==================== mips_multicycle_control
mips_multicycle_control, routed clock nets over the placement:
Drawn at 8 px/um.
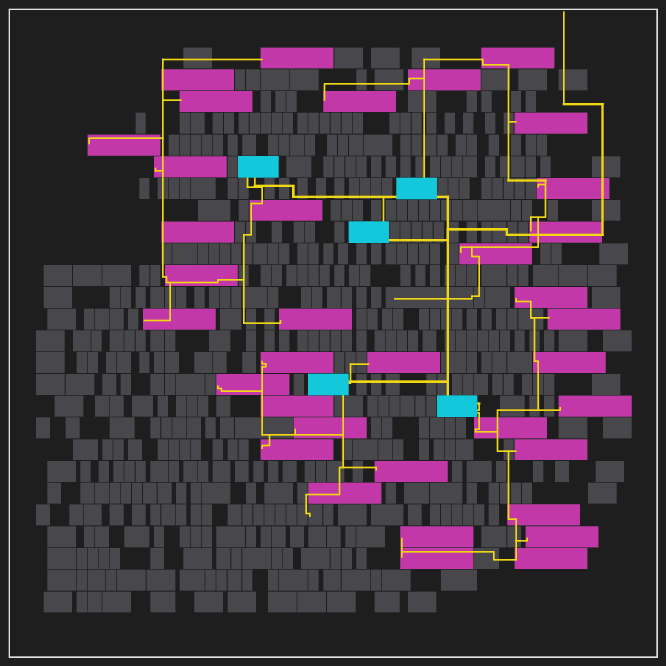
mips_multicycle_control, clock routing:
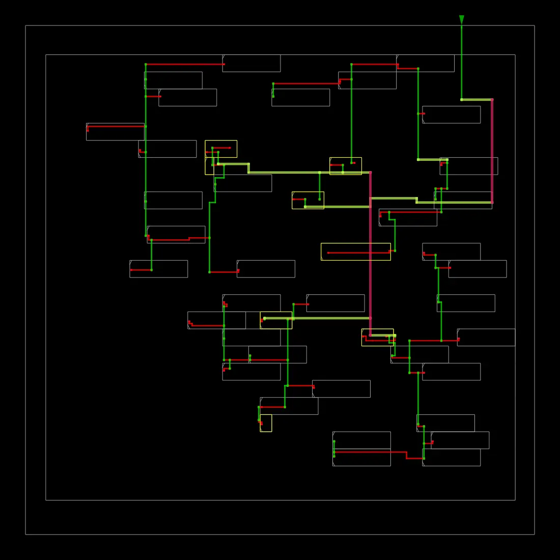
$ cat config.mk
export PLATFORM = sky130hd
export DESIGN_NAME = mips_multicycle_control
export DESIGN_NICKNAME = d
export VERILOG_FILES = /design/src/rtl/mips_ctrl_pkg.sv /design/src/rtl/mips_alu_decoder.sv /design/src/rtl/mips_multicycle_control.sv
export SDC_FILE = /design/constraint.sdc
export NUM_CORES = 1
export LEC_CHECK = 0
export ABC_AREA = 1
export CAP_MARGIN = 25
export CORE_MARGIN = 3
export CORE_UTILIZATION = 50
export DETAILED_ROUTE_END_ITERATION = 16
export GPL_ROUTABILITY_DRIVEN = 0
export GPL_TIMING_DRIVEN = 0
export PLACE_DENSITY = 0.92
export SLEW_MARGIN = 15
export SYNTH_ARGS = -nofsm -noshare
export SYNTH_HDL_FRONTEND = slang
export SYNTH_SLANG_ARGS = --single-unit
$ cat constraint.sdc
create_clock -name clk -period 2.9 [get_ports clk]
set_input_delay 0.58 -clock clk [delete_from_list [all_inputs] [get_ports clk]]
set_output_delay 0.58 -clock clk [all_outputs]
set_load 0.05 [all_outputs]
$ cat src/rtl/mips_ctrl_pkg.sv
// rtl/mips_ctrl_pkg.sv - shared encodings for the multicycle MIPS control unit
//
// Purpose: opcode/funct values, ALU control codes, FSM state encoding and
// datapath mux select codes used by mips_alu_decoder and
// mips_multicycle_control.
// Ports: none (package).

package mips_ctrl_pkg;

  // Opcodes (IR[31:26])
  localparam logic [5:0] OP_RTYPE = 6'h00;
  localparam logic [5:0] OP_J     = 6'h02;
  localparam logic [5:0] OP_BEQ   = 6'h04;
  localparam logic [5:0] OP_BNE   = 6'h05;
  localparam logic [5:0] OP_ADDI  = 6'h08;
  localparam logic [5:0] OP_ANDI  = 6'h0C;
  localparam logic [5:0] OP_LW    = 6'h23;
  localparam logic [5:0] OP_SW    = 6'h2B;

  // R-type funct codes (IR[5:0])
  localparam logic [5:0] FN_SLL = 6'h00;
  localparam logic [5:0] FN_ADD = 6'h20;
  localparam logic [5:0] FN_SUB = 6'h22;
  localparam logic [5:0] FN_AND = 6'h24;
  localparam logic [5:0] FN_OR  = 6'h25;

  // ALU control codes
  localparam logic [3:0] ALU_ADD = 4'd2;
  localparam logic [3:0] ALU_AND = 4'd5;
  localparam logic [3:0] ALU_OR  = 4'd6;
  localparam logic [3:0] ALU_SLL = 4'd8;
  localparam logic [3:0] ALU_SUB = 4'd10;

  // FSM state encoding (visible on state_dbg)
  localparam logic [3:0] ST_FETCH    = 4'd0;
  localparam logic [3:0] ST_DECODE   = 4'd1;
  localparam logic [3:0] ST_MEM_ADDR = 4'd2;
  localparam logic [3:0] ST_MEM_RD   = 4'd3;
  localparam logic [3:0] ST_MEM_WB   = 4'd4;
  localparam logic [3:0] ST_MEM_WR   = 4'd5;
  localparam logic [3:0] ST_R_EXEC   = 4'd6;
  localparam logic [3:0] ST_R_WB     = 4'd7;
  localparam logic [3:0] ST_I_EXEC   = 4'd8;
  localparam logic [3:0] ST_I_WB     = 4'd9;
  localparam logic [3:0] ST_BRANCH   = 4'd10;
  localparam logic [3:0] ST_JUMP     = 4'd11;

  // PC source select
  localparam logic [1:0] PC_SRC_ALU    = 2'd0;
  localparam logic [1:0] PC_SRC_ALUOUT = 2'd1;
  localparam logic [1:0] PC_SRC_JUMP   = 2'd2;

  // ALU operand A select
  localparam logic [1:0] SRC_A_PC    = 2'd0;
  localparam logic [1:0] SRC_A_REG   = 2'd1;
  localparam logic [1:0] SRC_A_SHAMT = 2'd2;

  // ALU operand B select
  localparam logic [1:0] SRC_B_REG     = 2'd0;
  localparam logic [1:0] SRC_B_FOUR    = 2'd1;
  localparam logic [1:0] SRC_B_IMM     = 2'd2;
  localparam logic [1:0] SRC_B_IMM_SH2 = 2'd3;

endpackage

$ cat src/rtl/mips_alu_decoder.sv
// rtl/mips_alu_decoder.sv - combinational opcode/funct to ALU code and legality decode
//
// Purpose: maps the current instruction to the ALU operation it needs in its
// execute step and flags whether the encoding is supported by this build.
// Ports:
//   opcode   in  6           IR[31:26]
//   funct    in  6           IR[5:0]
//   alu_code out ALU_CTRL_W  ALU operation for the execute step
//   legal    out 1           encoding is supported (honours ENABLE_BNE/ENABLE_J)

module mips_alu_decoder
  import mips_ctrl_pkg::*;
#(
  parameter int ALU_CTRL_W = 4,
  parameter bit ENABLE_BNE = 1'b1,
  parameter bit ENABLE_J   = 1'b1
) (
  input  logic [5:0]            opcode,
  input  logic [5:0]            funct,
  output logic [ALU_CTRL_W-1:0] alu_code,
  output logic                  legal
);

  localparam logic [ALU_CTRL_W-1:0] C_ADD = ALU_CTRL_W'(ALU_ADD);
  localparam logic [ALU_CTRL_W-1:0] C_AND = ALU_CTRL_W'(ALU_AND);
  localparam logic [ALU_CTRL_W-1:0] C_OR  = ALU_CTRL_W'(ALU_OR);
  localparam logic [ALU_CTRL_W-1:0] C_SLL = ALU_CTRL_W'(ALU_SLL);
  localparam logic [ALU_CTRL_W-1:0] C_SUB = ALU_CTRL_W'(ALU_SUB);

  always_comb begin
    alu_code = C_ADD;
    legal    = 1'b0;
    case (opcode)
      OP_RTYPE: begin
        case (funct)
          FN_ADD:  begin alu_code = C_ADD; legal = 1'b1; end
          FN_SUB:  begin alu_code = C_SUB; legal = 1'b1; end
          FN_AND:  begin alu_code = C_AND; legal = 1'b1; end
          FN_OR:   begin alu_code = C_OR;  legal = 1'b1; end
          FN_SLL:  begin alu_code = C_SLL; legal = 1'b1; end
          default: legal = 1'b0;
        endcase
      end
      // lw/sw use ADD for the effective address
      OP_ADDI, OP_LW, OP_SW: begin
        alu_code = C_ADD;
        legal    = 1'b1;
      end
      OP_ANDI: begin
        alu_code = C_AND;
        legal    = 1'b1;
      end
      OP_BEQ: begin
        alu_code = C_SUB;
        legal    = 1'b1;
      end
      OP_BNE: begin
        alu_code = C_SUB;
        legal    = ENABLE_BNE;
      end
      OP_J: begin
        alu_code = C_ADD;
        legal    = ENABLE_J;
      end
      default: legal = 1'b0;
    endcase
  end

endmodule

$ cat src/rtl/mips_multicycle_control.sv
// rtl/mips_multicycle_control.sv - multicycle MIPS control FSM with retired-instruction counter
//
// Purpose: sequences each instruction through fetch, decode, execute, memory
// and writeback, driving every datapath mux select and write enable.
// Ports:
//   clk, reset            clock (rising edge), async active-high reset
//   opcode, funct         instruction register fields
//   zero                  ALU zero flag (branch resolution)
//   mem_ready             memory access completes this cycle
//   mem_read, mem_write   memory strobes; iord selects ALUOut address
//   ir_write, pc_write    IR / PC load enables; pc_src selects PC source
//   alu_src_a, alu_src_b  ALU operand selects; alu_control ALU operation
//   reg_dst, mem_to_reg   register file write address / data selects
//   reg_write             register file write enable
//   instr_done            pulse on the last cycle of a legal instruction
//   illegal_instr         pulse in DECODE for an unsupported encoding
//   instr_count           retired legal instructions (wraps)
//   state_dbg             current FSM state

module mips_multicycle_control
  import mips_ctrl_pkg::*;
#(
  parameter int ALU_CTRL_W    = 4,
  parameter int CNT_W         = 32,
  parameter bit MEM_HANDSHAKE = 1'b1,
  parameter bit ENABLE_BNE    = 1'b1,
  parameter bit ENABLE_J      = 1'b1
) (
  input  logic                  clk,
  input  logic                  reset,
  input  logic [5:0]            opcode,
  input  logic [5:0]            funct,
  input  logic                  zero,
  input  logic                  mem_ready,
  output logic                  mem_read,
  output logic                  mem_write,
  output logic                  iord,
  output logic                  ir_write,
  output logic                  pc_write,
  output logic [1:0]            pc_src,
  output logic [1:0]            alu_src_a,
  output logic [1:0]            alu_src_b,
  output logic [ALU_CTRL_W-1:0] alu_control,
  output logic                  reg_dst,
  output logic                  mem_to_reg,
  output logic                  reg_write,
  output logic                  instr_done,
  output logic                  illegal_instr,
  output logic [CNT_W-1:0]      instr_count,
  output logic [3:0]            state_dbg
);

  localparam logic [ALU_CTRL_W-1:0] C_ADD = ALU_CTRL_W'(ALU_ADD);
  localparam logic [ALU_CTRL_W-1:0] C_SUB = ALU_CTRL_W'(ALU_SUB);

  logic [3:0]            state;
  logic [3:0]            next_state;
  logic [ALU_CTRL_W-1:0] dec_alu;
  logic                  dec_legal;
  logic                  ready;

  // Un-gated strobes; reset masks them below so nothing writes while held.
  logic mem_read_s;
  logic mem_write_s;
  logic ir_write_s;
  logic pc_write_s;
  logic reg_write_s;
  logic instr_done_s;
  logic illegal_s;

  // Without a handshake every access completes in its first cycle.
  assign ready = MEM_HANDSHAKE ? mem_ready : 1'b1;

  mips_alu_decoder #(
    .ALU_CTRL_W (ALU_CTRL_W),
    .ENABLE_BNE (ENABLE_BNE),
    .ENABLE_J   (ENABLE_J)
  ) u_alu_decoder (
    .opcode   (opcode),
    .funct    (funct),
    .alu_code (dec_alu),
    .legal    (dec_legal)
  );

  always_comb begin
    next_state   = state;
    mem_read_s   = 1'b0;
    mem_write_s  = 1'b0;
    iord         = 1'b0;
    ir_write_s   = 1'b0;
    pc_write_s   = 1'b0;
    pc_src       = PC_SRC_ALU;
    alu_src_a    = SRC_A_PC;
    alu_src_b    = SRC_B_REG;
    alu_control  = '0;
    reg_dst      = 1'b0;
    mem_to_reg   = 1'b0;
    reg_write_s  = 1'b0;
    instr_done_s = 1'b0;
    illegal_s    = 1'b0;

    case (state)
      ST_FETCH: begin
        // PC+4 is computed every fetch cycle but only committed with the IR.
        mem_read_s  = 1'b1;
        alu_src_b   = SRC_B_FOUR;
        alu_control = C_ADD;
        ir_write_s  = ready;
        pc_write_s  = ready;
        if (ready) next_state = ST_DECODE;
      end

      ST_DECODE: begin
        // Branch target PC + (imm<<2) is precomputed into ALUOut here.
        alu_src_b   = SRC_B_IMM_SH2;
        alu_control = C_ADD;
        if (!dec_legal) begin
          illegal_s  = 1'b1;
          next_state = ST_FETCH;
        end else begin
          case (opcode)
            OP_RTYPE:        next_state = ST_R_EXEC;
            OP_ADDI,OP_ANDI: next_state = ST_I_EXEC;
            OP_LW, OP_SW:    next_state = ST_MEM_ADDR;
            OP_BEQ, OP_BNE:  next_state = ST_BRANCH;
            OP_J:            next_state = ST_JUMP;
            default:         next_state = ST_FETCH;
          endcase
        end
      end

      ST_R_EXEC: begin
        alu_src_a   = (funct == FN_SLL) ? SRC_A_SHAMT : SRC_A_REG;
        alu_src_b   = SRC_B_REG;
        alu_control = dec_alu;
        next_state  = ST_R_WB;
      end

      ST_R_WB: begin
        reg_dst      = 1'b1;
        reg_write_s  = 1'b1;
        instr_done_s = 1'b1;
        next_state   = ST_FETCH;
      end

      ST_I_EXEC: begin
        alu_src_a   = SRC_A_REG;
        alu_src_b   = SRC_B_IMM;
        alu_control = dec_alu;
        next_state  = ST_I_WB;
      end

      ST_I_WB: begin
        reg_write_s  = 1'b1;
        instr_done_s = 1'b1;
        next_state   = ST_FETCH;
      end

      ST_MEM_ADDR: begin
        alu_src_a   = SRC_A_REG;
        alu_src_b   = SRC_B_IMM;
        alu_control = C_ADD;
        next_state  = (opcode == OP_SW) ? ST_MEM_WR : ST_MEM_RD;
      end

      ST_MEM_RD: begin
        iord       = 1'b1;
        mem_read_s = 1'b1;
        if (ready) next_state = ST_MEM_WB;
      end

      ST_MEM_WB: begin
        mem_to_reg   = 1'b1;
        reg_write_s  = 1'b1;
        instr_done_s = 1'b1;
        next_state   = ST_FETCH;
      end

      ST_MEM_WR: begin
        // The store retires in the cycle memory accepts it.
        iord         = 1'b1;
        mem_write_s  = 1'b1;
        instr_done_s = ready;
        if (ready) next_state = ST_FETCH;
      end

      ST_BRANCH: begin
        // Only beq and enabled bne reach this state.
        alu_src_a    = SRC_A_REG;
        alu_src_b    = SRC_B_REG;
        alu_control  = C_SUB;
        pc_src       = PC_SRC_ALUOUT;
        pc_write_s   = (opcode == OP_BEQ) ? zero : ~zero;
        instr_done_s = 1'b1;
        next_state   = ST_FETCH;
      end

      ST_JUMP: begin
        pc_src       = PC_SRC_JUMP;
        pc_write_s   = 1'b1;
        instr_done_s = 1'b1;
        next_state   = ST_FETCH;
      end

      default: next_state = ST_FETCH;
    endcase
  end

  assign mem_read      = mem_read_s   & ~reset;
  assign mem_write     = mem_write_s  & ~reset;
  assign ir_write      = ir_write_s   & ~reset;
  assign pc_write      = pc_write_s   & ~reset;
  assign reg_write     = reg_write_s  & ~reset;
  assign instr_done    = instr_done_s & ~reset;
  assign illegal_instr = illegal_s    & ~reset;
  assign state_dbg     = state;

  always_ff @(posedge clk or posedge reset) begin
    if (reset) begin
      state       <= ST_FETCH;
      instr_count <= '0;
    end else begin
      state <= next_state;
      if (instr_done) instr_count <= instr_count + CNT_W'(1);
    end
  end

endmodule

==> run summary <==
Synthesis and PnR results.

- Of the total synthesized cell area, the portion taken by AND-OR and OR-AND cells is 0.0286.
- The flow ran to the end, and the final reports show no timing, DRC or antenna violations.
- After routing, the total negative slack on setup checks comes to 0 ns.
- The sequential group share of total power is 0.262.
- The largest combinational cell category by area reads simple AND/OR/NAND/NOR gates.
- The post-layout instance area reads 3710 um2.
- Combinational cells consume a total of 1.36 mW.
- The type of the tightest min-delay check is reg2reg.
- The overall power is 2.45 mW.
- The placement-stage worst setup slack reads -0.639 ns.
- The buffer share of cell area is 0.202.
- For this design, the CTS-stage hold fixing added 0 buffers.
- The report lists the number of cells resized after CTS as 26.
- For this block, the initial DRC count from the detailed router was 269.
- The met3 global-route usage is 0.0466.
- The family with the most delay on the worst path reads buffers and inverters.
- The utilization after layout reads 0.705.
- The setup slack on the worst flop-to-flop path is 1.13 ns.
- The number of distinct library cells after synthesis reads 20.
- The met1 routed wirelength after detailed routing is 3230 um.
- The area figure in the yosys stat output reads 2800 um2.
- The register bit count reported by yosys reads 36.
- TritonCTS built the clock tree.
- Yosys stat counts 482 cells in the synthesized netlist.
- The power density over cell area reads 659 nW/um2.
- Dividing the final minimum period by the clock period gives 0.961.
- The first global-routing pass estimated 13800 um of wire.
- The internal power component reads 1.20 mW.
- The total congestion overflow after global routing reads 0.
- The net total in the final layout is 579.
Notes on 'routed clock nets over the placement' of mips_multicycle_control above:
[magenta] flip-flops | count: 36
[cyan] cells driving clock nets | count: 5
[yellow] clock wires | length: 504 um
routed clock nets: 6
part of the power in the clock network: 0.181
clock network latency to the later pin of the worst-skew pair: 0.30 ns
clock network power: 443 uW

Notes on 'clock routing' of mips_multicycle_control above:
TritonCTS Sinks: 36
final sequential cell count: 36
number of clock buffers inserted by TritonCTS: 5
clkbuf count: 6


==================== systolic_ctrl
## src/rtl/systolic_ctrl.sv

```systemverilog
// rtl/systolic_ctrl.sv - sequencer for a weight-stationary systolic MAC array
module systolic_ctrl #(
    parameter int ARRAY_SIZE = 4,
    parameter int PIPE_LAT   = 16,
    parameter int VEC_W      = 16
) (
    input  logic                          clk,
    input  logic                          rst_n,
    input  logic                          start,
    input  logic                          abort,
    input  logic [VEC_W-1:0]              cfg_num_vecs,
    output logic                          busy,
    output logic                          done,
    output logic                          w_rd_en,
    output logic [$clog2(ARRAY_SIZE)-1:0] w_rd_addr,
    output logic [ARRAY_SIZE-1:0]         pe_load_weight,
    output logic                          pe_enable,
    output logic                          pe_clear_acc,
    output logic                          act_zero,
    input  logic                          act_valid,
    output logic                          act_ready,
    output logic                          res_valid
);
    localparam int AW   = $clog2(ARRAY_SIZE);
    localparam int CMAX = (ARRAY_SIZE + 1 > PIPE_LAT) ? ARRAY_SIZE + 1 : PIPE_LAT;
    localparam int CW   = $clog2(CMAX + 1);
    localparam logic [CW-1:0]         LOAD_LAST = CW'(ARRAY_SIZE);
    localparam logic [CW-1:0]         PIPE_LAST = CW'(PIPE_LAT - 1);
    localparam logic [ARRAY_SIZE-1:0] ROW0      = ARRAY_SIZE'(1);
    localparam logic [PIPE_LAT-1:0]   TAG_IN    = PIPE_LAT'(1);

    typedef enum logic [2:0] {
        S_IDLE, S_LOAD_W, S_FLUSH, S_STREAM, S_DRAIN, S_DONE
    } state_t;

    state_t              state_q, state_d;
    logic [CW-1:0]       cnt_q, cnt_d;
    logic [VEC_W-1:0]    vec_cnt_q, vec_cnt_d;
    logic [VEC_W-1:0]    num_vecs_q, num_vecs_d;
    logic [PIPE_LAT-1:0] tag_q, tag_d;

    always_ff @(posedge clk) begin
        if (!rst_n) begin
            state_q    <= S_IDLE;
            cnt_q      <= '0;
            vec_cnt_q  <= '0;
            num_vecs_q <= '0;
            tag_q      <= '0;
        end else begin
            state_q    <= state_d;
            cnt_q      <= cnt_d;
            vec_cnt_q  <= vec_cnt_d;
            num_vecs_q <= num_vecs_d;
            tag_q      <= tag_d;
        end
    end

    always_comb begin
        state_d        = state_q;
        cnt_d          = cnt_q;
        vec_cnt_d      = vec_cnt_q;
        num_vecs_d     = num_vecs_q;
        tag_d          = tag_q;
        busy           = (state_q != S_IDLE);
        done           = 1'b0;
        w_rd_en        = 1'b0;
        w_rd_addr      = '0;
        pe_load_weight = '0;
        pe_enable      = 1'b0;
        pe_clear_acc   = 1'b0;
        act_zero       = 1'b0;
        act_ready      = 1'b0;

        case (state_q)
            S_IDLE: begin
                if (start && !abort) begin
                    num_vecs_d = cfg_num_vecs;
                    cnt_d      = '0;
                    vec_cnt_d  = '0;
                    state_d    = (cfg_num_vecs == '0) ? S_DONE : S_LOAD_W;
                end
            end
            S_LOAD_W: begin
                // Row i-1 is loaded one cycle after its read because of buffer latency.
                if (cnt_q < LOAD_LAST) begin
                    w_rd_en   = 1'b1;
                    w_rd_addr = cnt_q[AW-1:0];
                end
                if (cnt_q != '0) begin
                    pe_load_weight = ROW0 << (cnt_q - CW'(1));
                end
                if (cnt_q == LOAD_LAST) begin
                    cnt_d   = '0;
                    state_d = S_FLUSH;
                end else begin
                    cnt_d = cnt_q + CW'(1);
                end
            end
            S_FLUSH: begin
                pe_enable    = 1'b1;
                pe_clear_acc = 1'b1;
                act_zero     = 1'b1;
                tag_d        = '0;
                if (cnt_q == PIPE_LAST) begin
                    cnt_d   = '0;
                    state_d = S_STREAM;
                end else begin
                    cnt_d = cnt_q + CW'(1);
                end
            end
            S_STREAM: begin
                act_ready = 1'b1;
                pe_enable = act_valid;
                if (act_valid) begin
                    tag_d = (tag_q << 1) | TAG_IN;
                    if (vec_cnt_q != '1) begin
                        vec_cnt_d = vec_cnt_q + VEC_W'(1);
                    end
                    if (vec_cnt_q == num_vecs_q - VEC_W'(1)) begin
                        cnt_d   = '0;
                        state_d = S_DRAIN;
                    end
                end
            end
            S_DRAIN: begin
                pe_enable = 1'b1;
                act_zero  = 1'b1;
                tag_d     = tag_q << 1;
                if (cnt_q == PIPE_LAST) begin
                    cnt_d   = '0;
                    state_d = S_DONE;
                end else begin
                    cnt_d = cnt_q + CW'(1);
                end
            end
            S_DONE: begin
                done    = 1'b1;
                state_d = S_IDLE;
            end
            default: state_d = S_IDLE;
        endcase

        if (abort && state_q != S_IDLE) begin
            state_d   = S_IDLE;
            cnt_d     = '0;
            vec_cnt_d = '0;
            tag_d     = '0;
        end

        res_valid = pe_enable && tag_q[PIPE_LAT-1];
    end
endmodule

```

## config.mk

```make
export PLATFORM = sky130hd
export DESIGN_NAME = systolic_ctrl
export DESIGN_NICKNAME = d
export VERILOG_FILES = /design/src/rtl/systolic_ctrl.sv
export SDC_FILE = /design/constraint.sdc
export NUM_CORES = 1
export LEC_CHECK = 0
export ABC_CLOCK_PERIOD_IN_PS = 2200
export CAP_MARGIN = 15
export CORE_MARGIN = 3
export CORE_UTILIZATION = 35
export DETAILED_ROUTE_END_ITERATION = 10
export SYNTH_ARGS = -nofsm -noshare
export SYNTH_HDL_FRONTEND = slang
export SYNTH_SLANG_ARGS = --single-unit
```

## constraint.sdc

```tcl
create_clock -name clk -period 2.2 [get_ports clk]
set_clock_uncertainty 0.1 [all_clocks]
set_input_delay 0.44 -clock clk [delete_from_list [all_inputs] [get_ports clk]]
set_output_delay 0.44 -clock clk [all_outputs]
set_load 0.05 [all_outputs]
```

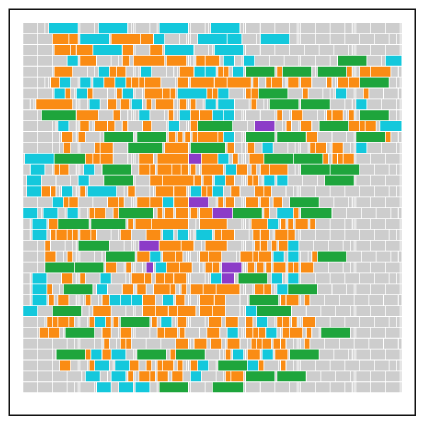
systolic_ctrl: placed cells, one colour a class
Drawn at 4 px/um. Fill, decap, tap and diode cells in grey.
| colour | class | cells | share of their area |
|---|---|---|---|
| purple | clock drivers and dummy loads | 8 | 2.0% |
| green | flip-flops | 56 | 26% |
| orange | all other logic | 326 | 49% |
| cyan | other buffers and delay cells | 112 | 24% |
Final Instance Area: 4660 um2
sequential cell area share: 0.248
utilization of the core after routing: 0.531
area inside the core boundary: 8760 um2

==> run summary <==
Synthesis and PnR results.

- The fraction of registers with async set/reset is 0.
- Looking at the critical path, the single cell with the biggest stage delay is sky130_fd_sc_hd__dfxtp_2.
- The number of antenna violations at the first check in global routing is 0.
- The largest fanout of any net on the critical path reads 3.
- The gate count of the mapped netlist reads 402.
- For reference, the top logic cell family by area is simple AND/OR/NAND/NOR gates.
- The slack of the critical path is -0.423 ns.
- In this run the worst setup path terminates at pe_load_weight[0].
- In this run the critical register-to-register path is launched from num_vecs_q[0].
- The part of the total power dissipated in the clock network is 0.140.
- Once the clock tree was built, the resizer swapped 18 gates to a different size.
- The timing-limited maximum frequency reads 0.381 GHz.
- The number of cells after detailed placement is 588.
- The die height is 101 um.
- The total congestion overflow after global routing reads 0.
- Registers take 1150 um2.
- The checks that failed: setup timing.
- The most used routing layer reads met2.
- The run finished, with violations left.
- Per the skew report, the later register of the worst-skew pair sees a clock latency of 0.31 ns.
- The first-pass GRT wire length reads 13200 um.
- Non-clock buffers in the final layout number 112.
- The final critical-path required period reads 2.62 ns.
- The total setup violations reported at the end of the flow is 8.
- The register bit count reported by yosys reads 56.
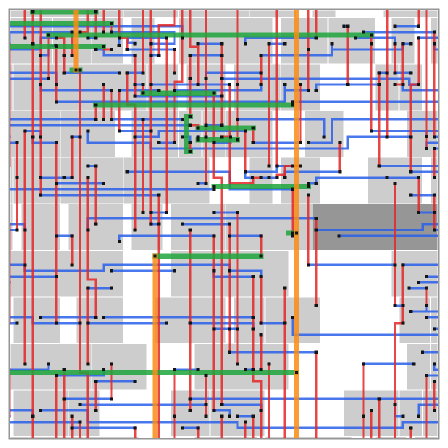
systolic_ctrl: close-up of the layout
Region (38, 38) to (63, 63) um. Cells in grey, sequential cells in the stronger grey; small squares are vias.
| colour | layer |
|---|---|
| red | met2 |
| blue | met1 |
| green | met3 |
| orange | met4 |
netlist names of flops here include: `vec_cnt_q` (1)
most frequent: buf_4 (7), xnor2_1 (6), nor2_1 (5)
sequential cells in the window: 1
cells with their middle in the window: 54


==================== router_sync_n
router_sync_n, placed cells, one colour a class:
Drawn at 4 px/um. Fill, decap, tap and diode cells in grey.
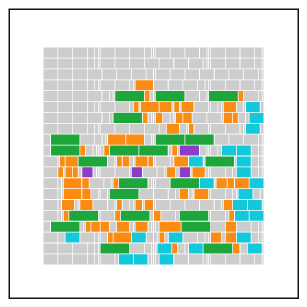
router_sync_n, placement density heat map:
Drawn at 4 px/um. 7 x 7 tiles, from black (low) to pale yellow (high), 0 to 100% covered.
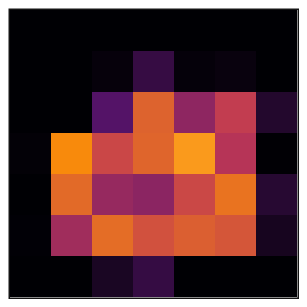
router_sync_n, close-up of the layout:
Region (23, 23) to (48, 48) um. Cells in grey, sequential cells in the stronger grey; small squares are vias.
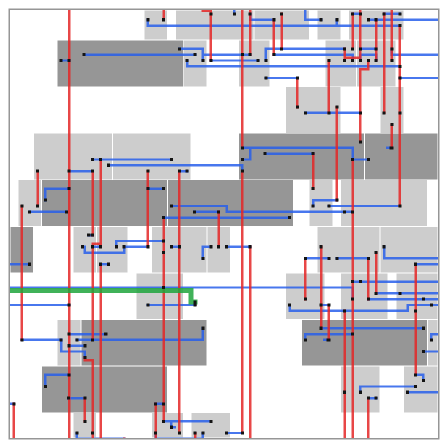
<file path="src/rtl/router_pkg.sv">
// Router-wide shared definitions.
//   NUM_CH_DEFAULT  : default number of output channels/FIFOs
//   TIMEOUT_DEFAULT : default stalled cycles before a channel soft reset
//   CNT_W_DEFAULT   : default watchdog counter width
//   addr_legal()    : header address check, shared with the router FSM
package router_pkg;

    localparam int unsigned NUM_CH_DEFAULT  = 3;
    localparam int unsigned TIMEOUT_DEFAULT = 30;
    localparam int unsigned CNT_W_DEFAULT   = 5;

    // Widest header address field any router configuration uses (NUM_CH <= 16).
    localparam int unsigned ADDR_MAX_W = 8;

    // True when the header address names an existing channel.
    function automatic logic addr_legal(input logic [ADDR_MAX_W-1:0] addr,
                                        input int unsigned num_ch);
        return {{(32 - ADDR_MAX_W){1'b0}}, addr} < num_ch;
    endfunction

endpackage

</file>
<file path="src/rtl/router_sync_wdog.sv">
// One channel's unread-data watchdog.
//   clock      : rising-edge clock
//   resetn     : synchronous active-low reset
//   vld        : channel FIFO holds data
//   rd         : destination is reading the channel this cycle
//   soft_reset : one-cycle FIFO soft reset after TIMEOUT consecutive stalls
module router_sync_wdog #(
    parameter int unsigned TIMEOUT = 30,
    parameter int unsigned CNT_W   = 5
) (
    input  logic clock,
    input  logic resetn,
    input  logic vld,
    input  logic rd,
    output logic soft_reset
);

    logic [CNT_W-1:0] cnt_q, cnt_d;
    logic             soft_reset_q, soft_reset_d;
    logic             stall;

    assign stall = vld & ~rd;

    // Any non-stalled cycle clears progress; the TIMEOUT-th stall fires and
    // restarts the count so a persistent stall pulses every TIMEOUT cycles.
    always_comb begin
        cnt_d        = '0;
        soft_reset_d = 1'b0;
        if (stall) begin
            if (cnt_q == CNT_W'(TIMEOUT - 1)) begin
                soft_reset_d = 1'b1;
            end else begin
                cnt_d = cnt_q + 1'b1;
            end
        end
    end

    always_ff @(posedge clock) begin
        if (!resetn) begin
            cnt_q        <= '0;
            soft_reset_q <= 1'b0;
        end else begin
            cnt_q        <= cnt_d;
            soft_reset_q <= soft_reset_d;
        end
    end

    assign soft_reset = soft_reset_q;

endmodule

</file>
<file path="src/rtl/router_sync_n.sv">
// Router write-steering and per-channel watchdog.
//   clock, resetn  : rising-edge clock, synchronous active-low reset
//   detect_add     : header byte on addr_in this cycle
//   addr_in        : destination address from the header
//   write_enb_reg  : FSM write request for the current byte
//   read_enb       : per-channel read strobes from the destinations
//   empty, full    : per-FIFO status flags
//   write_enb      : one-hot write enable to the addressed FIFO
//   fifo_full      : full flag of the addressed FIFO
//   vld_out        : per-channel data available
//   soft_reset     : per-channel one-cycle FIFO soft reset
//   addr_err       : one-cycle pulse when the latched address has no channel
module router_sync_n
    import router_pkg::*;
#(
    parameter int unsigned NUM_CH  = NUM_CH_DEFAULT,
    parameter int unsigned ADDR_W  = $clog2(NUM_CH),
    parameter int unsigned TIMEOUT = TIMEOUT_DEFAULT,
    parameter int unsigned CNT_W   = CNT_W_DEFAULT
) (
    input  logic              clock,
    input  logic              resetn,
    input  logic              detect_add,
    input  logic [ADDR_W-1:0] addr_in,
    input  logic              write_enb_reg,
    input  logic [NUM_CH-1:0] read_enb,
    input  logic [NUM_CH-1:0] empty,
    input  logic [NUM_CH-1:0] full,
    output logic [NUM_CH-1:0] write_enb,
    output logic              fifo_full,
    output logic [NUM_CH-1:0] vld_out,
    output logic [NUM_CH-1:0] soft_reset,
    output logic              addr_err
);

    logic [ADDR_W-1:0] addr_q;
    logic              addr_vld_q;
    logic              addr_err_q;
    logic              addr_ok;

    assign addr_ok = addr_legal(ADDR_MAX_W'(addr_in), NUM_CH);

    always_ff @(posedge clock) begin
        if (!resetn) begin
            addr_q     <= '0;
            addr_vld_q <= 1'b0;
            addr_err_q <= 1'b0;
        end else if (detect_add) begin
            addr_q     <= addr_in;
            addr_vld_q <= 1'b1;
            addr_err_q <= ~addr_ok;
        end else begin
            addr_err_q <= 1'b0;
        end
    end

    assign addr_err = addr_err_q;

    // Only legal channel indices are matched, so an illegal latched address
    // leaves every enable low and reports not-full.
    always_comb begin
        write_enb = '0;
        fifo_full = 1'b0;
        for (int i = 0; i < int'(NUM_CH); i++) begin
            if (addr_vld_q && (addr_q == ADDR_W'(i))) begin
                write_enb[i] = write_enb_reg;
                fifo_full    = full[i];
            end
        end
    end

    assign vld_out = ~empty;

    for (genvar g = 0; g < int'(NUM_CH); g++) begin : g_wdog
        router_sync_wdog #(
            .TIMEOUT (TIMEOUT),
            .CNT_W   (CNT_W)
        ) u_wdog (
            .clock      (clock),
            .resetn     (resetn),
            .vld        (vld_out[g]),
            .rd         (read_enb[g]),
            .soft_reset (soft_reset[g])
        );
    end

endmodule

</file>
<file path="config.mk">
export PLATFORM = sky130hd
export DESIGN_NAME = router_sync_n
export DESIGN_NICKNAME = d
export VERILOG_FILES = /design/src/rtl/router_pkg.sv /design/src/rtl/router_sync_wdog.sv /design/src/rtl/router_sync_n.sv
export SDC_FILE = /design/constraint.sdc
export NUM_CORES = 1
export LEC_CHECK = 0
export CAP_MARGIN = 30
export CORE_MARGIN = 8
export CORE_UTILIZATION = 30
export CTS_CLUSTER_SIZE = 30
export DETAILED_ROUTE_END_ITERATION = 8
export GPL_ROUTABILITY_DRIVEN = 0
export SLEW_MARGIN = 0
export SYNTH_ARGS = -nofsm -noshare
export SYNTH_HDL_FRONTEND = slang
export SYNTH_SLANG_ARGS = --single-unit
</file>
<file path="constraint.sdc">
create_clock -name clock -period 3.2 [get_ports clock]
set_clock_uncertainty 0.15 [all_clocks]
set_input_delay 0.48 -clock clock [delete_from_list [all_inputs] [get_ports clock]]
set_output_delay 0.48 -clock clock [all_outputs]
set_load 0.02 [all_outputs]
</file>
==> run summary <==
Synthesis and PnR results.

- Per report_power, the Combinational row totals 50.9 uW.
- For this run, global-route usage on met1 was measured as 0.0805.
- The net total in the final layout is 141.
- The met3 global-route usage is 0.0502.
- The flow ran to the end, and the final reports show no timing, DRC or antenna violations.
- Synthesis produced 96 cells.
- The total number of cells along the worst setup path is 5.
- The per-cell via count in the routed design reads 4.53.
- Of all the cell area in the finished design, the clock network holds 0.0298.
- The final-layout setup total negative slack reads 0 ns.
- Per the layout report, the design carries 318 filler cells.
- The critical path launch point type reads an input pin.
- The buffer share of cell area reads 0.205.
- The non-clock inverter instance count of the final layout is 7.
- The combinational gate area reads 424 um2.
- The buffering stage count on the worst path with inverters included reads 2.
- Of the total standard cell area in the layout, the multi-input combinational portion is 0.348.
- The global route stage reports its total congestion overflow as 0.
- On the critical path the largest part of the delay comes from buffers and inverters.
- By count the netlist is led by sky130_fd_sc_hd__dfxtp_1, sky130_fd_sc_hd__nor2_1, sky130_fd_sc_hd__inv_1, sky130_fd_sc_hd__nand3_1.
- The kind of end point of the critical path reads a primary output.
- Logged for this run, the post-placement worst setup slack is 0.707 ns.
- The register bit count reported by yosys reads 22.
- The synth_stat.txt file lists the number of cells as 96.
About 'placed cells, one colour a class' of router_sync_n:
| colour | class | cells | share of their area |
|---|---|---|---|
| purple | clock drivers and dummy loads | 4 | 3.1% |
| green | flip-flops | 22 | 37% |
| cyan | other buffers and delay cells | 25 | 21% |
| orange | all other logic | 68 | 38% |
number of core rows: 20
area inside the core boundary: 3000 um2
utilization of the core after routing: 0.406
Final Instance Area: 1220 um2
sequential cell area share: 0.361

About 'placement density heat map' of router_sync_n:
densest ninth of the die: middle
nearly empty tiles: 47%
fullest tile: 78%
pre-placement core utilization: 0.312

About 'close-up of the layout' of router_sync_n:
| colour | layer |
|---|---|
| red | met2 |
| blue | met1 |
| green | met3 |
sequential cells in the window: 8
netlist names of flops here include: `g_wdog.u_wdog.cnt_q` (7), `addr_q` (1)
most frequent: nor2_1 (9), dfxtp_1 (8), nand3_1 (4)
cells with their middle in the window: 40


==================== lcd_msg_formatter
lcd_msg_formatter, routed clock nets over the placement:
Drawn at 4 px/um.
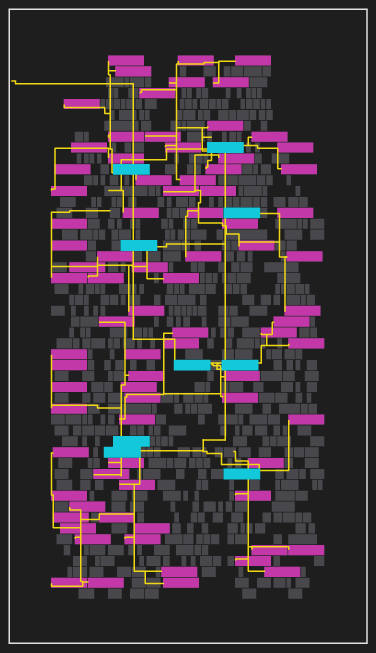
lcd_msg_formatter, placement density heat map:
Drawn at 2 px/um. 9 x 16 tiles, from black (low) to pale yellow (high), 0 to 100% covered.
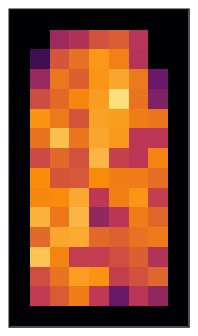
lcd_msg_formatter, close-up of the layout:
Region (32, 67) to (57, 92) um. Cells in grey, sequential cells in the stronger grey; small squares are vias.
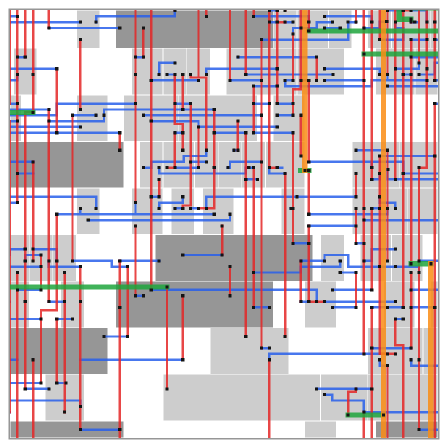
===== src/rtl/lcd_fmt_pkg.sv =====
// rtl/lcd_fmt_pkg.sv - shared constants and helpers for the LCD message formatter
package lcd_fmt_pkg;

  // FSM state encoding
  localparam logic [2:0] ST_IDLE    = 3'd0;
  localparam logic [2:0] ST_CAPTURE = 3'd1;
  localparam logic [2:0] ST_CONVERT = 3'd2;
  localparam logic [2:0] ST_SEND    = 3'd3;
  localparam logic [2:0] ST_DONE    = 3'd4;

  // ASCII characters used by the message
  localparam logic [7:0] ASCII_SPACE = 8'h20;
  localparam logic [7:0] ASCII_EQ    = 8'h3D;
  localparam logic [7:0] ASCII_PLUS  = 8'h2B;
  localparam logic [7:0] ASCII_MINUS = 8'h2D;
  localparam logic [7:0] ASCII_R     = 8'h52;
  localparam logic [7:0] ASCII_0     = 8'h30;
  localparam logic [7:0] ASCII_QMARK = 8'h3F;

  // Default set-DDRAM commands for the two display lines
  localparam logic [7:0] LINE1_ADDR_DEF = 8'h80;
  localparam logic [7:0] LINE2_ADDR_DEF = 8'hC0;

  // Two cursor commands plus two 16-character lines
  localparam int MSG_LEN = 34;

  // Four-character mnemonic, first character in the top byte
  function automatic logic [31:0] mnemonic(input logic [3:0] op);
    logic [31:0] m;
    case (op)
      4'd0:    m = "LOAD";
      4'd1:    m = "ADD ";
      4'd2:    m = "ADDI";
      4'd3:    m = "SUB ";
      4'd4:    m = "SUBI";
      4'd5:    m = "MUL ";
      4'd6:    m = "CLR ";
      4'd7:    m = "DPL ";
      default: m = {4{ASCII_QMARK}};
    endcase
    return m;
  endfunction

endpackage


===== src/rtl/bin2bcd_seq.sv =====
// rtl/bin2bcd_seq.sv - 16-cycle iterative double-dabble, 16-bit binary to 5 BCD digits
module bin2bcd_seq
  import lcd_fmt_pkg::*;
(
  input  logic        clk,
  input  logic        reset_n,
  input  logic        load,
  input  logic [15:0] load_val,
  output logic [19:0] bcd,
  output logic        ready
);

  logic [15:0] bin_q, bin_d;
  logic [19:0] bcd_q, bcd_d;
  logic [4:0]  cnt_q, cnt_d;
  logic [19:0] bcd_adj;

  // Add 3 to every digit that is 5 or more so the following shift carries correctly
  function automatic logic [19:0] dabble_adjust(input logic [19:0] v);
    logic [19:0] r;
    r = v;
    for (int i = 0; i < 5; i++) begin
      if (r[i*4 +: 4] >= 4'd5) r[i*4 +: 4] = r[i*4 +: 4] + 4'd3;
    end
    return r;
  endfunction

  // Load performs the first shift directly (all-zero digits need no adjust); 15 more follow
  always_comb begin
    bin_d   = bin_q;
    bcd_d   = bcd_q;
    cnt_d   = cnt_q;
    bcd_adj = dabble_adjust(bcd_q);
    if (load) begin
      bcd_d = {19'd0, load_val[15]};
      bin_d = {load_val[14:0], 1'b0};
      cnt_d = 5'd15;
    end else if (cnt_q != 5'd0) begin
      bcd_d = {bcd_adj[18:0], bin_q[15]};
      bin_d = {bin_q[14:0], 1'b0};
      cnt_d = cnt_q - 5'd1;
    end
  end

  // Converter state registers
  always_ff @(posedge clk or negedge reset_n) begin
    if (!reset_n) begin
      bin_q <= '0;
      bcd_q <= '0;
      cnt_q <= '0;
    end else begin
      bin_q <= bin_d;
      bcd_q <= bcd_d;
      cnt_q <= cnt_d;
    end
  end

  assign bcd   = bcd_q;
  assign ready = (cnt_q == 5'd0) && !load;

endmodule


===== src/rtl/lcd_msg_formatter.sv =====
// rtl/lcd_msg_formatter.sv - formats an instruction result into a two-line LCD message stream
module lcd_msg_formatter
  import lcd_fmt_pkg::*;
#(
  parameter int          LINE_LEN   = 16,
  parameter logic [7:0]  LINE1_ADDR = LINE1_ADDR_DEF,
  parameter logic [7:0]  LINE2_ADDR = LINE2_ADDR_DEF,
  parameter logic [7:0]  PAD_CHAR   = ASCII_SPACE
)(
  input  logic        clk,
  input  logic        reset_n,
  input  logic        start,
  input  logic [3:0]  opcode,
  input  logic [3:0]  dest_reg_addr,
  input  logic [15:0] alu_result,
  input  logic        char_ready,
  output logic        char_valid,
  output logic [7:0]  char_data,
  output logic        char_is_cmd,
  output logic        busy,
  output logic        done
);

  localparam logic [5:0] L2_IDX   = 6'(LINE_LEN + 1);
  localparam logic [5:0] LAST_IDX = 6'(MSG_LEN - 1);

  logic [2:0]  state_q, state_d;
  logic [3:0]  opcode_q, opcode_d;
  logic [3:0]  dest_q, dest_d;
  logic [15:0] res_q, res_d;
  logic        sign_q, sign_d;
  logic [5:0]  idx_q, idx_d;
  logic [7:0]  data_q, data_d;
  logic        cmd_q, cmd_d;

  logic        bcd_load;
  logic [15:0] mag;
  logic [19:0] bcd_digits;
  logic        bcd_ready;

  logic [5:0]  nxt_idx;
  logic [7:0]  nxt_byte;
  logic        nxt_cmd;
  logic [31:0] mnem;
  logic        dest_tens;
  logic [3:0]  dest_ones;
  logic [3:0]  l1_pos, l2_pos;

  // Magnitude of the captured result; 16'h8000 naturally maps to 32768
  assign mag = res_q[15] ? (~res_q + 16'd1) : res_q;

  bin2bcd_seq u_bcd (
    .clk      (clk),
    .reset_n  (reset_n),
    .load     (bcd_load),
    .load_val (mag),
    .bcd      (bcd_digits),
    .ready    (bcd_ready)
  );

  // Byte that follows the current index in the fixed message layout
  always_comb begin
    nxt_idx   = idx_q + 6'd1;
    mnem      = mnemonic(opcode_q);
    dest_tens = (dest_q >= 4'd10);
    dest_ones = dest_tens ? (dest_q - 4'd10) : dest_q;
    l1_pos    = 4'(nxt_idx - 6'd1);
    l2_pos    = 4'(nxt_idx - L2_IDX - 6'd1);
    nxt_byte  = PAD_CHAR;
    nxt_cmd   = 1'b0;
    if (nxt_idx == L2_IDX) begin
      nxt_byte = LINE2_ADDR;
      nxt_cmd  = 1'b1;
    end else if (nxt_idx < L2_IDX) begin
      case (l1_pos)
        4'd0:    nxt_byte = mnem[31:24];
        4'd1:    nxt_byte = mnem[23:16];
        4'd2:    nxt_byte = mnem[15:8];
        4'd3:    nxt_byte = mnem[7:0];
        4'd4:    nxt_byte = ASCII_SPACE;
        4'd5:    nxt_byte = ASCII_R;
        4'd6:    nxt_byte = dest_tens ? (ASCII_0 + 8'd1) : ASCII_0;
        4'd7:    nxt_byte = ASCII_0 + {4'd0, dest_ones};
        default: nxt_byte = PAD_CHAR;
      endcase
    end else begin
      case (l2_pos)
        4'd0:    nxt_byte = ASCII_EQ;
        4'd1:    nxt_byte = sign_q ? ASCII_MINUS : ASCII_PLUS;
        4'd2:    nxt_byte = ASCII_0 + {4'd0, bcd_digits[19:16]};
        4'd3:    nxt_byte = ASCII_0 + {4'd0, bcd_digits[15:12]};
        4'd4:    nxt_byte = ASCII_0 + {4'd0, bcd_digits[11:8]};
        4'd5:    nxt_byte = ASCII_0 + {4'd0, bcd_digits[7:4]};
        4'd6:    nxt_byte = ASCII_0 + {4'd0, bcd_digits[3:0]};
        default: nxt_byte = PAD_CHAR;
      endcase
    end
  end

  // Sequencer: capture, convert, then stream one byte per accepted transfer
  always_comb begin
    state_d  = state_q;
    opcode_d = opcode_q;
    dest_d   = dest_q;
    res_d    = res_q;
    sign_d   = sign_q;
    idx_d    = idx_q;
    data_d   = data_q;
    cmd_d    = cmd_q;
    bcd_load = 1'b0;
    case (state_q)
      ST_IDLE: begin
        if (start) begin
          opcode_d = opcode;
          dest_d   = dest_reg_addr;
          res_d    = alu_result;
          state_d  = ST_CAPTURE;
        end
      end
      ST_CAPTURE: begin
        sign_d   = res_q[15];
        bcd_load = 1'b1;
        state_d  = ST_CONVERT;
      end
      ST_CONVERT: begin
        if (bcd_ready) begin
          idx_d   = 6'd0;
          data_d  = LINE1_ADDR;
          cmd_d   = 1'b1;
          state_d = ST_SEND;
        end
      end
      ST_SEND: begin
        if (char_ready) begin
          if (idx_q == LAST_IDX) begin
            data_d  = 8'h00;
            cmd_d   = 1'b0;
            state_d = ST_DONE;
          end else begin
            idx_d  = nxt_idx;
            data_d = nxt_byte;
            cmd_d  = nxt_cmd;
          end
        end
      end
      ST_DONE: state_d = ST_IDLE;
      default: state_d = ST_IDLE;
    endcase
  end

  // State and datapath registers; async reset abandons any message in flight
  always_ff @(posedge clk or negedge reset_n) begin
    if (!reset_n) begin
      state_q  <= ST_IDLE;
      opcode_q <= '0;
      dest_q   <= '0;
      res_q    <= '0;
      sign_q   <= 1'b0;
      idx_q    <= '0;
      data_q   <= '0;
      cmd_q    <= 1'b0;
    end else begin
      state_q  <= state_d;
      opcode_q <= opcode_d;
      dest_q   <= dest_d;
      res_q    <= res_d;
      sign_q   <= sign_d;
      idx_q    <= idx_d;
      data_q   <= data_d;
      cmd_q    <= cmd_d;
    end
  end

  assign char_valid  = (state_q == ST_SEND);
  assign char_data   = data_q;
  assign char_is_cmd = cmd_q;
  assign busy        = (state_q == ST_CAPTURE) || (state_q == ST_CONVERT) || (state_q == ST_SEND);
  assign done        = (state_q == ST_DONE);

endmodule


===== config.mk =====
export PLATFORM = sky130hd
export DESIGN_NAME = lcd_msg_formatter
export DESIGN_NICKNAME = d
export VERILOG_FILES = /design/src/rtl/lcd_fmt_pkg.sv /design/src/rtl/bin2bcd_seq.sv /design/src/rtl/lcd_msg_formatter.sv
export SDC_FILE = /design/constraint.sdc
export NUM_CORES = 1
export LEC_CHECK = 0
export CORE_ASPECT_RATIO = 2
export CORE_MARGIN = 10
export CORE_UTILIZATION = 55
export CTS_CLUSTER_SIZE = 28
export DETAILED_ROUTE_END_ITERATION = 8
export MAX_ROUTING_LAYER = met4
export PLACE_DENSITY = 0.74
export SLEW_MARGIN = 10
export SYNTH_ARGS = -nofsm -noshare
export SYNTH_HDL_FRONTEND = slang
export SYNTH_SLANG_ARGS = --single-unit

===== constraint.sdc =====
create_clock -name clk -period 2.9 [get_ports clk]
set_input_delay 0.58 -clock clk [delete_from_list [all_inputs] [get_ports clk]]
set_output_delay 0.58 -clock clk [all_outputs]
set_load 0.03 [all_outputs]

==> run summary <==
Synthesis and PnR results.

- The total length of routed wires is 13700 um.
- The area figure in the yosys stat output reads 5250 um2.
- The number of clock buffers added by TritonCTS is 9.
- The fraction of area in registers reads 0.339.
- The repair_antennas step left the layout with diodes totalling 0.
- The met2 routed wirelength reads 7610 um.
- The die height reads 158 um.
- The critical path launch point is state_q[2].
- The number of antenna violations at the first check in global routing reads 0.
- Buffers placed on the I/O ports in this run total 39.
- The cell class ranked first by area reads multi-input combinational cells.
- The required time reported for the critical path endpoint is 2.32 ns.
- The flow ran to the end, and the final reports show no timing, DRC or antenna violations.
- The largest combinational cell category by area is AND-OR/OR-AND gates.
- The post-route antenna net violation count is 0.
- The per-cell via count in the routed design is 6.12.
- Summed over all cells, the static leakage comes to 2.53 nW.
- The arrival time of data at the critical path endpoint reads 2.09 ns.
- The sequential group share of total power is 0.308.
## Picture notes: 'routed clock nets over the placement' of lcd_msg_formatter
[yellow] clock wires | length: 1120 um
[magenta] flip-flops | count: 82
[cyan] cells driving clock nets | count: 9
routed clock nets: 10
part of the power in the clock network: 0.204
Fin Clk Skew: 0.00764 ns
clock network power: 1.32 mW

## Picture notes: 'placement density heat map' of lcd_msg_formatter
emptiest ninth of the die: top right
densest ninth of the die: middle
mean over tiles: 42%
fullest tile: 93%
tiles over 75% full: 15%
nearly empty tiles: 34%
pre-placement core utilization: 0.563
utilization of the core after routing: 0.649
area inside the core boundary: 9320 um2

## Picture notes: 'close-up of the layout' of lcd_msg_formatter
| colour | layer |
|---|---|
| orange | met4 |
| red | met2 |
| blue | met1 |
| green | met3 |
sequential cells in the window: 5
cells with their middle in the window: 51
netlist names of flops here include: `u_bcd.bcd` (2), `u_bcd.bin_q` (2)
most frequent: nand2_1 (12), o21ai_0 (6), a21oi_1 (6)


==================== mmul_tile_sched_flat
mmul_tile_sched_flat, routed clock nets over the placement:
Drawn at 12 px/um.
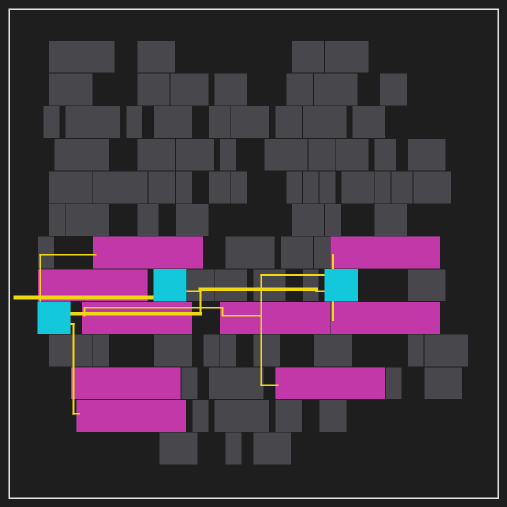
--- config.mk ---
export PLATFORM = sky130hd
export DESIGN_NAME = mmul_tile_sched_flat
export DESIGN_NICKNAME = d
export VERILOG_FILES = /design/src/rtl/mmul_pkg.sv /design/src/rtl/mmul_tile_sched_if.sv /design/src/rtl/mmul_sched_cnt.sv /design/src/rtl/mmul_tile_sched.sv /design/src/flat_wrapper.sv
export SDC_FILE = /design/constraint.sdc
export NUM_CORES = 1
export LEC_CHECK = 0
export ABC_AREA = 0
export CAP_MARGIN = 25
export CORE_MARGIN = 2
export CORE_UTILIZATION = 46
export DETAILED_ROUTE_END_ITERATION = 12
export GPL_ROUTABILITY_DRIVEN = 0
export PLACE_DENSITY_LB_ADDON = 0.25
export SYNTH_ARGS = -nofsm -noshare
export SYNTH_HDL_FRONTEND = slang
export SYNTH_SLANG_ARGS = --single-unit
--- constraint.sdc ---
create_clock -name clk -period 2.36 [get_ports clk]
set_clock_uncertainty 0.2 [all_clocks]
set_input_delay 0.472 -clock clk [delete_from_list [all_inputs] [get_ports clk]]
set_output_delay 0.472 -clock clk [all_outputs]
set_load 0.02 [all_outputs]
--- src/rtl/mmul_pkg.sv ---
// Shared definitions for the systolic-array tile scheduler.
//   - MMUL_N_DEFAULT : default array dimension
//   - ST_* localparams : FSM state encoding (IDLE=0 .. DONE=5)
//   - sched_state_e    : enum built on that encoding
//   - clog2()          : ceil(log2(v)), never less than 1, for index widths
//   - sat_inc32()      : 32-bit increment that sticks at all ones
package mmul_pkg;

    localparam int MMUL_N_DEFAULT = 4;

    localparam logic [2:0] ST_IDLE   = 3'd0;
    localparam logic [2:0] ST_LOAD   = 3'd1;
    localparam logic [2:0] ST_STREAM = 3'd2;
    localparam logic [2:0] ST_FLUSH  = 3'd3;
    localparam logic [2:0] ST_DRAIN  = 3'd4;
    localparam logic [2:0] ST_DONE   = 3'd5;

    typedef enum logic [2:0] {
        S_IDLE   = ST_IDLE,
        S_LOAD   = ST_LOAD,
        S_STREAM = ST_STREAM,
        S_FLUSH  = ST_FLUSH,
        S_DRAIN  = ST_DRAIN,
        S_DONE   = ST_DONE
    } sched_state_e;

    // Width needed to index 'value' items; a 1-entry range still gets 1 bit.
    function automatic int clog2(input int value);
        int r;
        r = 0;
        while ((1 << r) < value) begin
            r = r + 1;
        end
        return (r < 1) ? 1 : r;
    endfunction

    function automatic logic [31:0] sat_inc32(input logic [31:0] v);
        return (v == 32'hFFFF_FFFF) ? v : v + 32'd1;
    endfunction

endpackage

--- src/rtl/mmul_tile_sched_if.sv ---
// Handshake/control bundle between the tile scheduler and its neighbours
// (input buffer, systolic array, output adapter).
//   master : the scheduler (drives busy/done, inbuf_ready, array controls,
//            row_idx, out_buff_enabled; samples start, inbuf_valid,
//            out_buff_enable_feedback)
//   slave  : the surrounding logic, opposite directions
// With MMUL_SCHED_PERF_EN defined the bundle also carries perf_cycles and
// perf_stalls (32-bit scheduler outputs).
interface mmul_tile_sched_if
    import mmul_pkg::*;
#(
    parameter int N = MMUL_N_DEFAULT
);
    localparam int RW = clog2(N);

    logic          start;
    logic          busy;
    logic          done;
    logic          inbuf_valid;
    logic          inbuf_ready;
    logic          w_load;
    logic          a_feed;
    logic          a_zero;
    logic          array_en;
    logic [RW-1:0] row_idx;
    logic          out_buff_enabled;
    logic          out_buff_enable_feedback;
`ifdef MMUL_SCHED_PERF_EN
    logic [31:0]   perf_cycles;
    logic [31:0]   perf_stalls;

    modport master (
        input  start, inbuf_valid, out_buff_enable_feedback,
        output busy, done, inbuf_ready, w_load, a_feed, a_zero, array_en,
        output row_idx, out_buff_enabled, perf_cycles, perf_stalls
    );
    modport slave (
        output start, inbuf_valid, out_buff_enable_feedback,
        input  busy, done, inbuf_ready, w_load, a_feed, a_zero, array_en,
        input  row_idx, out_buff_enabled, perf_cycles, perf_stalls
    );
`else
    modport master (
        input  start, inbuf_valid, out_buff_enable_feedback,
        output busy, done, inbuf_ready, w_load, a_feed, a_zero, array_en,
        output row_idx, out_buff_enabled
    );
    modport slave (
        output start, inbuf_valid, out_buff_enable_feedback,
        input  busy, done, inbuf_ready, w_load, a_feed, a_zero, array_en,
        input  row_idx, out_buff_enabled
    );
`endif

endinterface

--- src/rtl/mmul_sched_cnt.sv ---
// Loadable down counter with zero flag (times the array flush).
//   clk, reset : clock, asynchronous active-high reset (count -> 0)
//   load       : load load_val this cycle (wins over dec)
//   dec        : decrement by one; holds at zero
//   count      : current value
//   zero       : count == 0
module mmul_sched_cnt #(
    parameter int W = 3
) (
    input  logic         clk,
    input  logic         reset,
    input  logic         load,
    input  logic [W-1:0] load_val,
    input  logic         dec,
    output logic [W-1:0] count,
    output logic         zero
);

    logic [W-1:0] count_q;
    logic [W-1:0] count_d;

    always_comb begin
        count_d = count_q;
        if (load) begin
            count_d = load_val;
        end else if (dec && (count_q != '0)) begin
            count_d = count_q - W'(1);
        end
    end

    always_ff @(posedge clk or posedge reset) begin
        if (reset) begin
            count_q <= '0;
        end else begin
            count_q <= count_d;
        end
    end

    assign count = count_q;
    assign zero  = (count_q == '0);

endmodule

--- src/rtl/mmul_tile_sched.sv ---
// Tile scheduler for the N x N systolic matrix multiplier.
// Per start: load N weight rows, stream N activation rows, flush the array
// for FLUSH_CYC cycles, then drain N result rows under output backpressure.
// Ports:
//   clk   : single clock, posedge
//   reset : asynchronous, active-high; forces IDLE and all outputs low
//   bus   : mmul_tile_sched_if.master (start/busy/done, input buffer
//           handshake, array enables, row_idx, output handshake)
// Optional: defining MMUL_SCHED_PERF_EN adds perf_cycles/perf_stalls on bus.
// busy and row_idx are registered; every other output is a combinational
// decode of the state and the handshake inputs.
module mmul_tile_sched
    import mmul_pkg::*;
#(
    parameter int N         = MMUL_N_DEFAULT,
    parameter int FLUSH_CYC = 2*N-1
) (
    input  logic              clk,
    input  logic              reset,
    mmul_tile_sched_if.master bus
);

    localparam int              RW       = clog2(N);
    localparam int              CW       = clog2(FLUSH_CYC + 1);
    localparam logic [RW-1:0]   ROW_LAST = RW'(N - 1);
    localparam logic [CW-1:0]   CNT_INIT = CW'(FLUSH_CYC);
    localparam logic [CW-1:0]   CNT_ONE  = CW'(1);

    sched_state_e  state_q, state_d;
    logic [RW-1:0] row_idx_q, row_idx_d;
    logic          busy_q, busy_d;

    logic          inbuf_ready;
    logic          w_load;
    logic          a_feed;
    logic          a_zero;
    logic          array_en;
    logic          out_buff_enabled;
    logic          done;
    logic          cnt_load;
    logic          cnt_dec;
    logic [CW-1:0] flush_cnt;
    logic          flush_zero;

    mmul_sched_cnt #(
        .W(CW)
    ) u_flush_cnt (
        .clk      (clk),
        .reset    (reset),
        .load     (cnt_load),
        .load_val (CNT_INIT),
        .dec      (cnt_dec),
        .count    (flush_cnt),
        .zero     (flush_zero)
    );

    always_comb begin
        state_d          = state_q;
        row_idx_d        = row_idx_q;
        inbuf_ready      = 1'b0;
        w_load           = 1'b0;
        a_feed           = 1'b0;
        a_zero           = 1'b0;
        array_en         = 1'b0;
        out_buff_enabled = 1'b0;
        done             = 1'b0;
        cnt_load         = 1'b0;
        cnt_dec          = 1'b0;

        case (state_q)
            S_IDLE: begin
                if (bus.start) begin
                    state_d   = S_LOAD;
                    row_idx_d = '0;
                end
            end

            S_LOAD: begin
                // Ready is a pure state decode; valid only qualifies the beat.
                inbuf_ready = 1'b1;
                if (bus.inbuf_valid) begin
                    w_load = 1'b1;
                    if (row_idx_q == ROW_LAST) begin
                        row_idx_d = '0;
                        state_d   = S_STREAM;
                    end else begin
                        row_idx_d = row_idx_q + RW'(1);
                    end
                end
            end

            S_STREAM: begin
                inbuf_ready = 1'b1;
                // The array only steps on a real activation beat, so an
                // input stall freezes it rather than injecting garbage.
                if (bus.inbuf_valid) begin
                    a_feed   = 1'b1;
                    array_en = 1'b1;
                    if (row_idx_q == ROW_LAST) begin
                        row_idx_d = '0;
                        state_d   = S_FLUSH;
                        cnt_load  = 1'b1;
                    end else begin
                        row_idx_d = row_idx_q + RW'(1);
                    end
                end
            end

            S_FLUSH: begin
                a_zero   = 1'b1;
                array_en = 1'b1;
                cnt_dec  = 1'b1;
                // Leaving on count==1 gives exactly FLUSH_CYC flush cycles;
                // the zero flag guards against a degenerate zero-length load.
                if ((flush_cnt == CNT_ONE) || flush_zero) begin
                    row_idx_d = '0;
                    state_d   = S_DRAIN;
                end
            end

            S_DRAIN: begin
                out_buff_enabled = 1'b1;
                if (bus.out_buff_enable_feedback) begin
                    if (row_idx_q == ROW_LAST) begin
                        row_idx_d = '0;
                        state_d   = S_DONE;
                    end else begin
                        row_idx_d = row_idx_q + RW'(1);
                    end
                end
            end

            S_DONE: begin
                done    = 1'b1;
                state_d = S_IDLE;
            end

            default: begin
                state_d   = S_IDLE;
                row_idx_d = '0;
            end
        endcase

        busy_d = (state_d != S_IDLE);
    end

    always_ff @(posedge clk or posedge reset) begin
        if (reset) begin
            state_q   <= S_IDLE;
            row_idx_q <= '0;
            busy_q    <= 1'b0;
        end else begin
            state_q   <= state_d;
            row_idx_q <= row_idx_d;
            busy_q    <= busy_d;
        end
    end

    assign bus.busy             = busy_q;
    assign bus.done             = done;
    assign bus.inbuf_ready      = inbuf_ready;
    assign bus.w_load           = w_load;
    assign bus.a_feed           = a_feed;
    assign bus.a_zero           = a_zero;
    assign bus.array_en         = array_en;
    assign bus.row_idx          = row_idx_q;
    assign bus.out_buff_enabled = out_buff_enabled;

`ifdef MMUL_SCHED_PERF_EN
    // Running counters restart at LOAD entry; the visible values only change
    // in DONE so they always describe the last completed tile.
    logic [31:0] run_cyc_q, run_cyc_d;
    logic [31:0] run_stall_q, run_stall_d;
    logic [31:0] perf_cycles_q, perf_cycles_d;
    logic [31:0] perf_stalls_q, perf_stalls_d;

    always_comb begin
        run_cyc_d     = run_cyc_q;
        run_stall_d   = run_stall_q;
        perf_cycles_d = perf_cycles_q;
        perf_stalls_d = perf_stalls_q;

        if (state_q == S_IDLE) begin
            if (bus.start) begin
                run_cyc_d   = '0;
                run_stall_d = '0;
            end
        end else begin
            run_cyc_d = sat_inc32(run_cyc_q);
            if ((((state_q == S_LOAD) || (state_q == S_STREAM)) && !bus.inbuf_valid) ||
                ((state_q == S_DRAIN) && !bus.out_buff_enable_feedback)) begin
                run_stall_d = sat_inc32(run_stall_q);
            end
            if (state_q == S_DONE) begin
                // The DONE cycle itself is part of the tile.
                perf_cycles_d = sat_inc32(run_cyc_q);
                perf_stalls_d = run_stall_q;
            end
        end
    end

    always_ff @(posedge clk or posedge reset) begin
        if (reset) begin
            run_cyc_q     <= '0;
            run_stall_q   <= '0;
            perf_cycles_q <= '0;
            perf_stalls_q <= '0;
        end else begin
            run_cyc_q     <= run_cyc_d;
            run_stall_q   <= run_stall_d;
            perf_cycles_q <= perf_cycles_d;
            perf_stalls_q <= perf_stalls_d;
        end
    end

    assign bus.perf_cycles = perf_cycles_q;
    assign bus.perf_stalls = perf_stalls_q;
`endif

endmodule

--- src/flat_wrapper.sv ---
// flat-port wrapper written by rule: the top's interface ports become plain ports
module mmul_tile_sched_flat import mmul_pkg::*;
#(
    parameter int N         = MMUL_N_DEFAULT,
    parameter int FLUSH_CYC = 2*N-1
)
  (clk, reset, bus_start, bus_inbuf_valid, bus_out_buff_enable_feedback, bus_busy, bus_done, bus_inbuf_ready, bus_w_load, bus_a_feed, bus_a_zero, bus_array_en, bus_row_idx, bus_out_buff_enabled);
  mmul_tile_sched_if #(.N(N)) bus_i ();
  input  logic clk;
  input  logic reset;
  input wire logic [$bits(bus_i.start)-1:0] bus_start;
  input wire logic [$bits(bus_i.inbuf_valid)-1:0] bus_inbuf_valid;
  input wire logic [$bits(bus_i.out_buff_enable_feedback)-1:0] bus_out_buff_enable_feedback;
  output wire logic [$bits(bus_i.busy)-1:0] bus_busy;
  output wire logic [$bits(bus_i.done)-1:0] bus_done;
  output wire logic [$bits(bus_i.inbuf_ready)-1:0] bus_inbuf_ready;
  output wire logic [$bits(bus_i.w_load)-1:0] bus_w_load;
  output wire logic [$bits(bus_i.a_feed)-1:0] bus_a_feed;
  output wire logic [$bits(bus_i.a_zero)-1:0] bus_a_zero;
  output wire logic [$bits(bus_i.array_en)-1:0] bus_array_en;
  output wire logic [$bits(bus_i.row_idx)-1:0] bus_row_idx;
  output wire logic [$bits(bus_i.out_buff_enabled)-1:0] bus_out_buff_enabled;
  assign bus_i.start = bus_start;
  assign bus_i.inbuf_valid = bus_inbuf_valid;
  assign bus_i.out_buff_enable_feedback = bus_out_buff_enable_feedback;
  assign bus_busy = bus_i.busy;
  assign bus_done = bus_i.done;
  assign bus_inbuf_ready = bus_i.inbuf_ready;
  assign bus_w_load = bus_i.w_load;
  assign bus_a_feed = bus_i.a_feed;
  assign bus_a_zero = bus_i.a_zero;
  assign bus_array_en = bus_i.array_en;
  assign bus_row_idx = bus_i.row_idx;
  assign bus_out_buff_enabled = bus_i.out_buff_enabled;
  mmul_tile_sched #(.N(N), .FLUSH_CYC(FLUSH_CYC)) u_core (.clk(clk), .reset(reset), .bus(bus_i));
endmodule
==> run summary <==
Synthesis and PnR results.

- The worst setup path is launched from an input pin.
- The root buffer selected by CTS reads sky130_fd_sc_hd__clkbuf_4.
- The internal power component is 653 uW.
- Summed over all nets, the half-perimeter wirelength after detailed placement is 973 um.
- TritonCTS built the clock tree.
- After layout, the minimum clock period comes to 2.27 ns.
- The clock slew seen by the registers of the worst setup and hold paths is 0.06 ns.
- Sorting the Yosys area breakdown by cell type puts at the top sky130_fd_sc_hd__dfrtp_1.
- The post-synthesis simple-gate area fraction is 0.260.
- The die height is 40.6 um.
- The cell class ranked first by area reads multi-input combinational cells.
- The register bit count reported by yosys is 9.
- The flow ran to the end, and the final reports show no timing, DRC or antenna violations.
- The cell family contributing the most delay on the critical path is buffers and inverters.
- For this run, the script counts the antenna cells in the layout as 0.
- Per the placement log, port buffering inserted 14 buffers.
- Sequential power for this build is 282 uW.
- The kind of critical path is in2out.
- The post-CTS resize count is 6.
- The utilization after layout is 0.648.
- The x dimension of the die reads 40.6 um.
- The kind of end point of the critical path reads a primary output.
- The share of post-route cells with drive strength above 1 reads 0.178.
- Yosys reports that the most numerous cell types are sky130_fd_sc_hd__dfrtp_1, sky130_fd_sc_hd__nor2_1, sky130_fd_sc_hd__inv_1.
- The critical path launch point reads bus_inbuf_valid.
- Counting flops with a built-in enable in the synthesized netlist gives 0.
- After clock tree synthesis, the flow added hold-fix buffers numbering 0.
- The number of global-route vias before repair reads 453.
## Picture notes: 'routed clock nets over the placement' of mmul_tile_sched_flat
[cyan] cells driving clock nets | count: 3
[magenta] flip-flops | count: 9
[yellow] clock wires | length: 99.4 um
routed clock nets: 4
clock network latency to the later pin of the worst-skew pair: 0.26 ns
clock network power: 115 uW
part of the power in the clock network: 0.101


==================== lane_add_pipe
--- src/rtl/lane_add_pipe.sv ---
// Multi-lane two-stage signed adder/accumulator with valid/ready handshakes.
// Define LANE_ADD_SATURATE_EN for saturating arithmetic instead of wrapping.
module lane_add_pipe #(
    parameter int WIDTH = 32,
    parameter int LANES = 4,
    parameter int CNT_W = 16
) (
    input  logic                   clk,
    input  logic                   rst_n,
    input  logic                   in_valid,
    output logic                   in_ready,
    input  logic [1:0]             op,
    input  logic [LANES*WIDTH-1:0] a_i,
    input  logic [LANES*WIDTH-1:0] b_i,
    output logic                   out_valid,
    input  logic                   out_ready,
    output logic [LANES*WIDTH-1:0] res_o,
    output logic [LANES-1:0]       ovf_o,
    output logic [CNT_W-1:0]       txn_cnt
);

    typedef enum logic [1:0] {
        OP_ADD = 2'b00,
        OP_SUB = 2'b01,
        OP_ACC = 2'b10,
        OP_CLR = 2'b11
    } op_e;

    logic                         stall;
    logic                         accept;
    logic                         s1_v_q;
    op_e                          s1_op_q;
    logic [LANES*WIDTH-1:0]       s1_a_q;
    logic [LANES*WIDTH-1:0]       s1_b_q;
    logic                         s2_v_q;
    logic [LANES*WIDTH-1:0]       res_q;
    logic [LANES*WIDTH-1:0]       res_d;
    logic [LANES-1:0]             ovf_q;
    logic [LANES-1:0]             ovf_d;
    logic [LANES-1:0][WIDTH-1:0]  acc_q;
    logic [LANES-1:0][WIDTH-1:0]  acc_d;
    logic [CNT_W-1:0]             cnt_q;

    assign stall     = s2_v_q && !out_ready;
    assign in_ready  = !stall;
    assign accept    = in_valid && in_ready;
    assign out_valid = s2_v_q;
    assign res_o     = res_q;
    assign ovf_o     = ovf_q;
    assign txn_cnt   = cnt_q;

    for (genvar k = 0; k < LANES; k++) begin : g_lane
        logic [WIDTH-1:0] a, b, x, y, s, r, acc_n;
        logic             sub, v;

        assign a = s1_a_q[k*WIDTH +: WIDTH];
        assign b = s1_b_q[k*WIDTH +: WIDTH];

        always_comb begin
            x     = a;
            y     = b;
            sub   = 1'b0;
            acc_n = acc_q[k];
            unique case (s1_op_q)
                OP_ADD: sub = 1'b0;
                OP_SUB: sub = 1'b1;
                OP_ACC: begin
                    x = acc_q[k];
                    y = a;
                end
                OP_CLR: begin
                    x = '0;
                    y = '0;
                end
            endcase
            s = sub ? x - y : x + y;
            // Subtraction overflows when operand signs differ, addition when they match.
            v = ((x[WIDTH-1] ^ y[WIDTH-1]) == sub) && (s[WIDTH-1] != x[WIDTH-1]);
            r = s;
`ifdef LANE_ADD_SATURATE_EN
            if (v)
                r = x[WIDTH-1] ? {1'b1, {(WIDTH-1){1'b0}}}
                               : {1'b0, {(WIDTH-1){1'b1}}};
`endif
            if (s1_op_q == OP_CLR) begin
                r = '0;
                v = 1'b0;
            end
            if (s1_op_q == OP_ACC || s1_op_q == OP_CLR)
                acc_n = r;
        end

        assign res_d[k*WIDTH +: WIDTH] = r;
        assign ovf_d[k]                = v;
        assign acc_d[k]                = acc_n;
    end

    always_ff @(posedge clk or negedge rst_n) begin
        if (!rst_n) begin
            s1_v_q  <= 1'b0;
            s1_op_q <= OP_ADD;
            s1_a_q  <= '0;
            s1_b_q  <= '0;
            s2_v_q  <= 1'b0;
            res_q   <= '0;
            ovf_q   <= '0;
            acc_q   <= '0;
            cnt_q   <= '0;
        end else begin
            if (accept)
                cnt_q <= cnt_q + 1'b1;
            if (!stall) begin
                s1_v_q <= accept;
                if (accept) begin
                    s1_op_q <= op_e'(op);
                    s1_a_q  <= a_i;
                    s1_b_q  <= b_i;
                end
                s2_v_q <= s1_v_q;
                // Accumulators commit as the bundle enters S2, so back-to-back ACCs chain.
                if (s1_v_q) begin
                    res_q <= res_d;
                    ovf_q <= ovf_d;
                    acc_q <= acc_d;
                end
            end
        end
    end

endmodule

--- config.mk ---
export PLATFORM = sky130hd
export DESIGN_NAME = lane_add_pipe
export DESIGN_NICKNAME = d
export VERILOG_FILES = /design/src/rtl/lane_add_pipe.sv
export SDC_FILE = /design/constraint.sdc
export NUM_CORES = 1
export LEC_CHECK = 0
export ABC_AREA = 0
export CAP_MARGIN = 20
export CORE_MARGIN = 8
export CORE_UTILIZATION = 25
export CTS_CLUSTER_SIZE = 40
export DETAILED_ROUTE_END_ITERATION = 7
export SLEW_MARGIN = 30
export SYNTH_ARGS = -nofsm -noshare
export SYNTH_HDL_FRONTEND = slang
export SYNTH_SLANG_ARGS = --single-unit
--- constraint.sdc ---
create_clock -name clk -period 11.7 [get_ports clk]
set_input_delay 2.34 -clock clk [delete_from_list [all_inputs] [get_ports clk]]
set_output_delay 2.34 -clock clk [all_outputs]
set_load 0.01 [all_outputs]
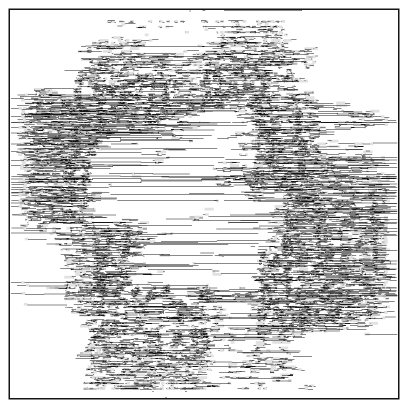
lane_add_pipe: the metal 1 layer
Drawn at 1 px/um.
longest straight run: 139 um
main direction: horizontal
wire length on this layer: 62.2 mm
share of all routed wire: 45%
nets with wire on the layer: 4629
total vias in the final route: 32946
met1 track demand over resource in global routing: 0.241
Post-Route WL: 138000 um

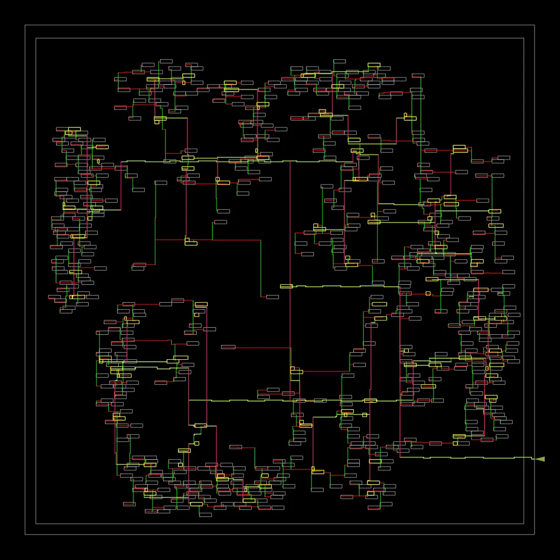
lane_add_pipe: clock routing
clock network latency to the later pin of the worst-skew pair: 0.69 ns
number of clock buffers inserted by TritonCTS: 68
clkbuf count: 86
Fin Clk Skew: 0.0371 ns
final sequential cell count: 536

==> run summary <==
Synthesis and PnR results.

- The run finished with clean final reports.
- The last timing report of the flow puts the setup violation total at 0.
- The post-synth count of flops with an enable pin is 0.
- The sequential group share of total power reads 0.289.
- The root buffer selected by CTS reads sky130_fd_sc_hd__clkbuf_16.
- The kind of critical path is reg2reg.
- For reference, the clock transition at the flip-flops on the worst setup and hold paths is 0.06 ns.
- The number of cells after detailed placement reads 6310.
- The first-pass GRT wire length reads 208000 um.
- The cell-mix breakdown from Yosys lists the compound-gate area share as 0.234.
- Per the synthesis report, the dominant area consumer among library cells is sky130_fd_sc_hd__dfrtp_1.
- The setup slack on the worst flop-to-flop path reads 4.69 ns.
- The net count after synthesis reads 4719.
- The average footprint of a synthesized cell is 8.01 um2.
- Tap insertion was completed with 1794 tapcells.

==================== div_sequencer_flat
div_sequencer_flat, placed cells, one colour a class:
Drawn at 2 px/um. Fill, decap, tap and diode cells in grey.
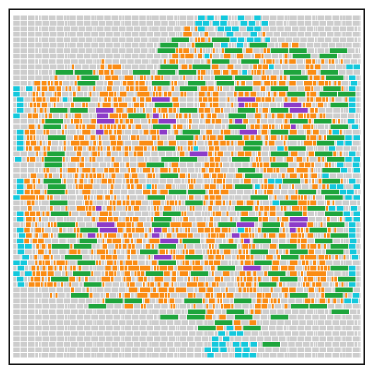
div_sequencer_flat, routed clock nets over the placement:
Drawn at 3 px/um.
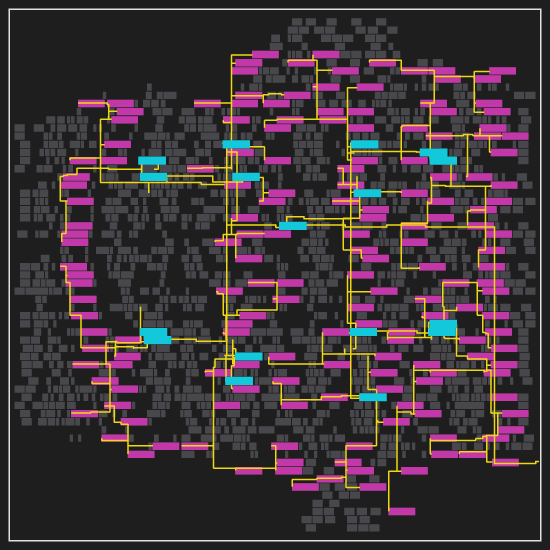
div_sequencer_flat, clock routing:
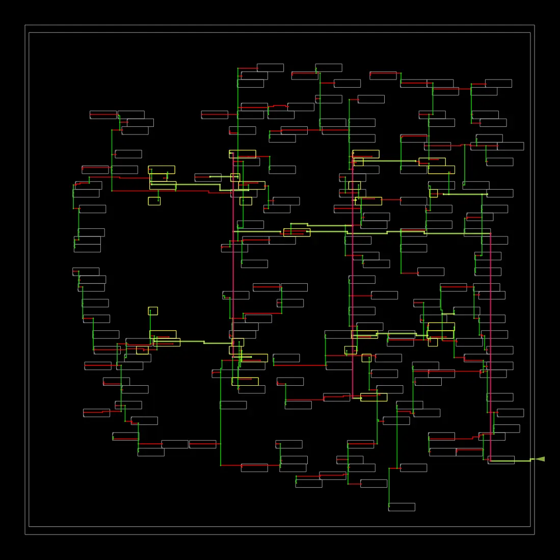
$ cat config.mk
export PLATFORM = sky130hd
export DESIGN_NAME = div_sequencer_flat
export DESIGN_NICKNAME = d
export VERILOG_FILES = /design/src/rtl/div_sequencer_pkg.sv /design/src/rtl/div_sequencer_if.sv /design/src/rtl/div_datapath.sv /design/src/rtl/div_sequencer.sv /design/src/flat_wrapper.sv
export SDC_FILE = /design/constraint.sdc
export NUM_CORES = 1
export LEC_CHECK = 0
export CORE_UTILIZATION = 40
export DETAILED_ROUTE_END_ITERATION = 8
export PLACE_DENSITY = 0.64
export SYNTH_ARGS = -nofsm -noshare
export SYNTH_HDL_FRONTEND = slang
export SYNTH_HIERARCHICAL = 1
export SYNTH_SLANG_ARGS = --single-unit
$ cat constraint.sdc
create_clock -name clk -period 10.6 [get_ports clk]
set_clock_uncertainty 0.15 [all_clocks]
set_input_delay 1.59 -clock clk [delete_from_list [all_inputs] [get_ports clk]]
set_output_delay 1.59 -clock clk [all_outputs]
set_load 0.05 [all_outputs]
$ cat src/rtl/div_sequencer_pkg.sv
// rtl/div_sequencer_pkg.sv - shared state encoding and default width for the divide sequencer
package div_sequencer_pkg;

    localparam int DIV_WIDTH = 32;

    typedef enum logic [1:0] {
        DIV_IDLE = 2'd0,
        DIV_RUN  = 2'd1,
        DIV_DONE = 2'd2
    } divState_t;

endpackage

$ cat src/rtl/div_sequencer_if.sv
// rtl/div_sequencer_if.sv - execute-stage divide request and HI/LO delivery bundle
// master: pipeline side (drives startE/signedE/flushE/srcaE/srcbE)
// slave : divider side (drives stall_div/busy/hi_out/lo_out/divvalid)
interface div_sequencer_if #(
    parameter int WIDTH = 32
);
    logic             startE;
    logic             signedE;
    logic             flushE;
    logic [WIDTH-1:0] srcaE;
    logic [WIDTH-1:0] srcbE;
    logic             stall_div;
    logic             busy;
    logic [WIDTH-1:0] hi_out;
    logic [WIDTH-1:0] lo_out;
    logic             divvalid;

    modport master (
        output startE, signedE, flushE, srcaE, srcbE,
        input  stall_div, busy, hi_out, lo_out, divvalid
    );

    modport slave (
        input  startE, signedE, flushE, srcaE, srcbE,
        output stall_div, busy, hi_out, lo_out, divvalid
    );
endinterface

$ cat src/rtl/div_datapath.sv
// rtl/div_datapath.sv - restoring radix-2 remainder/quotient shift registers
// clk, rst           : clock, async active-high reset
// load               : capture unsigned operands, clear remainder
// step               : commit one quotient bit
// dividendIn/divisorIn: unsigned operand magnitudes
// remNext/quoNext    : result of the step taken this cycle (combinational)
module div_datapath
    import div_sequencer_pkg::*;
#(
    parameter int WIDTH = DIV_WIDTH
) (
    input  logic             clk,
    input  logic             rst,
    input  logic             load,
    input  logic             step,
    input  logic [WIDTH-1:0] dividendIn,
    input  logic [WIDTH-1:0] divisorIn,
    output logic [WIDTH-1:0] remNext,
    output logic [WIDTH-1:0] quoNext
);
    logic [WIDTH-1:0] remReg;
    logic [WIDTH-1:0] quoReg;
    logic [WIDTH-1:0] dvsReg;
    logic [WIDTH:0]   shifted;
    logic             borrow;
    logic [WIDTH-1:0] trial;

    // quoReg starts as the dividend; its MSB feeds the remainder while
    // quotient bits fill in from the bottom.
    assign shifted = {remReg, quoReg[WIDTH-1]};
    assign borrow  = shifted < {1'b0, dvsReg};
    // remainder stays below the divisor, so the true difference fits WIDTH bits
    assign trial   = shifted[WIDTH-1:0] - dvsReg;
    assign remNext = borrow ? shifted[WIDTH-1:0] : trial;
    assign quoNext = {quoReg[WIDTH-2:0], ~borrow};

    always_ff @(posedge clk or posedge rst) begin
        if (rst) begin
            remReg <= '0;
            quoReg <= '0;
            dvsReg <= '0;
        end else if (load) begin
            remReg <= '0;
            quoReg <= dividendIn;
            dvsReg <= divisorIn;
        end else if (step) begin
            remReg <= remNext;
            quoReg <= quoNext;
        end
    end
endmodule

$ cat src/rtl/div_sequencer.sv
// rtl/div_sequencer.sv - DIV/DIVU sequencer: FSM, iteration count, sign fix, HI/LO registers
// clk, rst : clock, async active-high reset
// bus      : slave side of div_sequencer_if (E-stage request in, stall and HI/LO result out)
module div_sequencer
    import div_sequencer_pkg::*;
#(
    parameter int WIDTH = DIV_WIDTH
) (
    input  logic           clk,
    input  logic           rst,
    div_sequencer_if.slave bus
);
    localparam int               CNT_W     = $clog2(WIDTH);
    localparam logic [CNT_W-1:0] LAST_STEP = CNT_W'(WIDTH - 1);

    divState_t        state;
    divState_t        stateNext;
    logic [CNT_W-1:0] count;
    logic             signA;
    logic             signB;
    logic             load;
    logic             step;
    logic             finish;
    logic             divZero;
    logic [WIDTH-1:0] dividendAbs;
    logic [WIDTH-1:0] divisorAbs;
    logic [WIDTH-1:0] remNext;
    logic [WIDTH-1:0] quoNext;
    logic [WIDTH-1:0] quoFixed;
    logic [WIDTH-1:0] remFixed;
    logic [WIDTH-1:0] hiReg;
    logic [WIDTH-1:0] loReg;
    logic             validReg;

    // Magnitudes held unsigned, so the most negative value needs no extra bit.
    assign dividendAbs = (bus.signedE && bus.srcaE[WIDTH-1]) ? -bus.srcaE : bus.srcaE;
    assign divisorAbs  = (bus.signedE && bus.srcbE[WIDTH-1]) ? -bus.srcbE : bus.srcbE;

    div_datapath #(.WIDTH(WIDTH)) u_datapath (
        .clk       (clk),
        .rst       (rst),
        .load      (load),
        .step      (step),
        .dividendIn(dividendAbs),
        .divisorIn (divisorAbs),
        .remNext   (remNext),
        .quoNext   (quoNext)
    );

    // signA/signB are only set for signed divides, so DIVU never gets a fix.
    assign quoFixed = (signA ^ signB) ? -quoNext : quoNext;
    assign remFixed = signA ? -remNext : remNext;

    always_comb begin
        stateNext = state;
        load      = 1'b0;
        step      = 1'b0;
        finish    = 1'b0;
        divZero   = 1'b0;
        case (state)
            DIV_IDLE: begin
                if (bus.startE && !bus.flushE) begin
                    load = 1'b1;
                    if (bus.srcbE == '0) begin
                        divZero   = 1'b1;
                        stateNext = DIV_DONE;
                    end else begin
                        stateNext = DIV_RUN;
                    end
                end
            end
            DIV_RUN: begin
                if (bus.flushE) begin
                    stateNext = DIV_IDLE;
                end else begin
                    step = 1'b1;
                    if (count == LAST_STEP) begin
                        finish    = 1'b1;
                        stateNext = DIV_DONE;
                    end
                end
            end
            DIV_DONE: stateNext = DIV_IDLE;
            default:  stateNext = DIV_IDLE;
        endcase
    end

    always_ff @(posedge clk or posedge rst) begin
        if (rst) begin
            state    <= DIV_IDLE;
            count    <= '0;
            signA    <= 1'b0;
            signB    <= 1'b0;
            hiReg    <= '0;
            loReg    <= '0;
            validReg <= 1'b0;
        end else begin
            state    <= stateNext;
            validReg <= finish | divZero;
            if (load) begin
                count <= '0;
                signA <= bus.signedE & bus.srcaE[WIDTH-1];
                signB <= bus.signedE & bus.srcbE[WIDTH-1];
            end else if (step) begin
                count <= count + 1'b1;
            end
            // Divide by zero reports the raw dividend and an all-ones quotient.
            if (divZero) begin
                hiReg <= bus.srcaE;
                loReg <= '1;
            end else if (finish) begin
                hiReg <= remFixed;
                loReg <= quoFixed;
            end
        end
    end

    assign bus.stall_div = ((state == DIV_IDLE && bus.startE) || state == DIV_RUN) && !bus.flushE;
    assign bus.busy      = state != DIV_IDLE;
    assign bus.hi_out    = hiReg;
    assign bus.lo_out    = loReg;
    assign bus.divvalid  = validReg;
endmodule

$ cat src/flat_wrapper.sv
// flat-port wrapper written by rule: the top's interface ports become plain ports
module div_sequencer_flat import div_sequencer_pkg::*;
#(
    parameter int WIDTH = DIV_WIDTH
)
  (clk, rst, bus_startE, bus_signedE, bus_flushE, bus_srcaE, bus_srcbE, bus_stall_div, bus_busy, bus_hi_out, bus_lo_out, bus_divvalid);
  div_sequencer_if #(.WIDTH(WIDTH)) bus_i ();
  input  logic clk;
  input  logic rst;
  input wire logic [$bits(bus_i.startE)-1:0] bus_startE;
  input wire logic [$bits(bus_i.signedE)-1:0] bus_signedE;
  input wire logic [$bits(bus_i.flushE)-1:0] bus_flushE;
  input wire logic [$bits(bus_i.srcaE)-1:0] bus_srcaE;
  input wire logic [$bits(bus_i.srcbE)-1:0] bus_srcbE;
  output wire logic [$bits(bus_i.stall_div)-1:0] bus_stall_div;
  output wire logic [$bits(bus_i.busy)-1:0] bus_busy;
  output wire logic [$bits(bus_i.hi_out)-1:0] bus_hi_out;
  output wire logic [$bits(bus_i.lo_out)-1:0] bus_lo_out;
  output wire logic [$bits(bus_i.divvalid)-1:0] bus_divvalid;
  assign bus_i.startE = bus_startE;
  assign bus_i.signedE = bus_signedE;
  assign bus_i.flushE = bus_flushE;
  assign bus_i.srcaE = bus_srcaE;
  assign bus_i.srcbE = bus_srcbE;
  assign bus_stall_div = bus_i.stall_div;
  assign bus_busy = bus_i.busy;
  assign bus_hi_out = bus_i.hi_out;
  assign bus_lo_out = bus_i.lo_out;
  assign bus_divvalid = bus_i.divvalid;
  div_sequencer #(.WIDTH(WIDTH)) u_core (.clk(clk), .rst(rst), .bus(bus_i));
endmodule
==> run summary <==
Synthesis and PnR results.

- After synthesis, the design contains 1440 cells according to Yosys.
- The main area contributors are sky130_fd_sc_hd__dfrtp_1, sky130_fd_sc_hd__nor2_1, sky130_fd_sc_hd__xnor2_1.
- The required time reported for the critical path endpoint is 8.86 ns.
- The largest area contributor in the synthesized netlist reads sky130_fd_sc_hd__dfrtp_1.
- The port buffer count reads 135.
- The slew at the pin closest to its max-slew limit is 0.963 ns.
- The average instance in the mapped netlist occupies 8.48 um2.
- For the sequential group, total power comes out at 905 uW.
- The fraction of registers with async set/reset is 1.00.
- The slack of the critical path is 4.81 ns.
- The run finished with clean final reports.
- The number of buffers inserted by post-CTS setup repair reads 0.
- Counting tap cells, the placed design contains a total of 1869 instances.
- The report lists the number of cells resized after CTS as 0.
- The internal power component is 1.88 mW.
- Per the post-synthesis report, the number of cells in the design is 1440.
- Per STA, the worst path accumulates the most delay in the family buffers and inverters.
- The number of max-capacitance violations reported reads 0.
- The area figure in the yosys stat output is 12200 um2.
- The startpoint of the worst register-to-register path reads u_core/u_datapath/quoReg[31].
- The met2 routed wirelength reads 14500 um.
- The most numerous logic cell after layout is sky130_fd_sc_hd__nor2_1.
- The maximum ir drop on the vdd rail is 0.000139 V.
- The per-cell via count in the routed design reads 5.47.
- STA classifies the critical path startpoint as an input pin.
- The kind of critical path reads in2out.
- The clock-cell share of area is 0.0405.
- The clock slew seen by the registers of the worst setup and hold paths reads 0.07 ns.
- The flow reports power dissipated in combinational cells as 1.97 mW.
- The layout has 65 inverters outside the clock class.
About 'placed cells, one colour a class' of div_sequencer_flat:
| colour | class | cells | share of their area |
|---|---|---|---|
| purple | clock drivers and dummy loads | 31 | 4.2% |
| green | flip-flops | 170 | 31% |
| cyan | other buffers and delay cells | 143 | 10% |
| orange | all other logic | 1166 | 54% |
area inside the core boundary: 29800 um2
utilization of the core after routing: 0.474
sequential cell area share: 0.301
number of core rows: 63

About 'routed clock nets over the placement' of div_sequencer_flat:
[magenta] flip-flops | count: 170
[yellow] clock wires | length: 2280 um
[cyan] cells driving clock nets | count: 17
routed clock nets: 18
part of the power in the clock network: 0.177
clock network power: 617 uW
clock network latency to the later pin of the worst-skew pair: 0.44 ns

About 'clock routing' of div_sequencer_flat:
final sequential cell count: 170
TritonCTS Sinks: 170
clkbuf count: 17
number of clock buffers inserted by TritonCTS: 17


==================== mac_seq
mac_seq, close-up of the layout:
Region (27, 34) to (52, 59) um. Cells in grey, sequential cells in the stronger grey; small squares are vias.
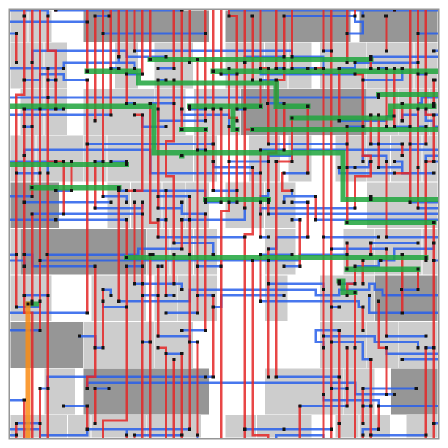
`config.mk`:
```
export PLATFORM = sky130hd
export DESIGN_NAME = mac_seq
export DESIGN_NICKNAME = d
export VERILOG_FILES = /design/src/rtl/mac_seq.sv
export SDC_FILE = /design/constraint.sdc
export NUM_CORES = 1
export LEC_CHECK = 0
export ABC_AREA = 0
export CORE_ASPECT_RATIO = 1.2
export CORE_MARGIN = 3
export CORE_UTILIZATION = 49
export DETAILED_ROUTE_END_ITERATION = 16
export GPL_TIMING_DRIVEN = 0
export PLACE_DENSITY = 0.85
export SYNTH_ARGS = -nofsm -noshare
export SYNTH_HDL_FRONTEND = slang
export SYNTH_SLANG_ARGS = --single-unit
```
`constraint.sdc`:
```
create_clock -name clk -period 6.1 [get_ports clk]
set_input_delay 1.83 -clock clk [delete_from_list [all_inputs] [get_ports clk]]
set_output_delay 1.83 -clock clk [all_outputs]
set_load 0.02 [all_outputs]
```
`src/rtl/mac_seq.sv`:
```
// Layer sequencer for the MAC accumulator: streams input/weight pairs, clears between
// neurons, saturates each sum into an 11-bit activation-LUT address. Option: MAC_SEQ_RELU_EN.
module mac_seq #(
  parameter  int N_IN   = 784,
  parameter  int N_OUT  = 32,
  localparam int IN_AW  = $clog2(N_IN),
  // a single-neuron layer still needs a 1-bit neuron index
  localparam int OUT_AW = (N_OUT > 1) ? $clog2(N_OUT) : 1,
  localparam int WT_AW  = $clog2(N_IN * N_OUT)
) (
  input  logic                     clk,
  input  logic                     rst,
  input  logic                     start,
  output logic [IN_AW-1:0]         in_addr,
  input  logic signed [7:0]        in_data,
  output logic [WT_AW-1:0]         wt_addr,
  input  logic signed [7:0]        wt_data,
  output logic signed [7:0]        mac_a,
  output logic signed [7:0]        mac_b,
  output logic                     mac_clr_n,
  input  logic signed [25:0]       mac_acc,
  output logic [10:0]              act_addr,
  output logic [OUT_AW-1:0]        act_neuron,
  output logic                     act_valid,
  output logic                     done
);

  typedef enum logic [2:0] {IDLE, CLR, MAC, DRAIN, SAT} state_t;

  state_t             state, state_n;
  logic [OUT_AW-1:0]  neuron;
  logic [WT_AW-1:0]   wt_cnt;
  logic               op_vld;
  logic               last_in, last_neuron, issue;
  logic signed [25:0] sh;
  logic signed [10:0] sat;
  logic [10:0]        sat_addr;

  assign last_in     = (in_addr == IN_AW'(N_IN - 1));
  assign last_neuron = (neuron == OUT_AW'(N_OUT - 1));
  // an address is presented on every edge that lands in MAC
  assign issue       = (state == CLR) || (state == MAC && !last_in);

  // RAM data arrives one cycle after its address; zeros in between leave acc unchanged
  assign mac_a     = op_vld ? in_data : '0;
  assign mac_b     = op_vld ? wt_data : '0;
  assign mac_clr_n = !(rst || state == CLR);

  always_comb begin
    state_n = state;
    case (state)
      IDLE:    if (start) state_n = CLR;
      CLR:     state_n = MAC;
      MAC:     if (last_in) state_n = DRAIN;
      DRAIN:   state_n = SAT;
      SAT:     state_n = last_neuron ? IDLE : CLR;
      default: state_n = IDLE;
    endcase
  end

  always_comb begin
    sh = mac_acc >>> 7;
    if (sh > 26'sd1023)       sat = 11'sd1023;
    else if (sh < -26'sd1024) sat = 11'h400;
    else                      sat = sh[10:0];
`ifdef MAC_SEQ_RELU_EN
    if (sh < 0) sat = '0;
`endif
    sat_addr = $unsigned(sat) + 11'd1024;
  end

  always_ff @(posedge clk) begin
    if (rst) state <= IDLE;
    else     state <= state_n;
  end

  always_ff @(posedge clk) begin
    if (rst) begin
      neuron     <= '0;
      wt_cnt     <= '0;
      op_vld     <= 1'b0;
      in_addr    <= '0;
      wt_addr    <= '0;
      act_addr   <= '0;
      act_neuron <= '0;
      act_valid  <= 1'b0;
      done       <= 1'b0;
    end else begin
      op_vld    <= (state == MAC);
      act_valid <= 1'b0;
      done      <= 1'b0;
      if (state == IDLE && start) begin
        neuron <= '0;
        wt_cnt <= '0;
      end
      // weight address is a running count across neurons, not neuron*N_IN+i
      if (issue) begin
        in_addr <= (state == CLR) ? '0 : in_addr + 1'b1;
        wt_addr <= wt_cnt;
        wt_cnt  <= wt_cnt + 1'b1;
      end
      if (state == SAT) begin
        act_addr   <= sat_addr;
        act_neuron <= neuron;
        act_valid  <= 1'b1;
        if (last_neuron) done   <= 1'b1;
        else             neuron <= neuron + 1'b1;
      end
    end
  end

endmodule

```
==> run summary <==
Synthesis and PnR results.

- The post-synthesis mux area share reads 0.0107.
- The worst-case reg-to-reg path depth reads 7.
- The type of the tightest min-delay check reads reg2reg.
- The share of post-route cells with drive strength above 1 is 0.0629.
- The post-layout instance area is 4380 um2.
- The arrival time of data at the critical path endpoint reads 3.41 ns.
- The total length of routed wires is 8490 um.
- On the critical path, the stage with the largest delay is an instance of sky130_fd_sc_hd__clkdlybuf4s50_1.
- The tally of filler cells in the layout reads 507.
- Counting instances in the post-synthesis netlist gives the leading cell types as sky130_fd_sc_hd__dfxtp_1, sky130_fd_sc_hd__nand2_1, sky130_fd_sc_hd__a21oi_1, sky130_fd_sc_hd__nand3_1.
- The area fraction in xor and xnor cells is 0.0111.
- The overall power is 954 uW.
- In the per-layer summary, the met1 wirelength comes to 3400 um.
- The sequential cell area reads 1340 um2.
- The clock slew seen by the registers of the worst setup and hold paths reads 0.06 ns.
- Among all stages on the critical path, the maximum delay recorded is 0.64 ns.
- The final routed DRC violation total is 0.
- The placement-stage worst setup slack is 0.883 ns.
- The number of primary I/O pins is 105.
- The run finished with clean final reports.
- The buffering stage count on the worst path with inverters included is 4.
- After detailed placement, the total cell area comes to 4210 um2.
- The dominant cell by count in the synthesized netlist is sky130_fd_sc_hd__dfxtp_1.
- The most frequently used flop master after synthesis is sky130_fd_sc_hd__dfxtp_1.
- The post-route antenna net violation count reads 0.
- The startpoint of the worst register-to-register path is neuron[0].
About 'close-up of the layout' of mac_seq:
| colour | layer |
|---|---|
| green | met3 |
| red | met2 |
| blue | met1 |
| orange | met4 |
netlist names of flops here include: `wt_cnt` (5), `state` (3)
most frequent: clkbuf_1 (13), dfxtp_1 (8), nand3_1 (7)
sequential cells in the window: 8
cells with their middle in the window: 73


==================== pwm_capture
pwm_capture, clock routing:
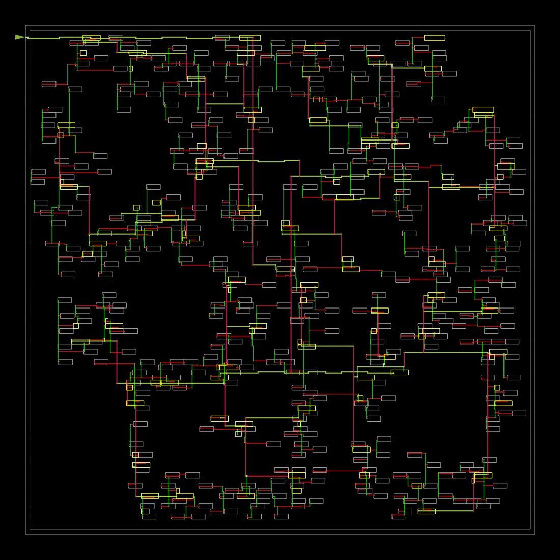
pwm_capture, placed cells, one colour a class:
Drawn at 1.5 px/um. Fill, decap, tap and diode cells in grey.
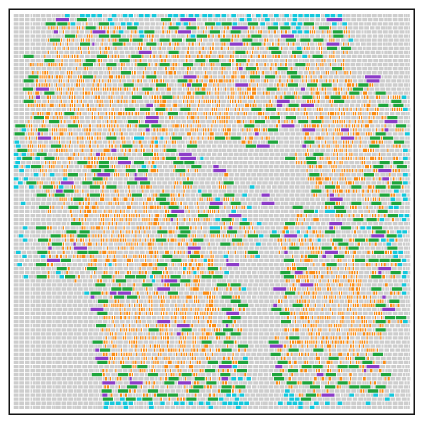
pwm_capture, close-up of the layout:
Region (122, 122) to (147, 147) um. Cells in grey, sequential cells in the stronger grey; small squares are vias.
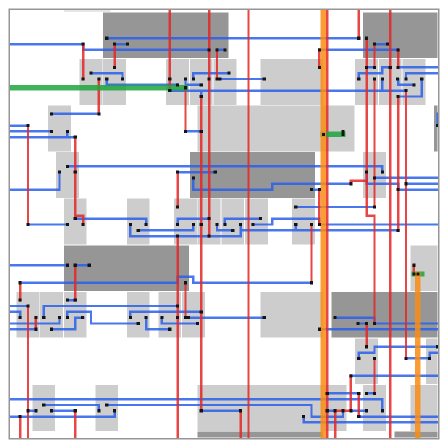
File: config.mk
export PLATFORM = sky130hd
export DESIGN_NAME = pwm_capture
export DESIGN_NICKNAME = d
export VERILOG_FILES = /design/src/rtl/pwm_capture_pkg.sv /design/src/rtl/pwm_capture_chan.sv /design/src/rtl/pwm_capture.sv
export SDC_FILE = /design/constraint.sdc
export NUM_CORES = 1
export LEC_CHECK = 0
export ABC_AREA = 1
export CORE_MARGIN = 2
export CORE_UTILIZATION = 30
export CTS_CLUSTER_DIAMETER = 50
export CTS_CLUSTER_SIZE = 28
export DETAILED_ROUTE_END_ITERATION = 10
export PLACE_DENSITY_LB_ADDON = 0.15
export SKIP_LAST_GASP = 1
export SYNTH_ARGS = -nofsm -noshare
export SYNTH_HDL_FRONTEND = slang
export SYNTH_SLANG_ARGS = --single-unit
File: constraint.sdc
create_clock -name clk -period 5.11 [get_ports clk]
set_input_delay 1.533 -clock clk [delete_from_list [all_inputs] [get_ports clk]]
set_output_delay 1.533 -clock clk [all_outputs]
set_load 0.02 [all_outputs]
File: src/rtl/pwm_capture_pkg.sv
// Shared types and constants for the three-channel PWM capture block.
package pwm_capture_pkg;

    typedef enum logic [1:0] {
        ARM     = 2'd0,
        MEASURE = 2'd1,
        STUCK   = 2'd2
    } cap_state_e;

    localparam int NUM_CH = 3;
    localparam int RED    = 0;
    localparam int GREEN  = 1;
    localparam int BLUE   = 2;

    function automatic logic rise_detect(input logic s2, input logic prev);
        return s2 & ~prev;
    endfunction

endpackage

File: src/rtl/pwm_capture_chan.sv
// One PWM capture channel: synchronizer, edge detector, measurement FSM,
// period/high-time counters and registered results.
module pwm_capture_chan
    import pwm_capture_pkg::*;
#(
    parameter int CNT_W   = 32,
    parameter int TIMEOUT = 2**20
) (
    input  logic             clk,
    input  logic             reset,
    input  logic             enable,
    input  logic             pwm_in,
    output logic [CNT_W-1:0] period_o,
    output logic [CNT_W-1:0] high_o,
    output logic             valid_o,
    output logic             stuck_o
);

    localparam logic [CNT_W-1:0] TIMEOUT_C = CNT_W'(TIMEOUT);
    localparam logic [CNT_W-1:0] ONE_C     = CNT_W'(1);
    localparam logic [CNT_W-1:0] ZERO_C    = {CNT_W{1'b0}};
    localparam logic [CNT_W-1:0] ONES_C    = {CNT_W{1'b1}};

    logic             s1_q, s1_d;
    logic             s2_q, s2_d;
    logic             prev_q, prev_d;
    cap_state_e       state_q, state_d;
    logic [CNT_W-1:0] per_cnt_q, per_cnt_d;
    logic [CNT_W-1:0] hi_cnt_q, hi_cnt_d;
    logic [CNT_W-1:0] period_q, period_d;
    logic [CNT_W-1:0] high_q, high_d;
    logic             valid_q, valid_d;
    logic             stuck_q, stuck_d;

    logic rise;
    logic timeout;

    assign rise    = rise_detect(s2_q, prev_q);
    assign timeout = (per_cnt_q == TIMEOUT_C);

    // Next-state, counter and result logic for the channel.
    always_comb begin
        s1_d      = pwm_in;
        s2_d      = s1_q;
        prev_d    = s2_q;
        state_d   = state_q;
        per_cnt_d = per_cnt_q;
        hi_cnt_d  = hi_cnt_q;
        period_d  = period_q;
        high_d    = high_q;
        valid_d   = 1'b0;
        stuck_d   = stuck_q;

        if (!enable) begin
            state_d   = ARM;
            per_cnt_d = ZERO_C;
            hi_cnt_d  = ZERO_C;
            stuck_d   = 1'b0;
        end else begin
            // Counters freeze while stuck and on the cycle that declares it,
            // which keeps them bounded by TIMEOUT.
            if (rise) begin
                per_cnt_d = ONE_C;
                hi_cnt_d  = ONE_C;
            end else if ((state_q != STUCK) && !timeout) begin
                per_cnt_d = per_cnt_q + ONE_C;
                if (s2_q) begin
                    hi_cnt_d = hi_cnt_q + ONE_C;
                end else begin
                    hi_cnt_d = hi_cnt_q;
                end
            end else begin
                per_cnt_d = per_cnt_q;
                hi_cnt_d  = hi_cnt_q;
            end

            case (state_q)
                ARM, MEASURE: begin
                    if (rise) begin
                        state_d = MEASURE;
                        if (state_q == MEASURE) begin
                            period_d = per_cnt_q;
                            high_d   = hi_cnt_q;
                            valid_d  = 1'b1;
                        end else begin
                            valid_d  = 1'b0;
                        end
                    end else if (timeout) begin
                        state_d  = STUCK;
                        period_d = ZERO_C;
                        high_d   = s2_q ? ONES_C : ZERO_C;
                        valid_d  = 1'b1;
                        stuck_d  = 1'b1;
                    end else begin
                        state_d  = state_q;
                    end
                end
                STUCK: begin
                    if (rise) begin
                        state_d = MEASURE;
                        stuck_d = 1'b0;
                    end else begin
                        state_d = STUCK;
                    end
                end
                default: begin
                    state_d   = ARM;
                    per_cnt_d = ZERO_C;
                    hi_cnt_d  = ZERO_C;
                    stuck_d   = 1'b0;
                end
            endcase
        end
    end

    // State and result registers with synchronous reset.
    always_ff @(posedge clk) begin
        if (reset) begin
            s1_q      <= 1'b0;
            s2_q      <= 1'b0;
            prev_q    <= 1'b0;
            state_q   <= ARM;
            per_cnt_q <= ZERO_C;
            hi_cnt_q  <= ZERO_C;
            period_q  <= ZERO_C;
            high_q    <= ZERO_C;
            valid_q   <= 1'b0;
            stuck_q   <= 1'b0;
        end else begin
            s1_q      <= s1_d;
            s2_q      <= s2_d;
            prev_q    <= prev_d;
            state_q   <= state_d;
            per_cnt_q <= per_cnt_d;
            hi_cnt_q  <= hi_cnt_d;
            period_q  <= period_d;
            high_q    <= high_d;
            valid_q   <= valid_d;
            stuck_q   <= stuck_d;
        end
    end

    assign period_o = period_q;
    assign high_o   = high_q;
    assign valid_o  = valid_q;
    assign stuck_o  = stuck_q;

endmodule

File: src/rtl/pwm_capture.sv
// Three-channel PWM measurement block: one capture channel per colour line,
// results packed channel n at [n*CNT_W +: CNT_W].
module pwm_capture
    import pwm_capture_pkg::*;
#(
    parameter int CNT_W   = 32,
    parameter int TIMEOUT = 2**20
) (
    input  logic                    clk,
    input  logic                    reset,
    input  logic                    enable,
    input  logic [NUM_CH-1:0]       pwm_in,
    output logic [NUM_CH*CNT_W-1:0] period_o,
    output logic [NUM_CH*CNT_W-1:0] high_o,
    output logic [NUM_CH-1:0]       valid_o,
    output logic [NUM_CH-1:0]       stuck_o
);

    for (genvar g = 0; g < NUM_CH; g++) begin : g_chan
        pwm_capture_chan #(
            .CNT_W  (CNT_W),
            .TIMEOUT(TIMEOUT)
        ) u_chan (
            .clk     (clk),
            .reset   (reset),
            .enable  (enable),
            .pwm_in  (pwm_in[g]),
            .period_o(period_o[g*CNT_W +: CNT_W]),
            .high_o  (high_o[g*CNT_W +: CNT_W]),
            .valid_o (valid_o[g]),
            .stuck_o (stuck_o[g])
        );
    end

endmodule

==> run summary <==
Synthesis and PnR results.

- The register bit count reported by yosys reads 405.
- TritonCTS built the clock tree.
- Summed over all nets, wire length on met2 after detailed routing comes to 29500 um.
- The port buffer count is 203.
- The net total in the final layout is 3524.
- The report lists the cells along the critical path as clkdlybuf4s50_1, inv_1, nor2_2, nand2_1, nor2_2, clkinv_1, buf_12, a21oi_1.
- The combinational group power is 195 uW.
- The met1 global-route usage is 0.255.
- The largest area contributor in the synthesized netlist is sky130_fd_sc_hd__dfxtp_1.
- The final critical-path required period is 3.42 ns.
- The flow ran to the end, and the final reports show no timing, DRC or antenna violations.
- The buffer depth of the longest clock path is 3.
- Looking at the reg2reg group, the worst path ends at g_chan[2].u_chan.period_o[8].
- By area the synthesized netlist is led by sky130_fd_sc_hd__dfxtp_1, sky130_fd_sc_hd__nand2_1, sky130_fd_sc_hd__nor2_1.
- The smallest hold slack reads 0.396 ns.
- For this run, the leading register cell type out of synthesis is sky130_fd_sc_hd__dfxtp_1.
- The proportion of synthesized chip area in sequential cells reads 0.385.
- The clock network consumes a total of 4.25 mW.
- The number of antenna cells inserted is 0.
- The share of post-route cells with drive strength above 1 reads 0.0447.
- The combinational gate area reads 11200 um2.
- At the end of routability-driven placement, the weighted congestion stood at 0.897.
- The fraction of final cell area spent on clock buffers and inverters in this run is 0.0807.
- The instance area after placement reads 23700 um2.
- The count of yosys warnings during synthesis reads 0.
- Setup repair after global routing left no endpoint under its margin.
- The startpoint of the worst register-to-register path reads g_chan[2].u_chan.prev_q.
- The kind of end point of the critical path reads a flop.
## Picture notes: 'clock routing' of pwm_capture
number of clock buffers inserted by TritonCTS: 59
final sequential cell count: 405
clock network latency to the later pin of the worst-skew pair: 0.63 ns
Fin Clk Skew: 0.0296 ns
TritonCTS Sinks: 405

## Picture notes: 'placed cells, one colour a class' of pwm_capture
| colour | class | cells | share of their area |
|---|---|---|---|
| green | flip-flops | 405 | 33% |
| purple | clock drivers and dummy loads | 112 | 8.5% |
| orange | all other logic | 2821 | 50% |
| cyan | other buffers and delay cells | 222 | 9.0% |
utilization of the core after routing: 0.370
number of core rows: 97
area inside the core boundary: 69800 um2

## Picture notes: 'close-up of the layout' of pwm_capture
| colour | layer |
|---|---|
| red | met2 |
| green | met3 |
| orange | met4 |
| blue | met1 |
sequential cells in the window: 5
cells with their middle in the window: 40
most frequent: nor2_1 (18), nand2_1 (9), dfxtp_1 (5)
netlist names of flops here include: `g_chan.u_chan.high_o` (5)


==================== reg_bank_v2
reg_bank_v2, clock routing:
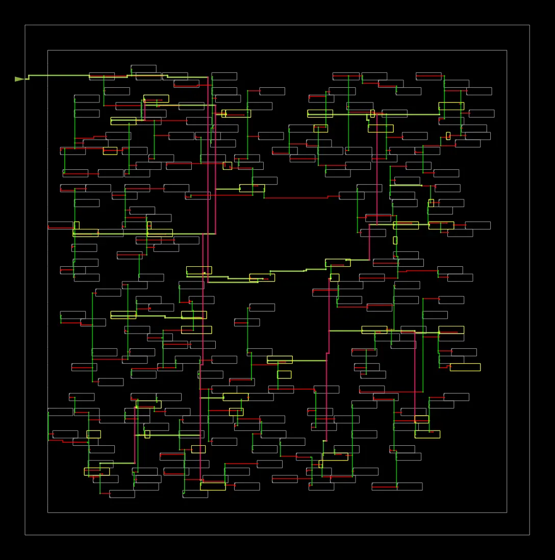
reg_bank_v2, placed cells, one colour a class:
Drawn at 2 px/um. Fill, decap, tap and diode cells in grey.
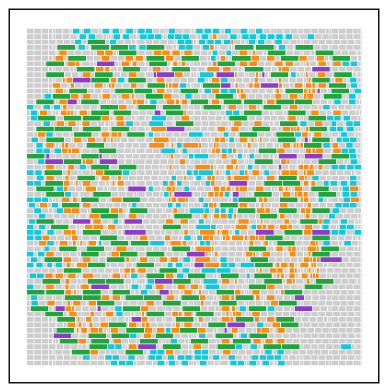
**src/rtl/reg_bank_v2.sv**
```systemverilog
// Register bank: NUM_RW write-protected RW registers, W1C event status, IRQ enable, unlock key.
// Optional macro REG_BANK_V2_ERR_EN adds the reg_err pulse output.
module reg_bank_v2 #(
  parameter int ADDR_WIDTH = 24,
  parameter int DATA_WIDTH = 32,
  parameter int NUM_RW     = 4,
  parameter int NUM_EVT    = 8,
  parameter int UNLOCK_CYC = 16,
  parameter logic [DATA_WIDTH-1:0] RW_RST = 'h1
) (
  input  logic                         reg_clk,
  input  logic                         reg_rstn,
  input  logic                         wp_dis,
  input  logic [NUM_EVT-1:0]           evt_in,
  input  logic                         reg_wr,
  input  logic                         reg_rd,
  input  logic [DATA_WIDTH/8-1:0]      reg_we,
  input  logic [ADDR_WIDTH-1:0]        reg_addr,
  input  logic [DATA_WIDTH-1:0]        reg_wdat,
  output logic [DATA_WIDTH-1:0]        reg_rdat,
  output logic                         reg_rdvld,
  output logic [NUM_RW*DATA_WIDTH-1:0] rw_out,
  output logic                         irq
`ifdef REG_BANK_V2_ERR_EN
  , output logic                       reg_err
`endif
);
  localparam int NB = DATA_WIDTH/8;
  localparam logic [0:0] ST_LOCKED   = 1'b0;
  localparam logic [0:0] ST_UNLOCKED = 1'b1;

  logic [DATA_WIDTH-1:0] rw_q [NUM_RW];
  logic [NUM_EVT-1:0]    status_q, st_clr;
  logic [DATA_WIDTH-1:0] irq_en_q, wmask, rd_mux;
  logic [0:0]            state_q;
  logic [7:0]            cnt_q;
  logic [NUM_RW-1:0]     hit_rw;
  logic                  hit_st, hit_en, hit_key, hit_any;
  logic                  wr_ok, key_wr, key_ok;

  // address decode
  for (genvar i = 0; i < NUM_RW; i++) begin : g_dec
    assign hit_rw[i] = (reg_addr == ADDR_WIDTH'(4*i));
    assign rw_out[i*DATA_WIDTH +: DATA_WIDTH] = rw_q[i];
  end
  assign hit_st  = (reg_addr == ADDR_WIDTH'('h40));
  assign hit_en  = (reg_addr == ADDR_WIDTH'('h44));
  assign hit_key = (reg_addr == ADDR_WIDTH'('h48));
  assign hit_any = (|hit_rw) | hit_st | hit_en | hit_key;

  always_comb begin
    wmask = '0;
    for (int b = 0; b < NB; b++) wmask[b*8 +: 8] = {8{reg_we[b]}};
  end

  assign wr_ok  = (state_q == ST_UNLOCKED) | wp_dis;
  assign key_wr = reg_wr & hit_key;
  assign key_ok = key_wr & (reg_wdat[15:0] == 16'h5A5A) & (&reg_we);
  assign st_clr = (reg_wr & hit_st) ? (reg_wdat[NUM_EVT-1:0] & wmask[NUM_EVT-1:0]) : '0;

  always_ff @(posedge reg_clk or negedge reg_rstn) begin
    if (!reg_rstn) begin
      for (int i = 0; i < NUM_RW; i++) rw_q[i] <= RW_RST;
    end else begin
      for (int i = 0; i < NUM_RW; i++)
        if (reg_wr && hit_rw[i] && wr_ok) rw_q[i] <= (rw_q[i] & ~wmask) | (reg_wdat & wmask);
    end
  end

  // events set after the W1C clear so a same-cycle event survives
  always_ff @(posedge reg_clk or negedge reg_rstn) begin
    if (!reg_rstn) begin
      status_q <= '0;
      irq_en_q <= '0;
      irq      <= 1'b0;
    end else begin
      status_q <= (status_q & ~st_clr) | evt_in;
      if (reg_wr && hit_en) irq_en_q <= (irq_en_q & ~wmask) | (reg_wdat & wmask);
      irq <= |(status_q & irq_en_q[NUM_EVT-1:0]);
    end
  end

  // a KEY write always wins over window expiry in the same cycle
  always_ff @(posedge reg_clk or negedge reg_rstn) begin
    if (!reg_rstn) begin
      state_q <= ST_LOCKED;
      cnt_q   <= '0;
    end else if (key_wr) begin
      state_q <= key_ok ? ST_UNLOCKED : ST_LOCKED;
      cnt_q   <= key_ok ? 8'(UNLOCK_CYC) : 8'd0;
    end else if (state_q == ST_UNLOCKED) begin
      if (cnt_q == 8'd1) begin
        state_q <= ST_LOCKED;
        cnt_q   <= '0;
      end else begin
        cnt_q <= cnt_q - 8'd1;
      end
    end
  end

  always_comb begin
    rd_mux = '0;
    for (int i = 0; i < NUM_RW; i++) if (hit_rw[i]) rd_mux = rw_q[i];
    if (hit_st)  rd_mux = DATA_WIDTH'(status_q);
    if (hit_en)  rd_mux = irq_en_q;
    if (hit_key) rd_mux = DATA_WIDTH'({cnt_q, state_q});
  end

  always_ff @(posedge reg_clk or negedge reg_rstn) begin
    if (!reg_rstn) begin
      reg_rdat  <= '0;
      reg_rdvld <= 1'b0;
    end else begin
      reg_rdat  <= reg_rd ? rd_mux : '0;
      reg_rdvld <= reg_rd;
    end
  end

`ifdef REG_BANK_V2_ERR_EN
  logic err_d;
  assign err_d = ((reg_wr | reg_rd) & ~hit_any) | (reg_wr & (|hit_rw) & ~wr_ok);
  always_ff @(posedge reg_clk or negedge reg_rstn) begin
    if (!reg_rstn) reg_err <= 1'b0;
    else           reg_err <= err_d;
  end
`else
  // no error reporting: unmapped accesses and blocked writes are dropped silently
  logic unused_hit_any;
  assign unused_hit_any = hit_any;
`endif
endmodule

```
**config.mk**
```make
export PLATFORM = sky130hd
export DESIGN_NAME = reg_bank_v2
export DESIGN_NICKNAME = d
export VERILOG_FILES = /design/src/rtl/reg_bank_v2.sv
export SDC_FILE = /design/constraint.sdc
export NUM_CORES = 1
export LEC_CHECK = 0
export CORE_AREA = 8 8 176 178
export DETAILED_ROUTE_END_ITERATION = 6
export DIE_AREA = 0 0 184 186
export GPL_ROUTABILITY_DRIVEN = 0
export PLACE_DENSITY_LB_ADDON = 0.1
export REMOVE_ABC_BUFFERS = 1
export SLEW_MARGIN = 10
export SYNTH_ARGS = -nofsm -noshare
export SYNTH_HDL_FRONTEND = slang
export SYNTH_SLANG_ARGS = --single-unit
```
**constraint.sdc**
```tcl
create_clock -name reg_clk -period 2.8 [get_ports reg_clk]
set_input_delay 0.56 -clock reg_clk [delete_from_list [all_inputs] [get_ports reg_clk]]
set_output_delay 0.56 -clock reg_clk [all_outputs]
set_load 0.05 [all_outputs]
```
==> run summary <==
Synthesis and PnR results.

- The run finished with clean final reports.
- Leaving out fill and tap cells, the most frequent cells in the layout are sky130_fd_sc_hd__clkdlybuf4s50_1, sky130_fd_sc_hd__dfrtp_1, sky130_fd_sc_hd__mux2_2, sky130_fd_sc_hd__buf_4, sky130_fd_sc_hd__o22ai_1.
- For the pin with the worst max-slew slack, the measured transition is 0.798 ns.
- Compared with the post-synthesis result, the final layout area differs by 43.1%.
- The number of multi-input combinational cells in the layout is 462.
- In this run the worst path has a maximum fanout of 3.
- The met1 routed wirelength after detailed routing is 14600 um.
- Counting endpoints that fail hold in the final report gives 0.
- The placeable core region is 28200 um2.
- In this run, the synthesized area fraction spent on AND-OR/OR-AND gates is recorded as 0.0738.
- The most used routing layer is met2.
- The number of global-route vias before repair is 7826.
- The count of placed standard cells in the final layout, fillers left out is 1435.
- The proportion of synthesized chip area in sequential cells is 0.545.
- Yosys reports the multiplexer fraction of the synthesized area as 0.238.
- The met3 global-route usage is 0.0392.
- The net total in the final layout reads 1108.
- The post-synthesis simple-gate area fraction is 0.104.
- STA reports a reg2reg setup slack of 0.69 ns.
- The placement-stage worst setup slack is -0.0747 ns.
- In the setup report, the worst path falls into the class reg2out.
- The final route contains 7387 vias.
- The total length of routed met3 wires is 1860 um.
- The total setup violations reported at the end of the flow is 0.
- The most numerous logic cell after layout is sky130_fd_sc_hd__clkdlybuf4s50_1.
- Per the layout area report, the register area comes to 5290 um2.
- The largest part of the power goes to the clock network.
- The destination of the critical timing path reads rw_out[64].
- Per the synth log, the flip-flop and latch total comes to 211.
## Picture notes: 'clock routing' of reg_bank_v2
clkbuf count: 38
clock network latency to the later pin of the worst-skew pair: 0.52 ns
Fin Clk Skew: 0.0134 ns
number of clock buffers inserted by TritonCTS: 25
TritonCTS Sinks: 211

## Picture notes: 'placed cells, one colour a class' of reg_bank_v2
| colour | class | cells | share of their area |
|---|---|---|---|
| green | flip-flops | 211 | 39% |
| purple | clock drivers and dummy loads | 45 | 6.2% |
| cyan | other buffers and delay cells | 305 | 23% |
| orange | all other logic | 490 | 31% |
sequential cell area share: 0.381
utilization of the core after routing: 0.491
number of core rows: 62


==================== fetch_unit
`src/rtl/fetch_unit.sv`:
```
// Instruction-fetch front end: PC sequencer, single-outstanding req/ack IMEM port and a
// prefetch FIFO presented to decode over valid/ready. Redirects flush and kill in-flight fetches.
module fetch_unit #(
  parameter int unsigned     XLEN     = 32,
  parameter int unsigned     ILEN     = 32,
  parameter int unsigned     DEPTH    = 4,
  parameter logic [XLEN-1:0] RESET_PC = '0
) (
  input  logic            clk,
  input  logic            rst,
  output logic            imem_req,
  output logic [XLEN-1:0] imem_addr,
  input  logic            imem_ack,
  input  logic [ILEN-1:0] imem_rdata,
  input  logic            redirect,
  input  logic [XLEN-1:0] redirect_pc,
  output logic            inst_valid,
  input  logic            inst_ready,
  output logic [ILEN-1:0] inst_data,
  output logic [XLEN-1:0] inst_pc
);

  localparam int unsigned PtrW = (DEPTH > 1) ? $clog2(DEPTH) : 1;
  localparam int unsigned CntW = PtrW + 1;

  typedef enum logic [1:0] {
    StIdle,
    StWait,
    StDrain
  } state_e;

  state_e            state_q, state_d;
  logic              req_q, req_d;
  logic [XLEN-1:0]   addr_q, addr_d;
  logic [XLEN-1:0]   pc_q, pc_d;
  logic [PtrW-1:0]   wptr_q, wptr_d;
  logic [PtrW-1:0]   rptr_q, rptr_d;
  logic [CntW-1:0]   count_q, count_d;

  logic [ILEN-1:0]   data_mem [DEPTH];
  logic [XLEN-1:0]   pc_mem   [DEPTH];

  logic              push, pop, can_issue;
  logic [XLEN-1:0]   addr_plus4;
  logic [XLEN-1:0]   redir_pc;

  // A redirect discards any same-cycle push or pop.
  assign push       = (state_q == StWait) && imem_ack && !redirect;
  assign pop        = inst_valid && inst_ready && !redirect;
  assign addr_plus4 = addr_q + XLEN'(4);
  assign redir_pc   = redirect_pc & ~XLEN'(3);

  // FIFO occupancy and pointers
  always_comb begin
    count_d = count_q;
    wptr_d  = wptr_q;
    rptr_d  = rptr_q;
    if (redirect) begin
      count_d = '0;
      wptr_d  = '0;
      rptr_d  = '0;
    end else begin
      if (push) begin
        wptr_d = wptr_q + PtrW'(1);
      end
      if (pop) begin
        rptr_d = rptr_q + PtrW'(1);
      end
      if (push && !pop) begin
        count_d = count_q + CntW'(1);
      end else if (pop && !push) begin
        count_d = count_q - CntW'(1);
      end
    end
  end

  // Issue only when the FIFO will still have room after this edge.
  assign can_issue = (count_d < CntW'(DEPTH));

  // Fetch sequencer
  always_comb begin
    state_d = state_q;
    req_d   = req_q;
    addr_d  = addr_q;
    pc_d    = pc_q;
    if (redirect) begin
      pc_d = redir_pc;
      case (state_q)
        StIdle: begin
          req_d   = 1'b1;
          addr_d  = redir_pc;
          state_d = StWait;
        end
        StWait, StDrain: begin
          // An ack this cycle retires the old request, so the new one can go out now.
          if (imem_ack) begin
            req_d   = 1'b1;
            addr_d  = redir_pc;
            state_d = StWait;
          end else begin
            state_d = StDrain;
          end
        end
        default: begin
          req_d   = 1'b0;
          state_d = StIdle;
        end
      endcase
    end else begin
      case (state_q)
        StIdle: begin
          if (can_issue) begin
            req_d   = 1'b1;
            addr_d  = pc_q;
            state_d = StWait;
          end
        end
        StWait: begin
          if (imem_ack) begin
            pc_d = addr_plus4;
            if (can_issue) begin
              addr_d = addr_plus4;
            end else begin
              req_d   = 1'b0;
              state_d = StIdle;
            end
          end
        end
        StDrain: begin
          if (imem_ack) begin
            addr_d  = pc_q;
            state_d = StWait;
          end
        end
        default: begin
          req_d   = 1'b0;
          state_d = StIdle;
        end
      endcase
    end
  end

  always_ff @(posedge clk or posedge rst) begin
    if (rst) begin
      state_q <= StIdle;
      req_q   <= 1'b0;
      addr_q  <= RESET_PC;
      pc_q    <= RESET_PC;
      wptr_q  <= '0;
      rptr_q  <= '0;
      count_q <= '0;
    end else begin
      state_q <= state_d;
      req_q   <= req_d;
      addr_q  <= addr_d;
      pc_q    <= pc_d;
      wptr_q  <= wptr_d;
      rptr_q  <= rptr_d;
      count_q <= count_d;
    end
  end

  // Storage needs no reset: entries are only visible while counted.
  always_ff @(posedge clk) begin
    if (push) begin
      data_mem[wptr_q] <= imem_rdata;
      pc_mem[wptr_q]   <= addr_q;
    end
  end

  assign imem_req   = req_q;
  assign imem_addr  = addr_q;
  assign inst_valid = (count_q != '0);
  assign inst_data  = data_mem[rptr_q];
  assign inst_pc    = pc_mem[rptr_q];

endmodule
```
`config.mk`:
```
export PLATFORM = sky130hd
export DESIGN_NAME = fetch_unit
export DESIGN_NICKNAME = d
export VERILOG_FILES = /design/src/rtl/fetch_unit.sv
export SDC_FILE = /design/constraint.sdc
export NUM_CORES = 1
export LEC_CHECK = 0
export CAP_MARGIN = 25
export CORE_AREA = 2 2 179 181
export CTS_CLUSTER_SIZE = 12
export DETAILED_ROUTE_END_ITERATION = 12
export DIE_AREA = 0 0 181 183
export PLACE_DENSITY = 0.65
export SYNTH_ARGS = -nofsm -noshare
export SYNTH_HDL_FRONTEND = slang
export SYNTH_SLANG_ARGS = --single-unit
```
`constraint.sdc`:
```
create_clock -name clk -period 4.47 [get_ports clk]
set_input_delay 0.6705 -clock clk [delete_from_list [all_inputs] [get_ports clk]]
set_output_delay 0.6705 -clock clk [all_outputs]
set_load 0.05 [all_outputs]
```
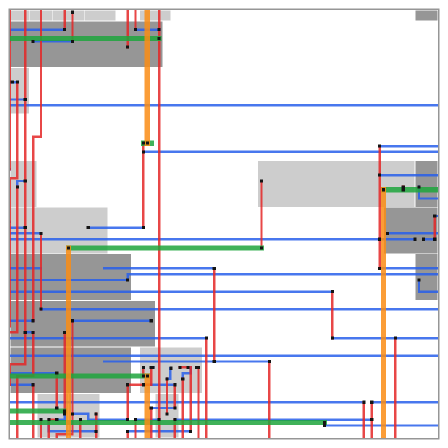
fetch_unit: close-up of the layout
Region (78, 79) to (103, 104) um. Cells in grey, sequential cells in the stronger grey; small squares are vias.
| colour | layer |
|---|---|
| red | met2 |
| blue | met1 |
| green | met3 |
| orange | met4 |
most frequent: dfrtp_1 (4), o21ai_0 (2)
cells with their middle in the window: 10
sequential cells in the window: 4
netlist names of flops here include: `pc_q` (3), `imem_addr` (1)

==> run summary <==
Synthesis and PnR results.

- The aoi/oai-family share of the synthesized area reads 0.0823.
- Grouping stages by cell kind, the critical path spends the most delay in buffers and inverters.
- The met3 global-route usage reads 0.0316.
- The number of buffers outside the clock class in the layout reads 186.
- The largest fanout of any net on the critical path reads 26.
- The critical path goes through buf_4, mux4_2, clkdlybuf4s50_1.
- The maximum ir drop on the vdd rail reads 0.000380 V.
- The met1 routed wirelength after detailed routing is 14200 um.
- The timing-limited maximum frequency reads 0.275 GHz.
- The area figure in the yosys stat output reads 13900 um2.
- Summing all multiplexer cells gives an area fraction of 0.110.
- The final critical-path required period reads 3.64 ns.
- The count of placed standard cells in the final layout, fillers left out is 1473.
- The flow ran to the end, and the final reports show no timing, DRC or antenna violations.
- The number of tap instances is 402.
- In this run, placement finished with an instance count of 1406.
- The sequential cells in the finished layout cover a total of 9550 um2.
- The met1 global-route usage is 0.273.
- Summing internal, switching and leakage power gives 11.5 mW.
- The critical path launch point is rptr_q[0].
- The total length of routed met3 wires reads 1630 um.
- According to the hold report, the worst path is of the reg2reg type.
- The slack of the critical path is 0.828 ns.
- The total length of routed wires is 31900 um.
- The count of buffers added on input and output ports is 164.
- The internal power component is 7.13 mW.
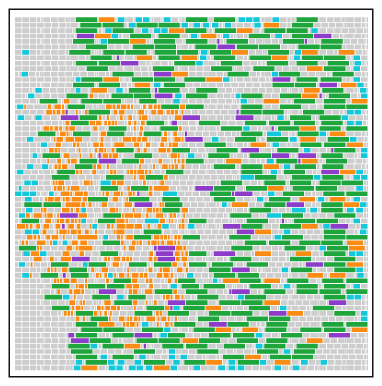
fetch_unit: placed cells, one colour a class
Drawn at 2 px/um. Fill, decap, tap and diode cells in grey.
| colour | class | cells | share of their area |
|---|---|---|---|
| purple | clock drivers and dummy loads | 64 | 6.8% |
| cyan | other buffers and delay cells | 186 | 11% |
| green | flip-flops | 330 | 57% |
| orange | all other logic | 489 | 25% |
Final Instance Area: 17200 um2
sequential cell area share: 0.554
area inside the core boundary: 31200 um2
utilization of the core after routing: 0.552



==> gallery <==
Routed clock nets over the placement.
Plate I
Drawn at 2 px/um.
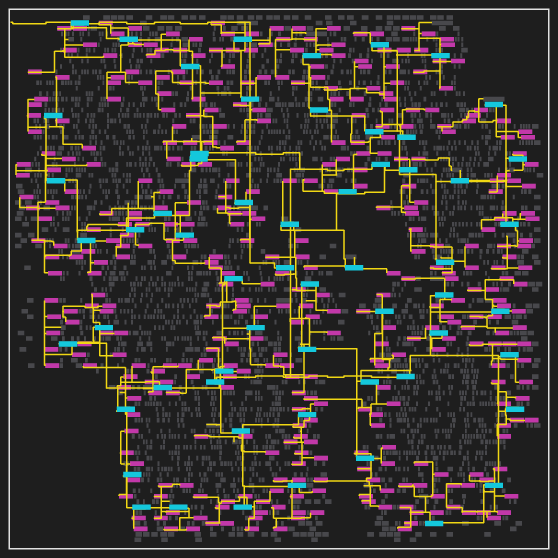
Plate II
Drawn at 1.5 px/um.
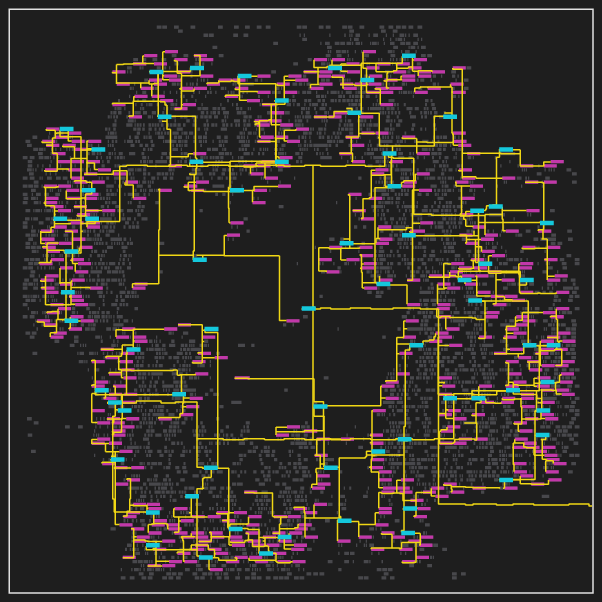
Plate III
Drawn at 6 px/um.
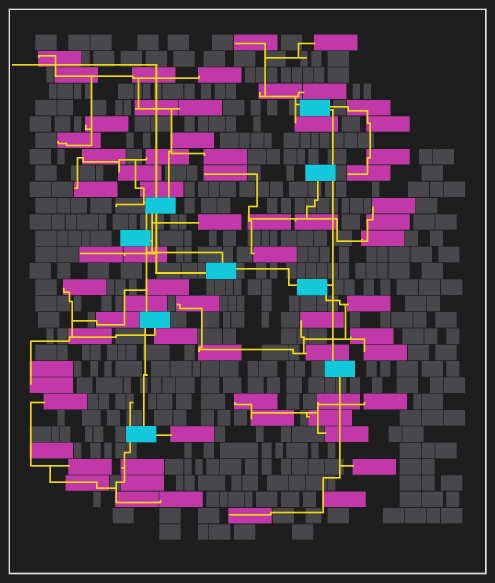
Plate IV
Drawn at 8 px/um.
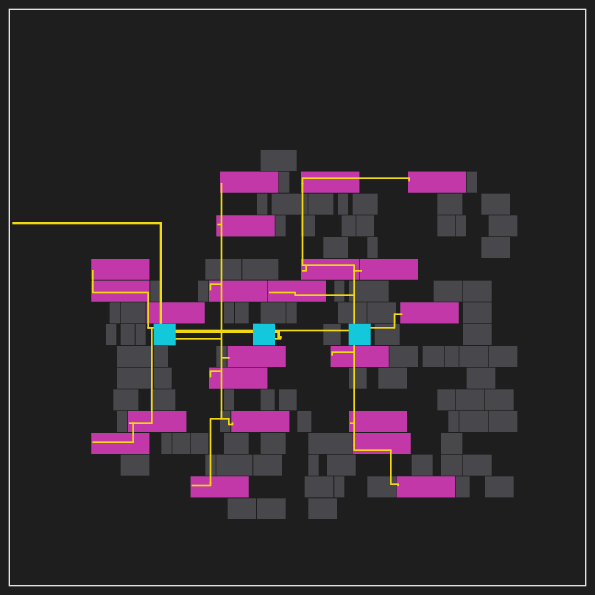
Plate V
Drawn at 6 px/um.
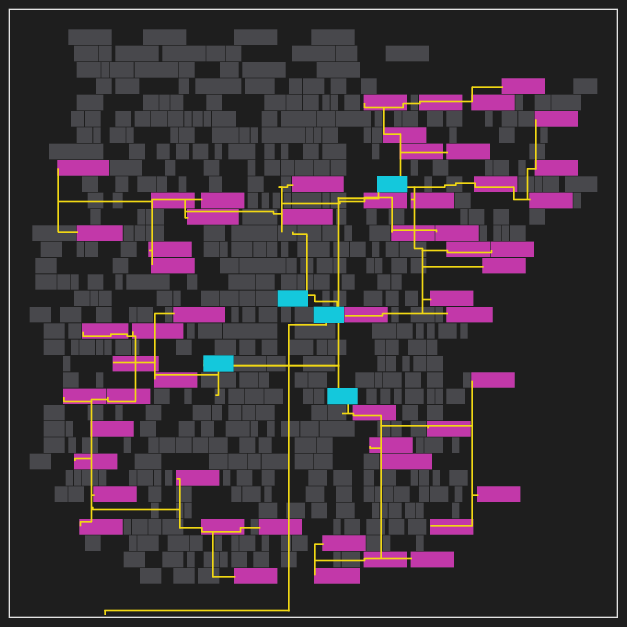
Plate VI
Drawn at 3 px/um.
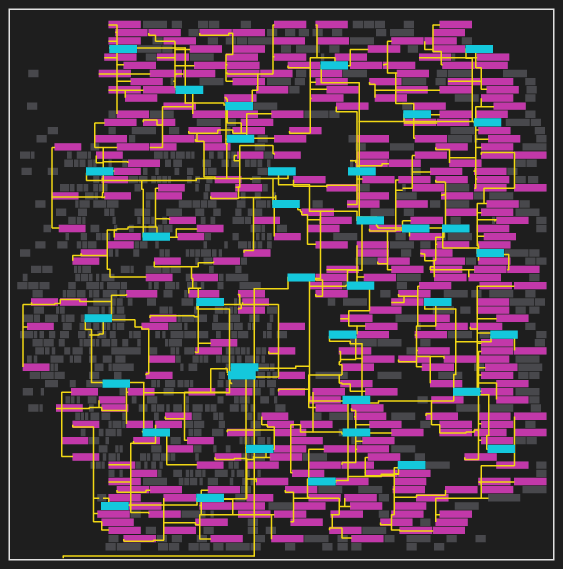
| from | picture |
|---|---|
| pwm_capture | Plate I |
| systolic_ctrl | Plate V |
| router_sync_n | Plate IV |
| mac_seq | Plate III |
| lane_add_pipe | Plate II |
| fetch_unit | Plate VI |
The one with the smallest die is Plate IV.
The one with the most sequential cells is Plate II.


==> screenshots <==
Close-up of the layout.
image #1
Region (76, 76) to (101, 101) um. Cells in grey, sequential cells in the stronger grey; small squares are vias.
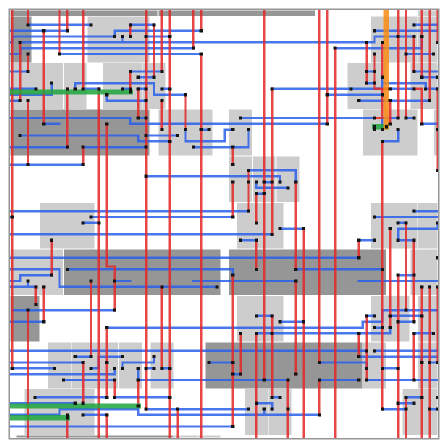
image #2
Region (80, 80) to (105, 105) um. Cells in grey, sequential cells in the stronger grey; small squares are vias.
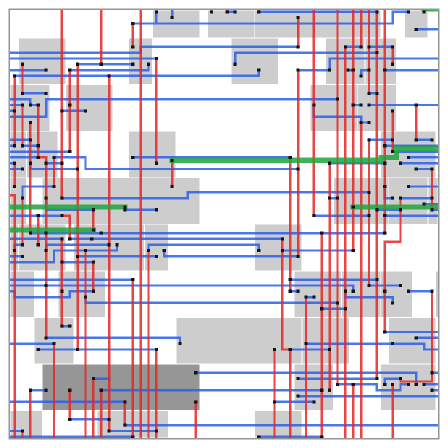
image #3
Region (28, 28) to (53, 53) um. Cells in grey, sequential cells in the stronger grey; small squares are vias.
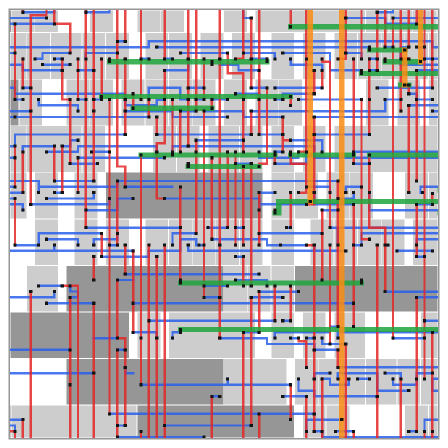
image #4
Region (8, 8) to (33, 33) um. Cells in grey, sequential cells in the stronger grey; small squares are vias.
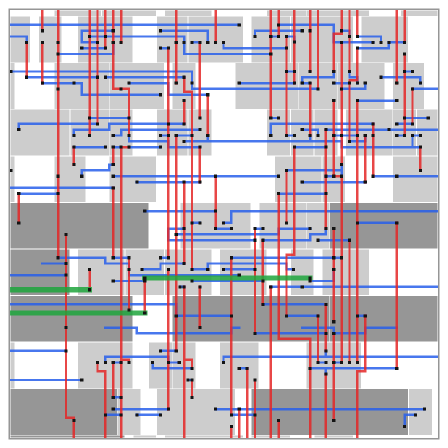
reg_bank_v2 is image #2.
mmul_tile_sched_flat is image #4.
mips_multicycle_control is image #3.
div_sequencer_flat is image #1.

Power is estimated from default activity; no workload was simulated.
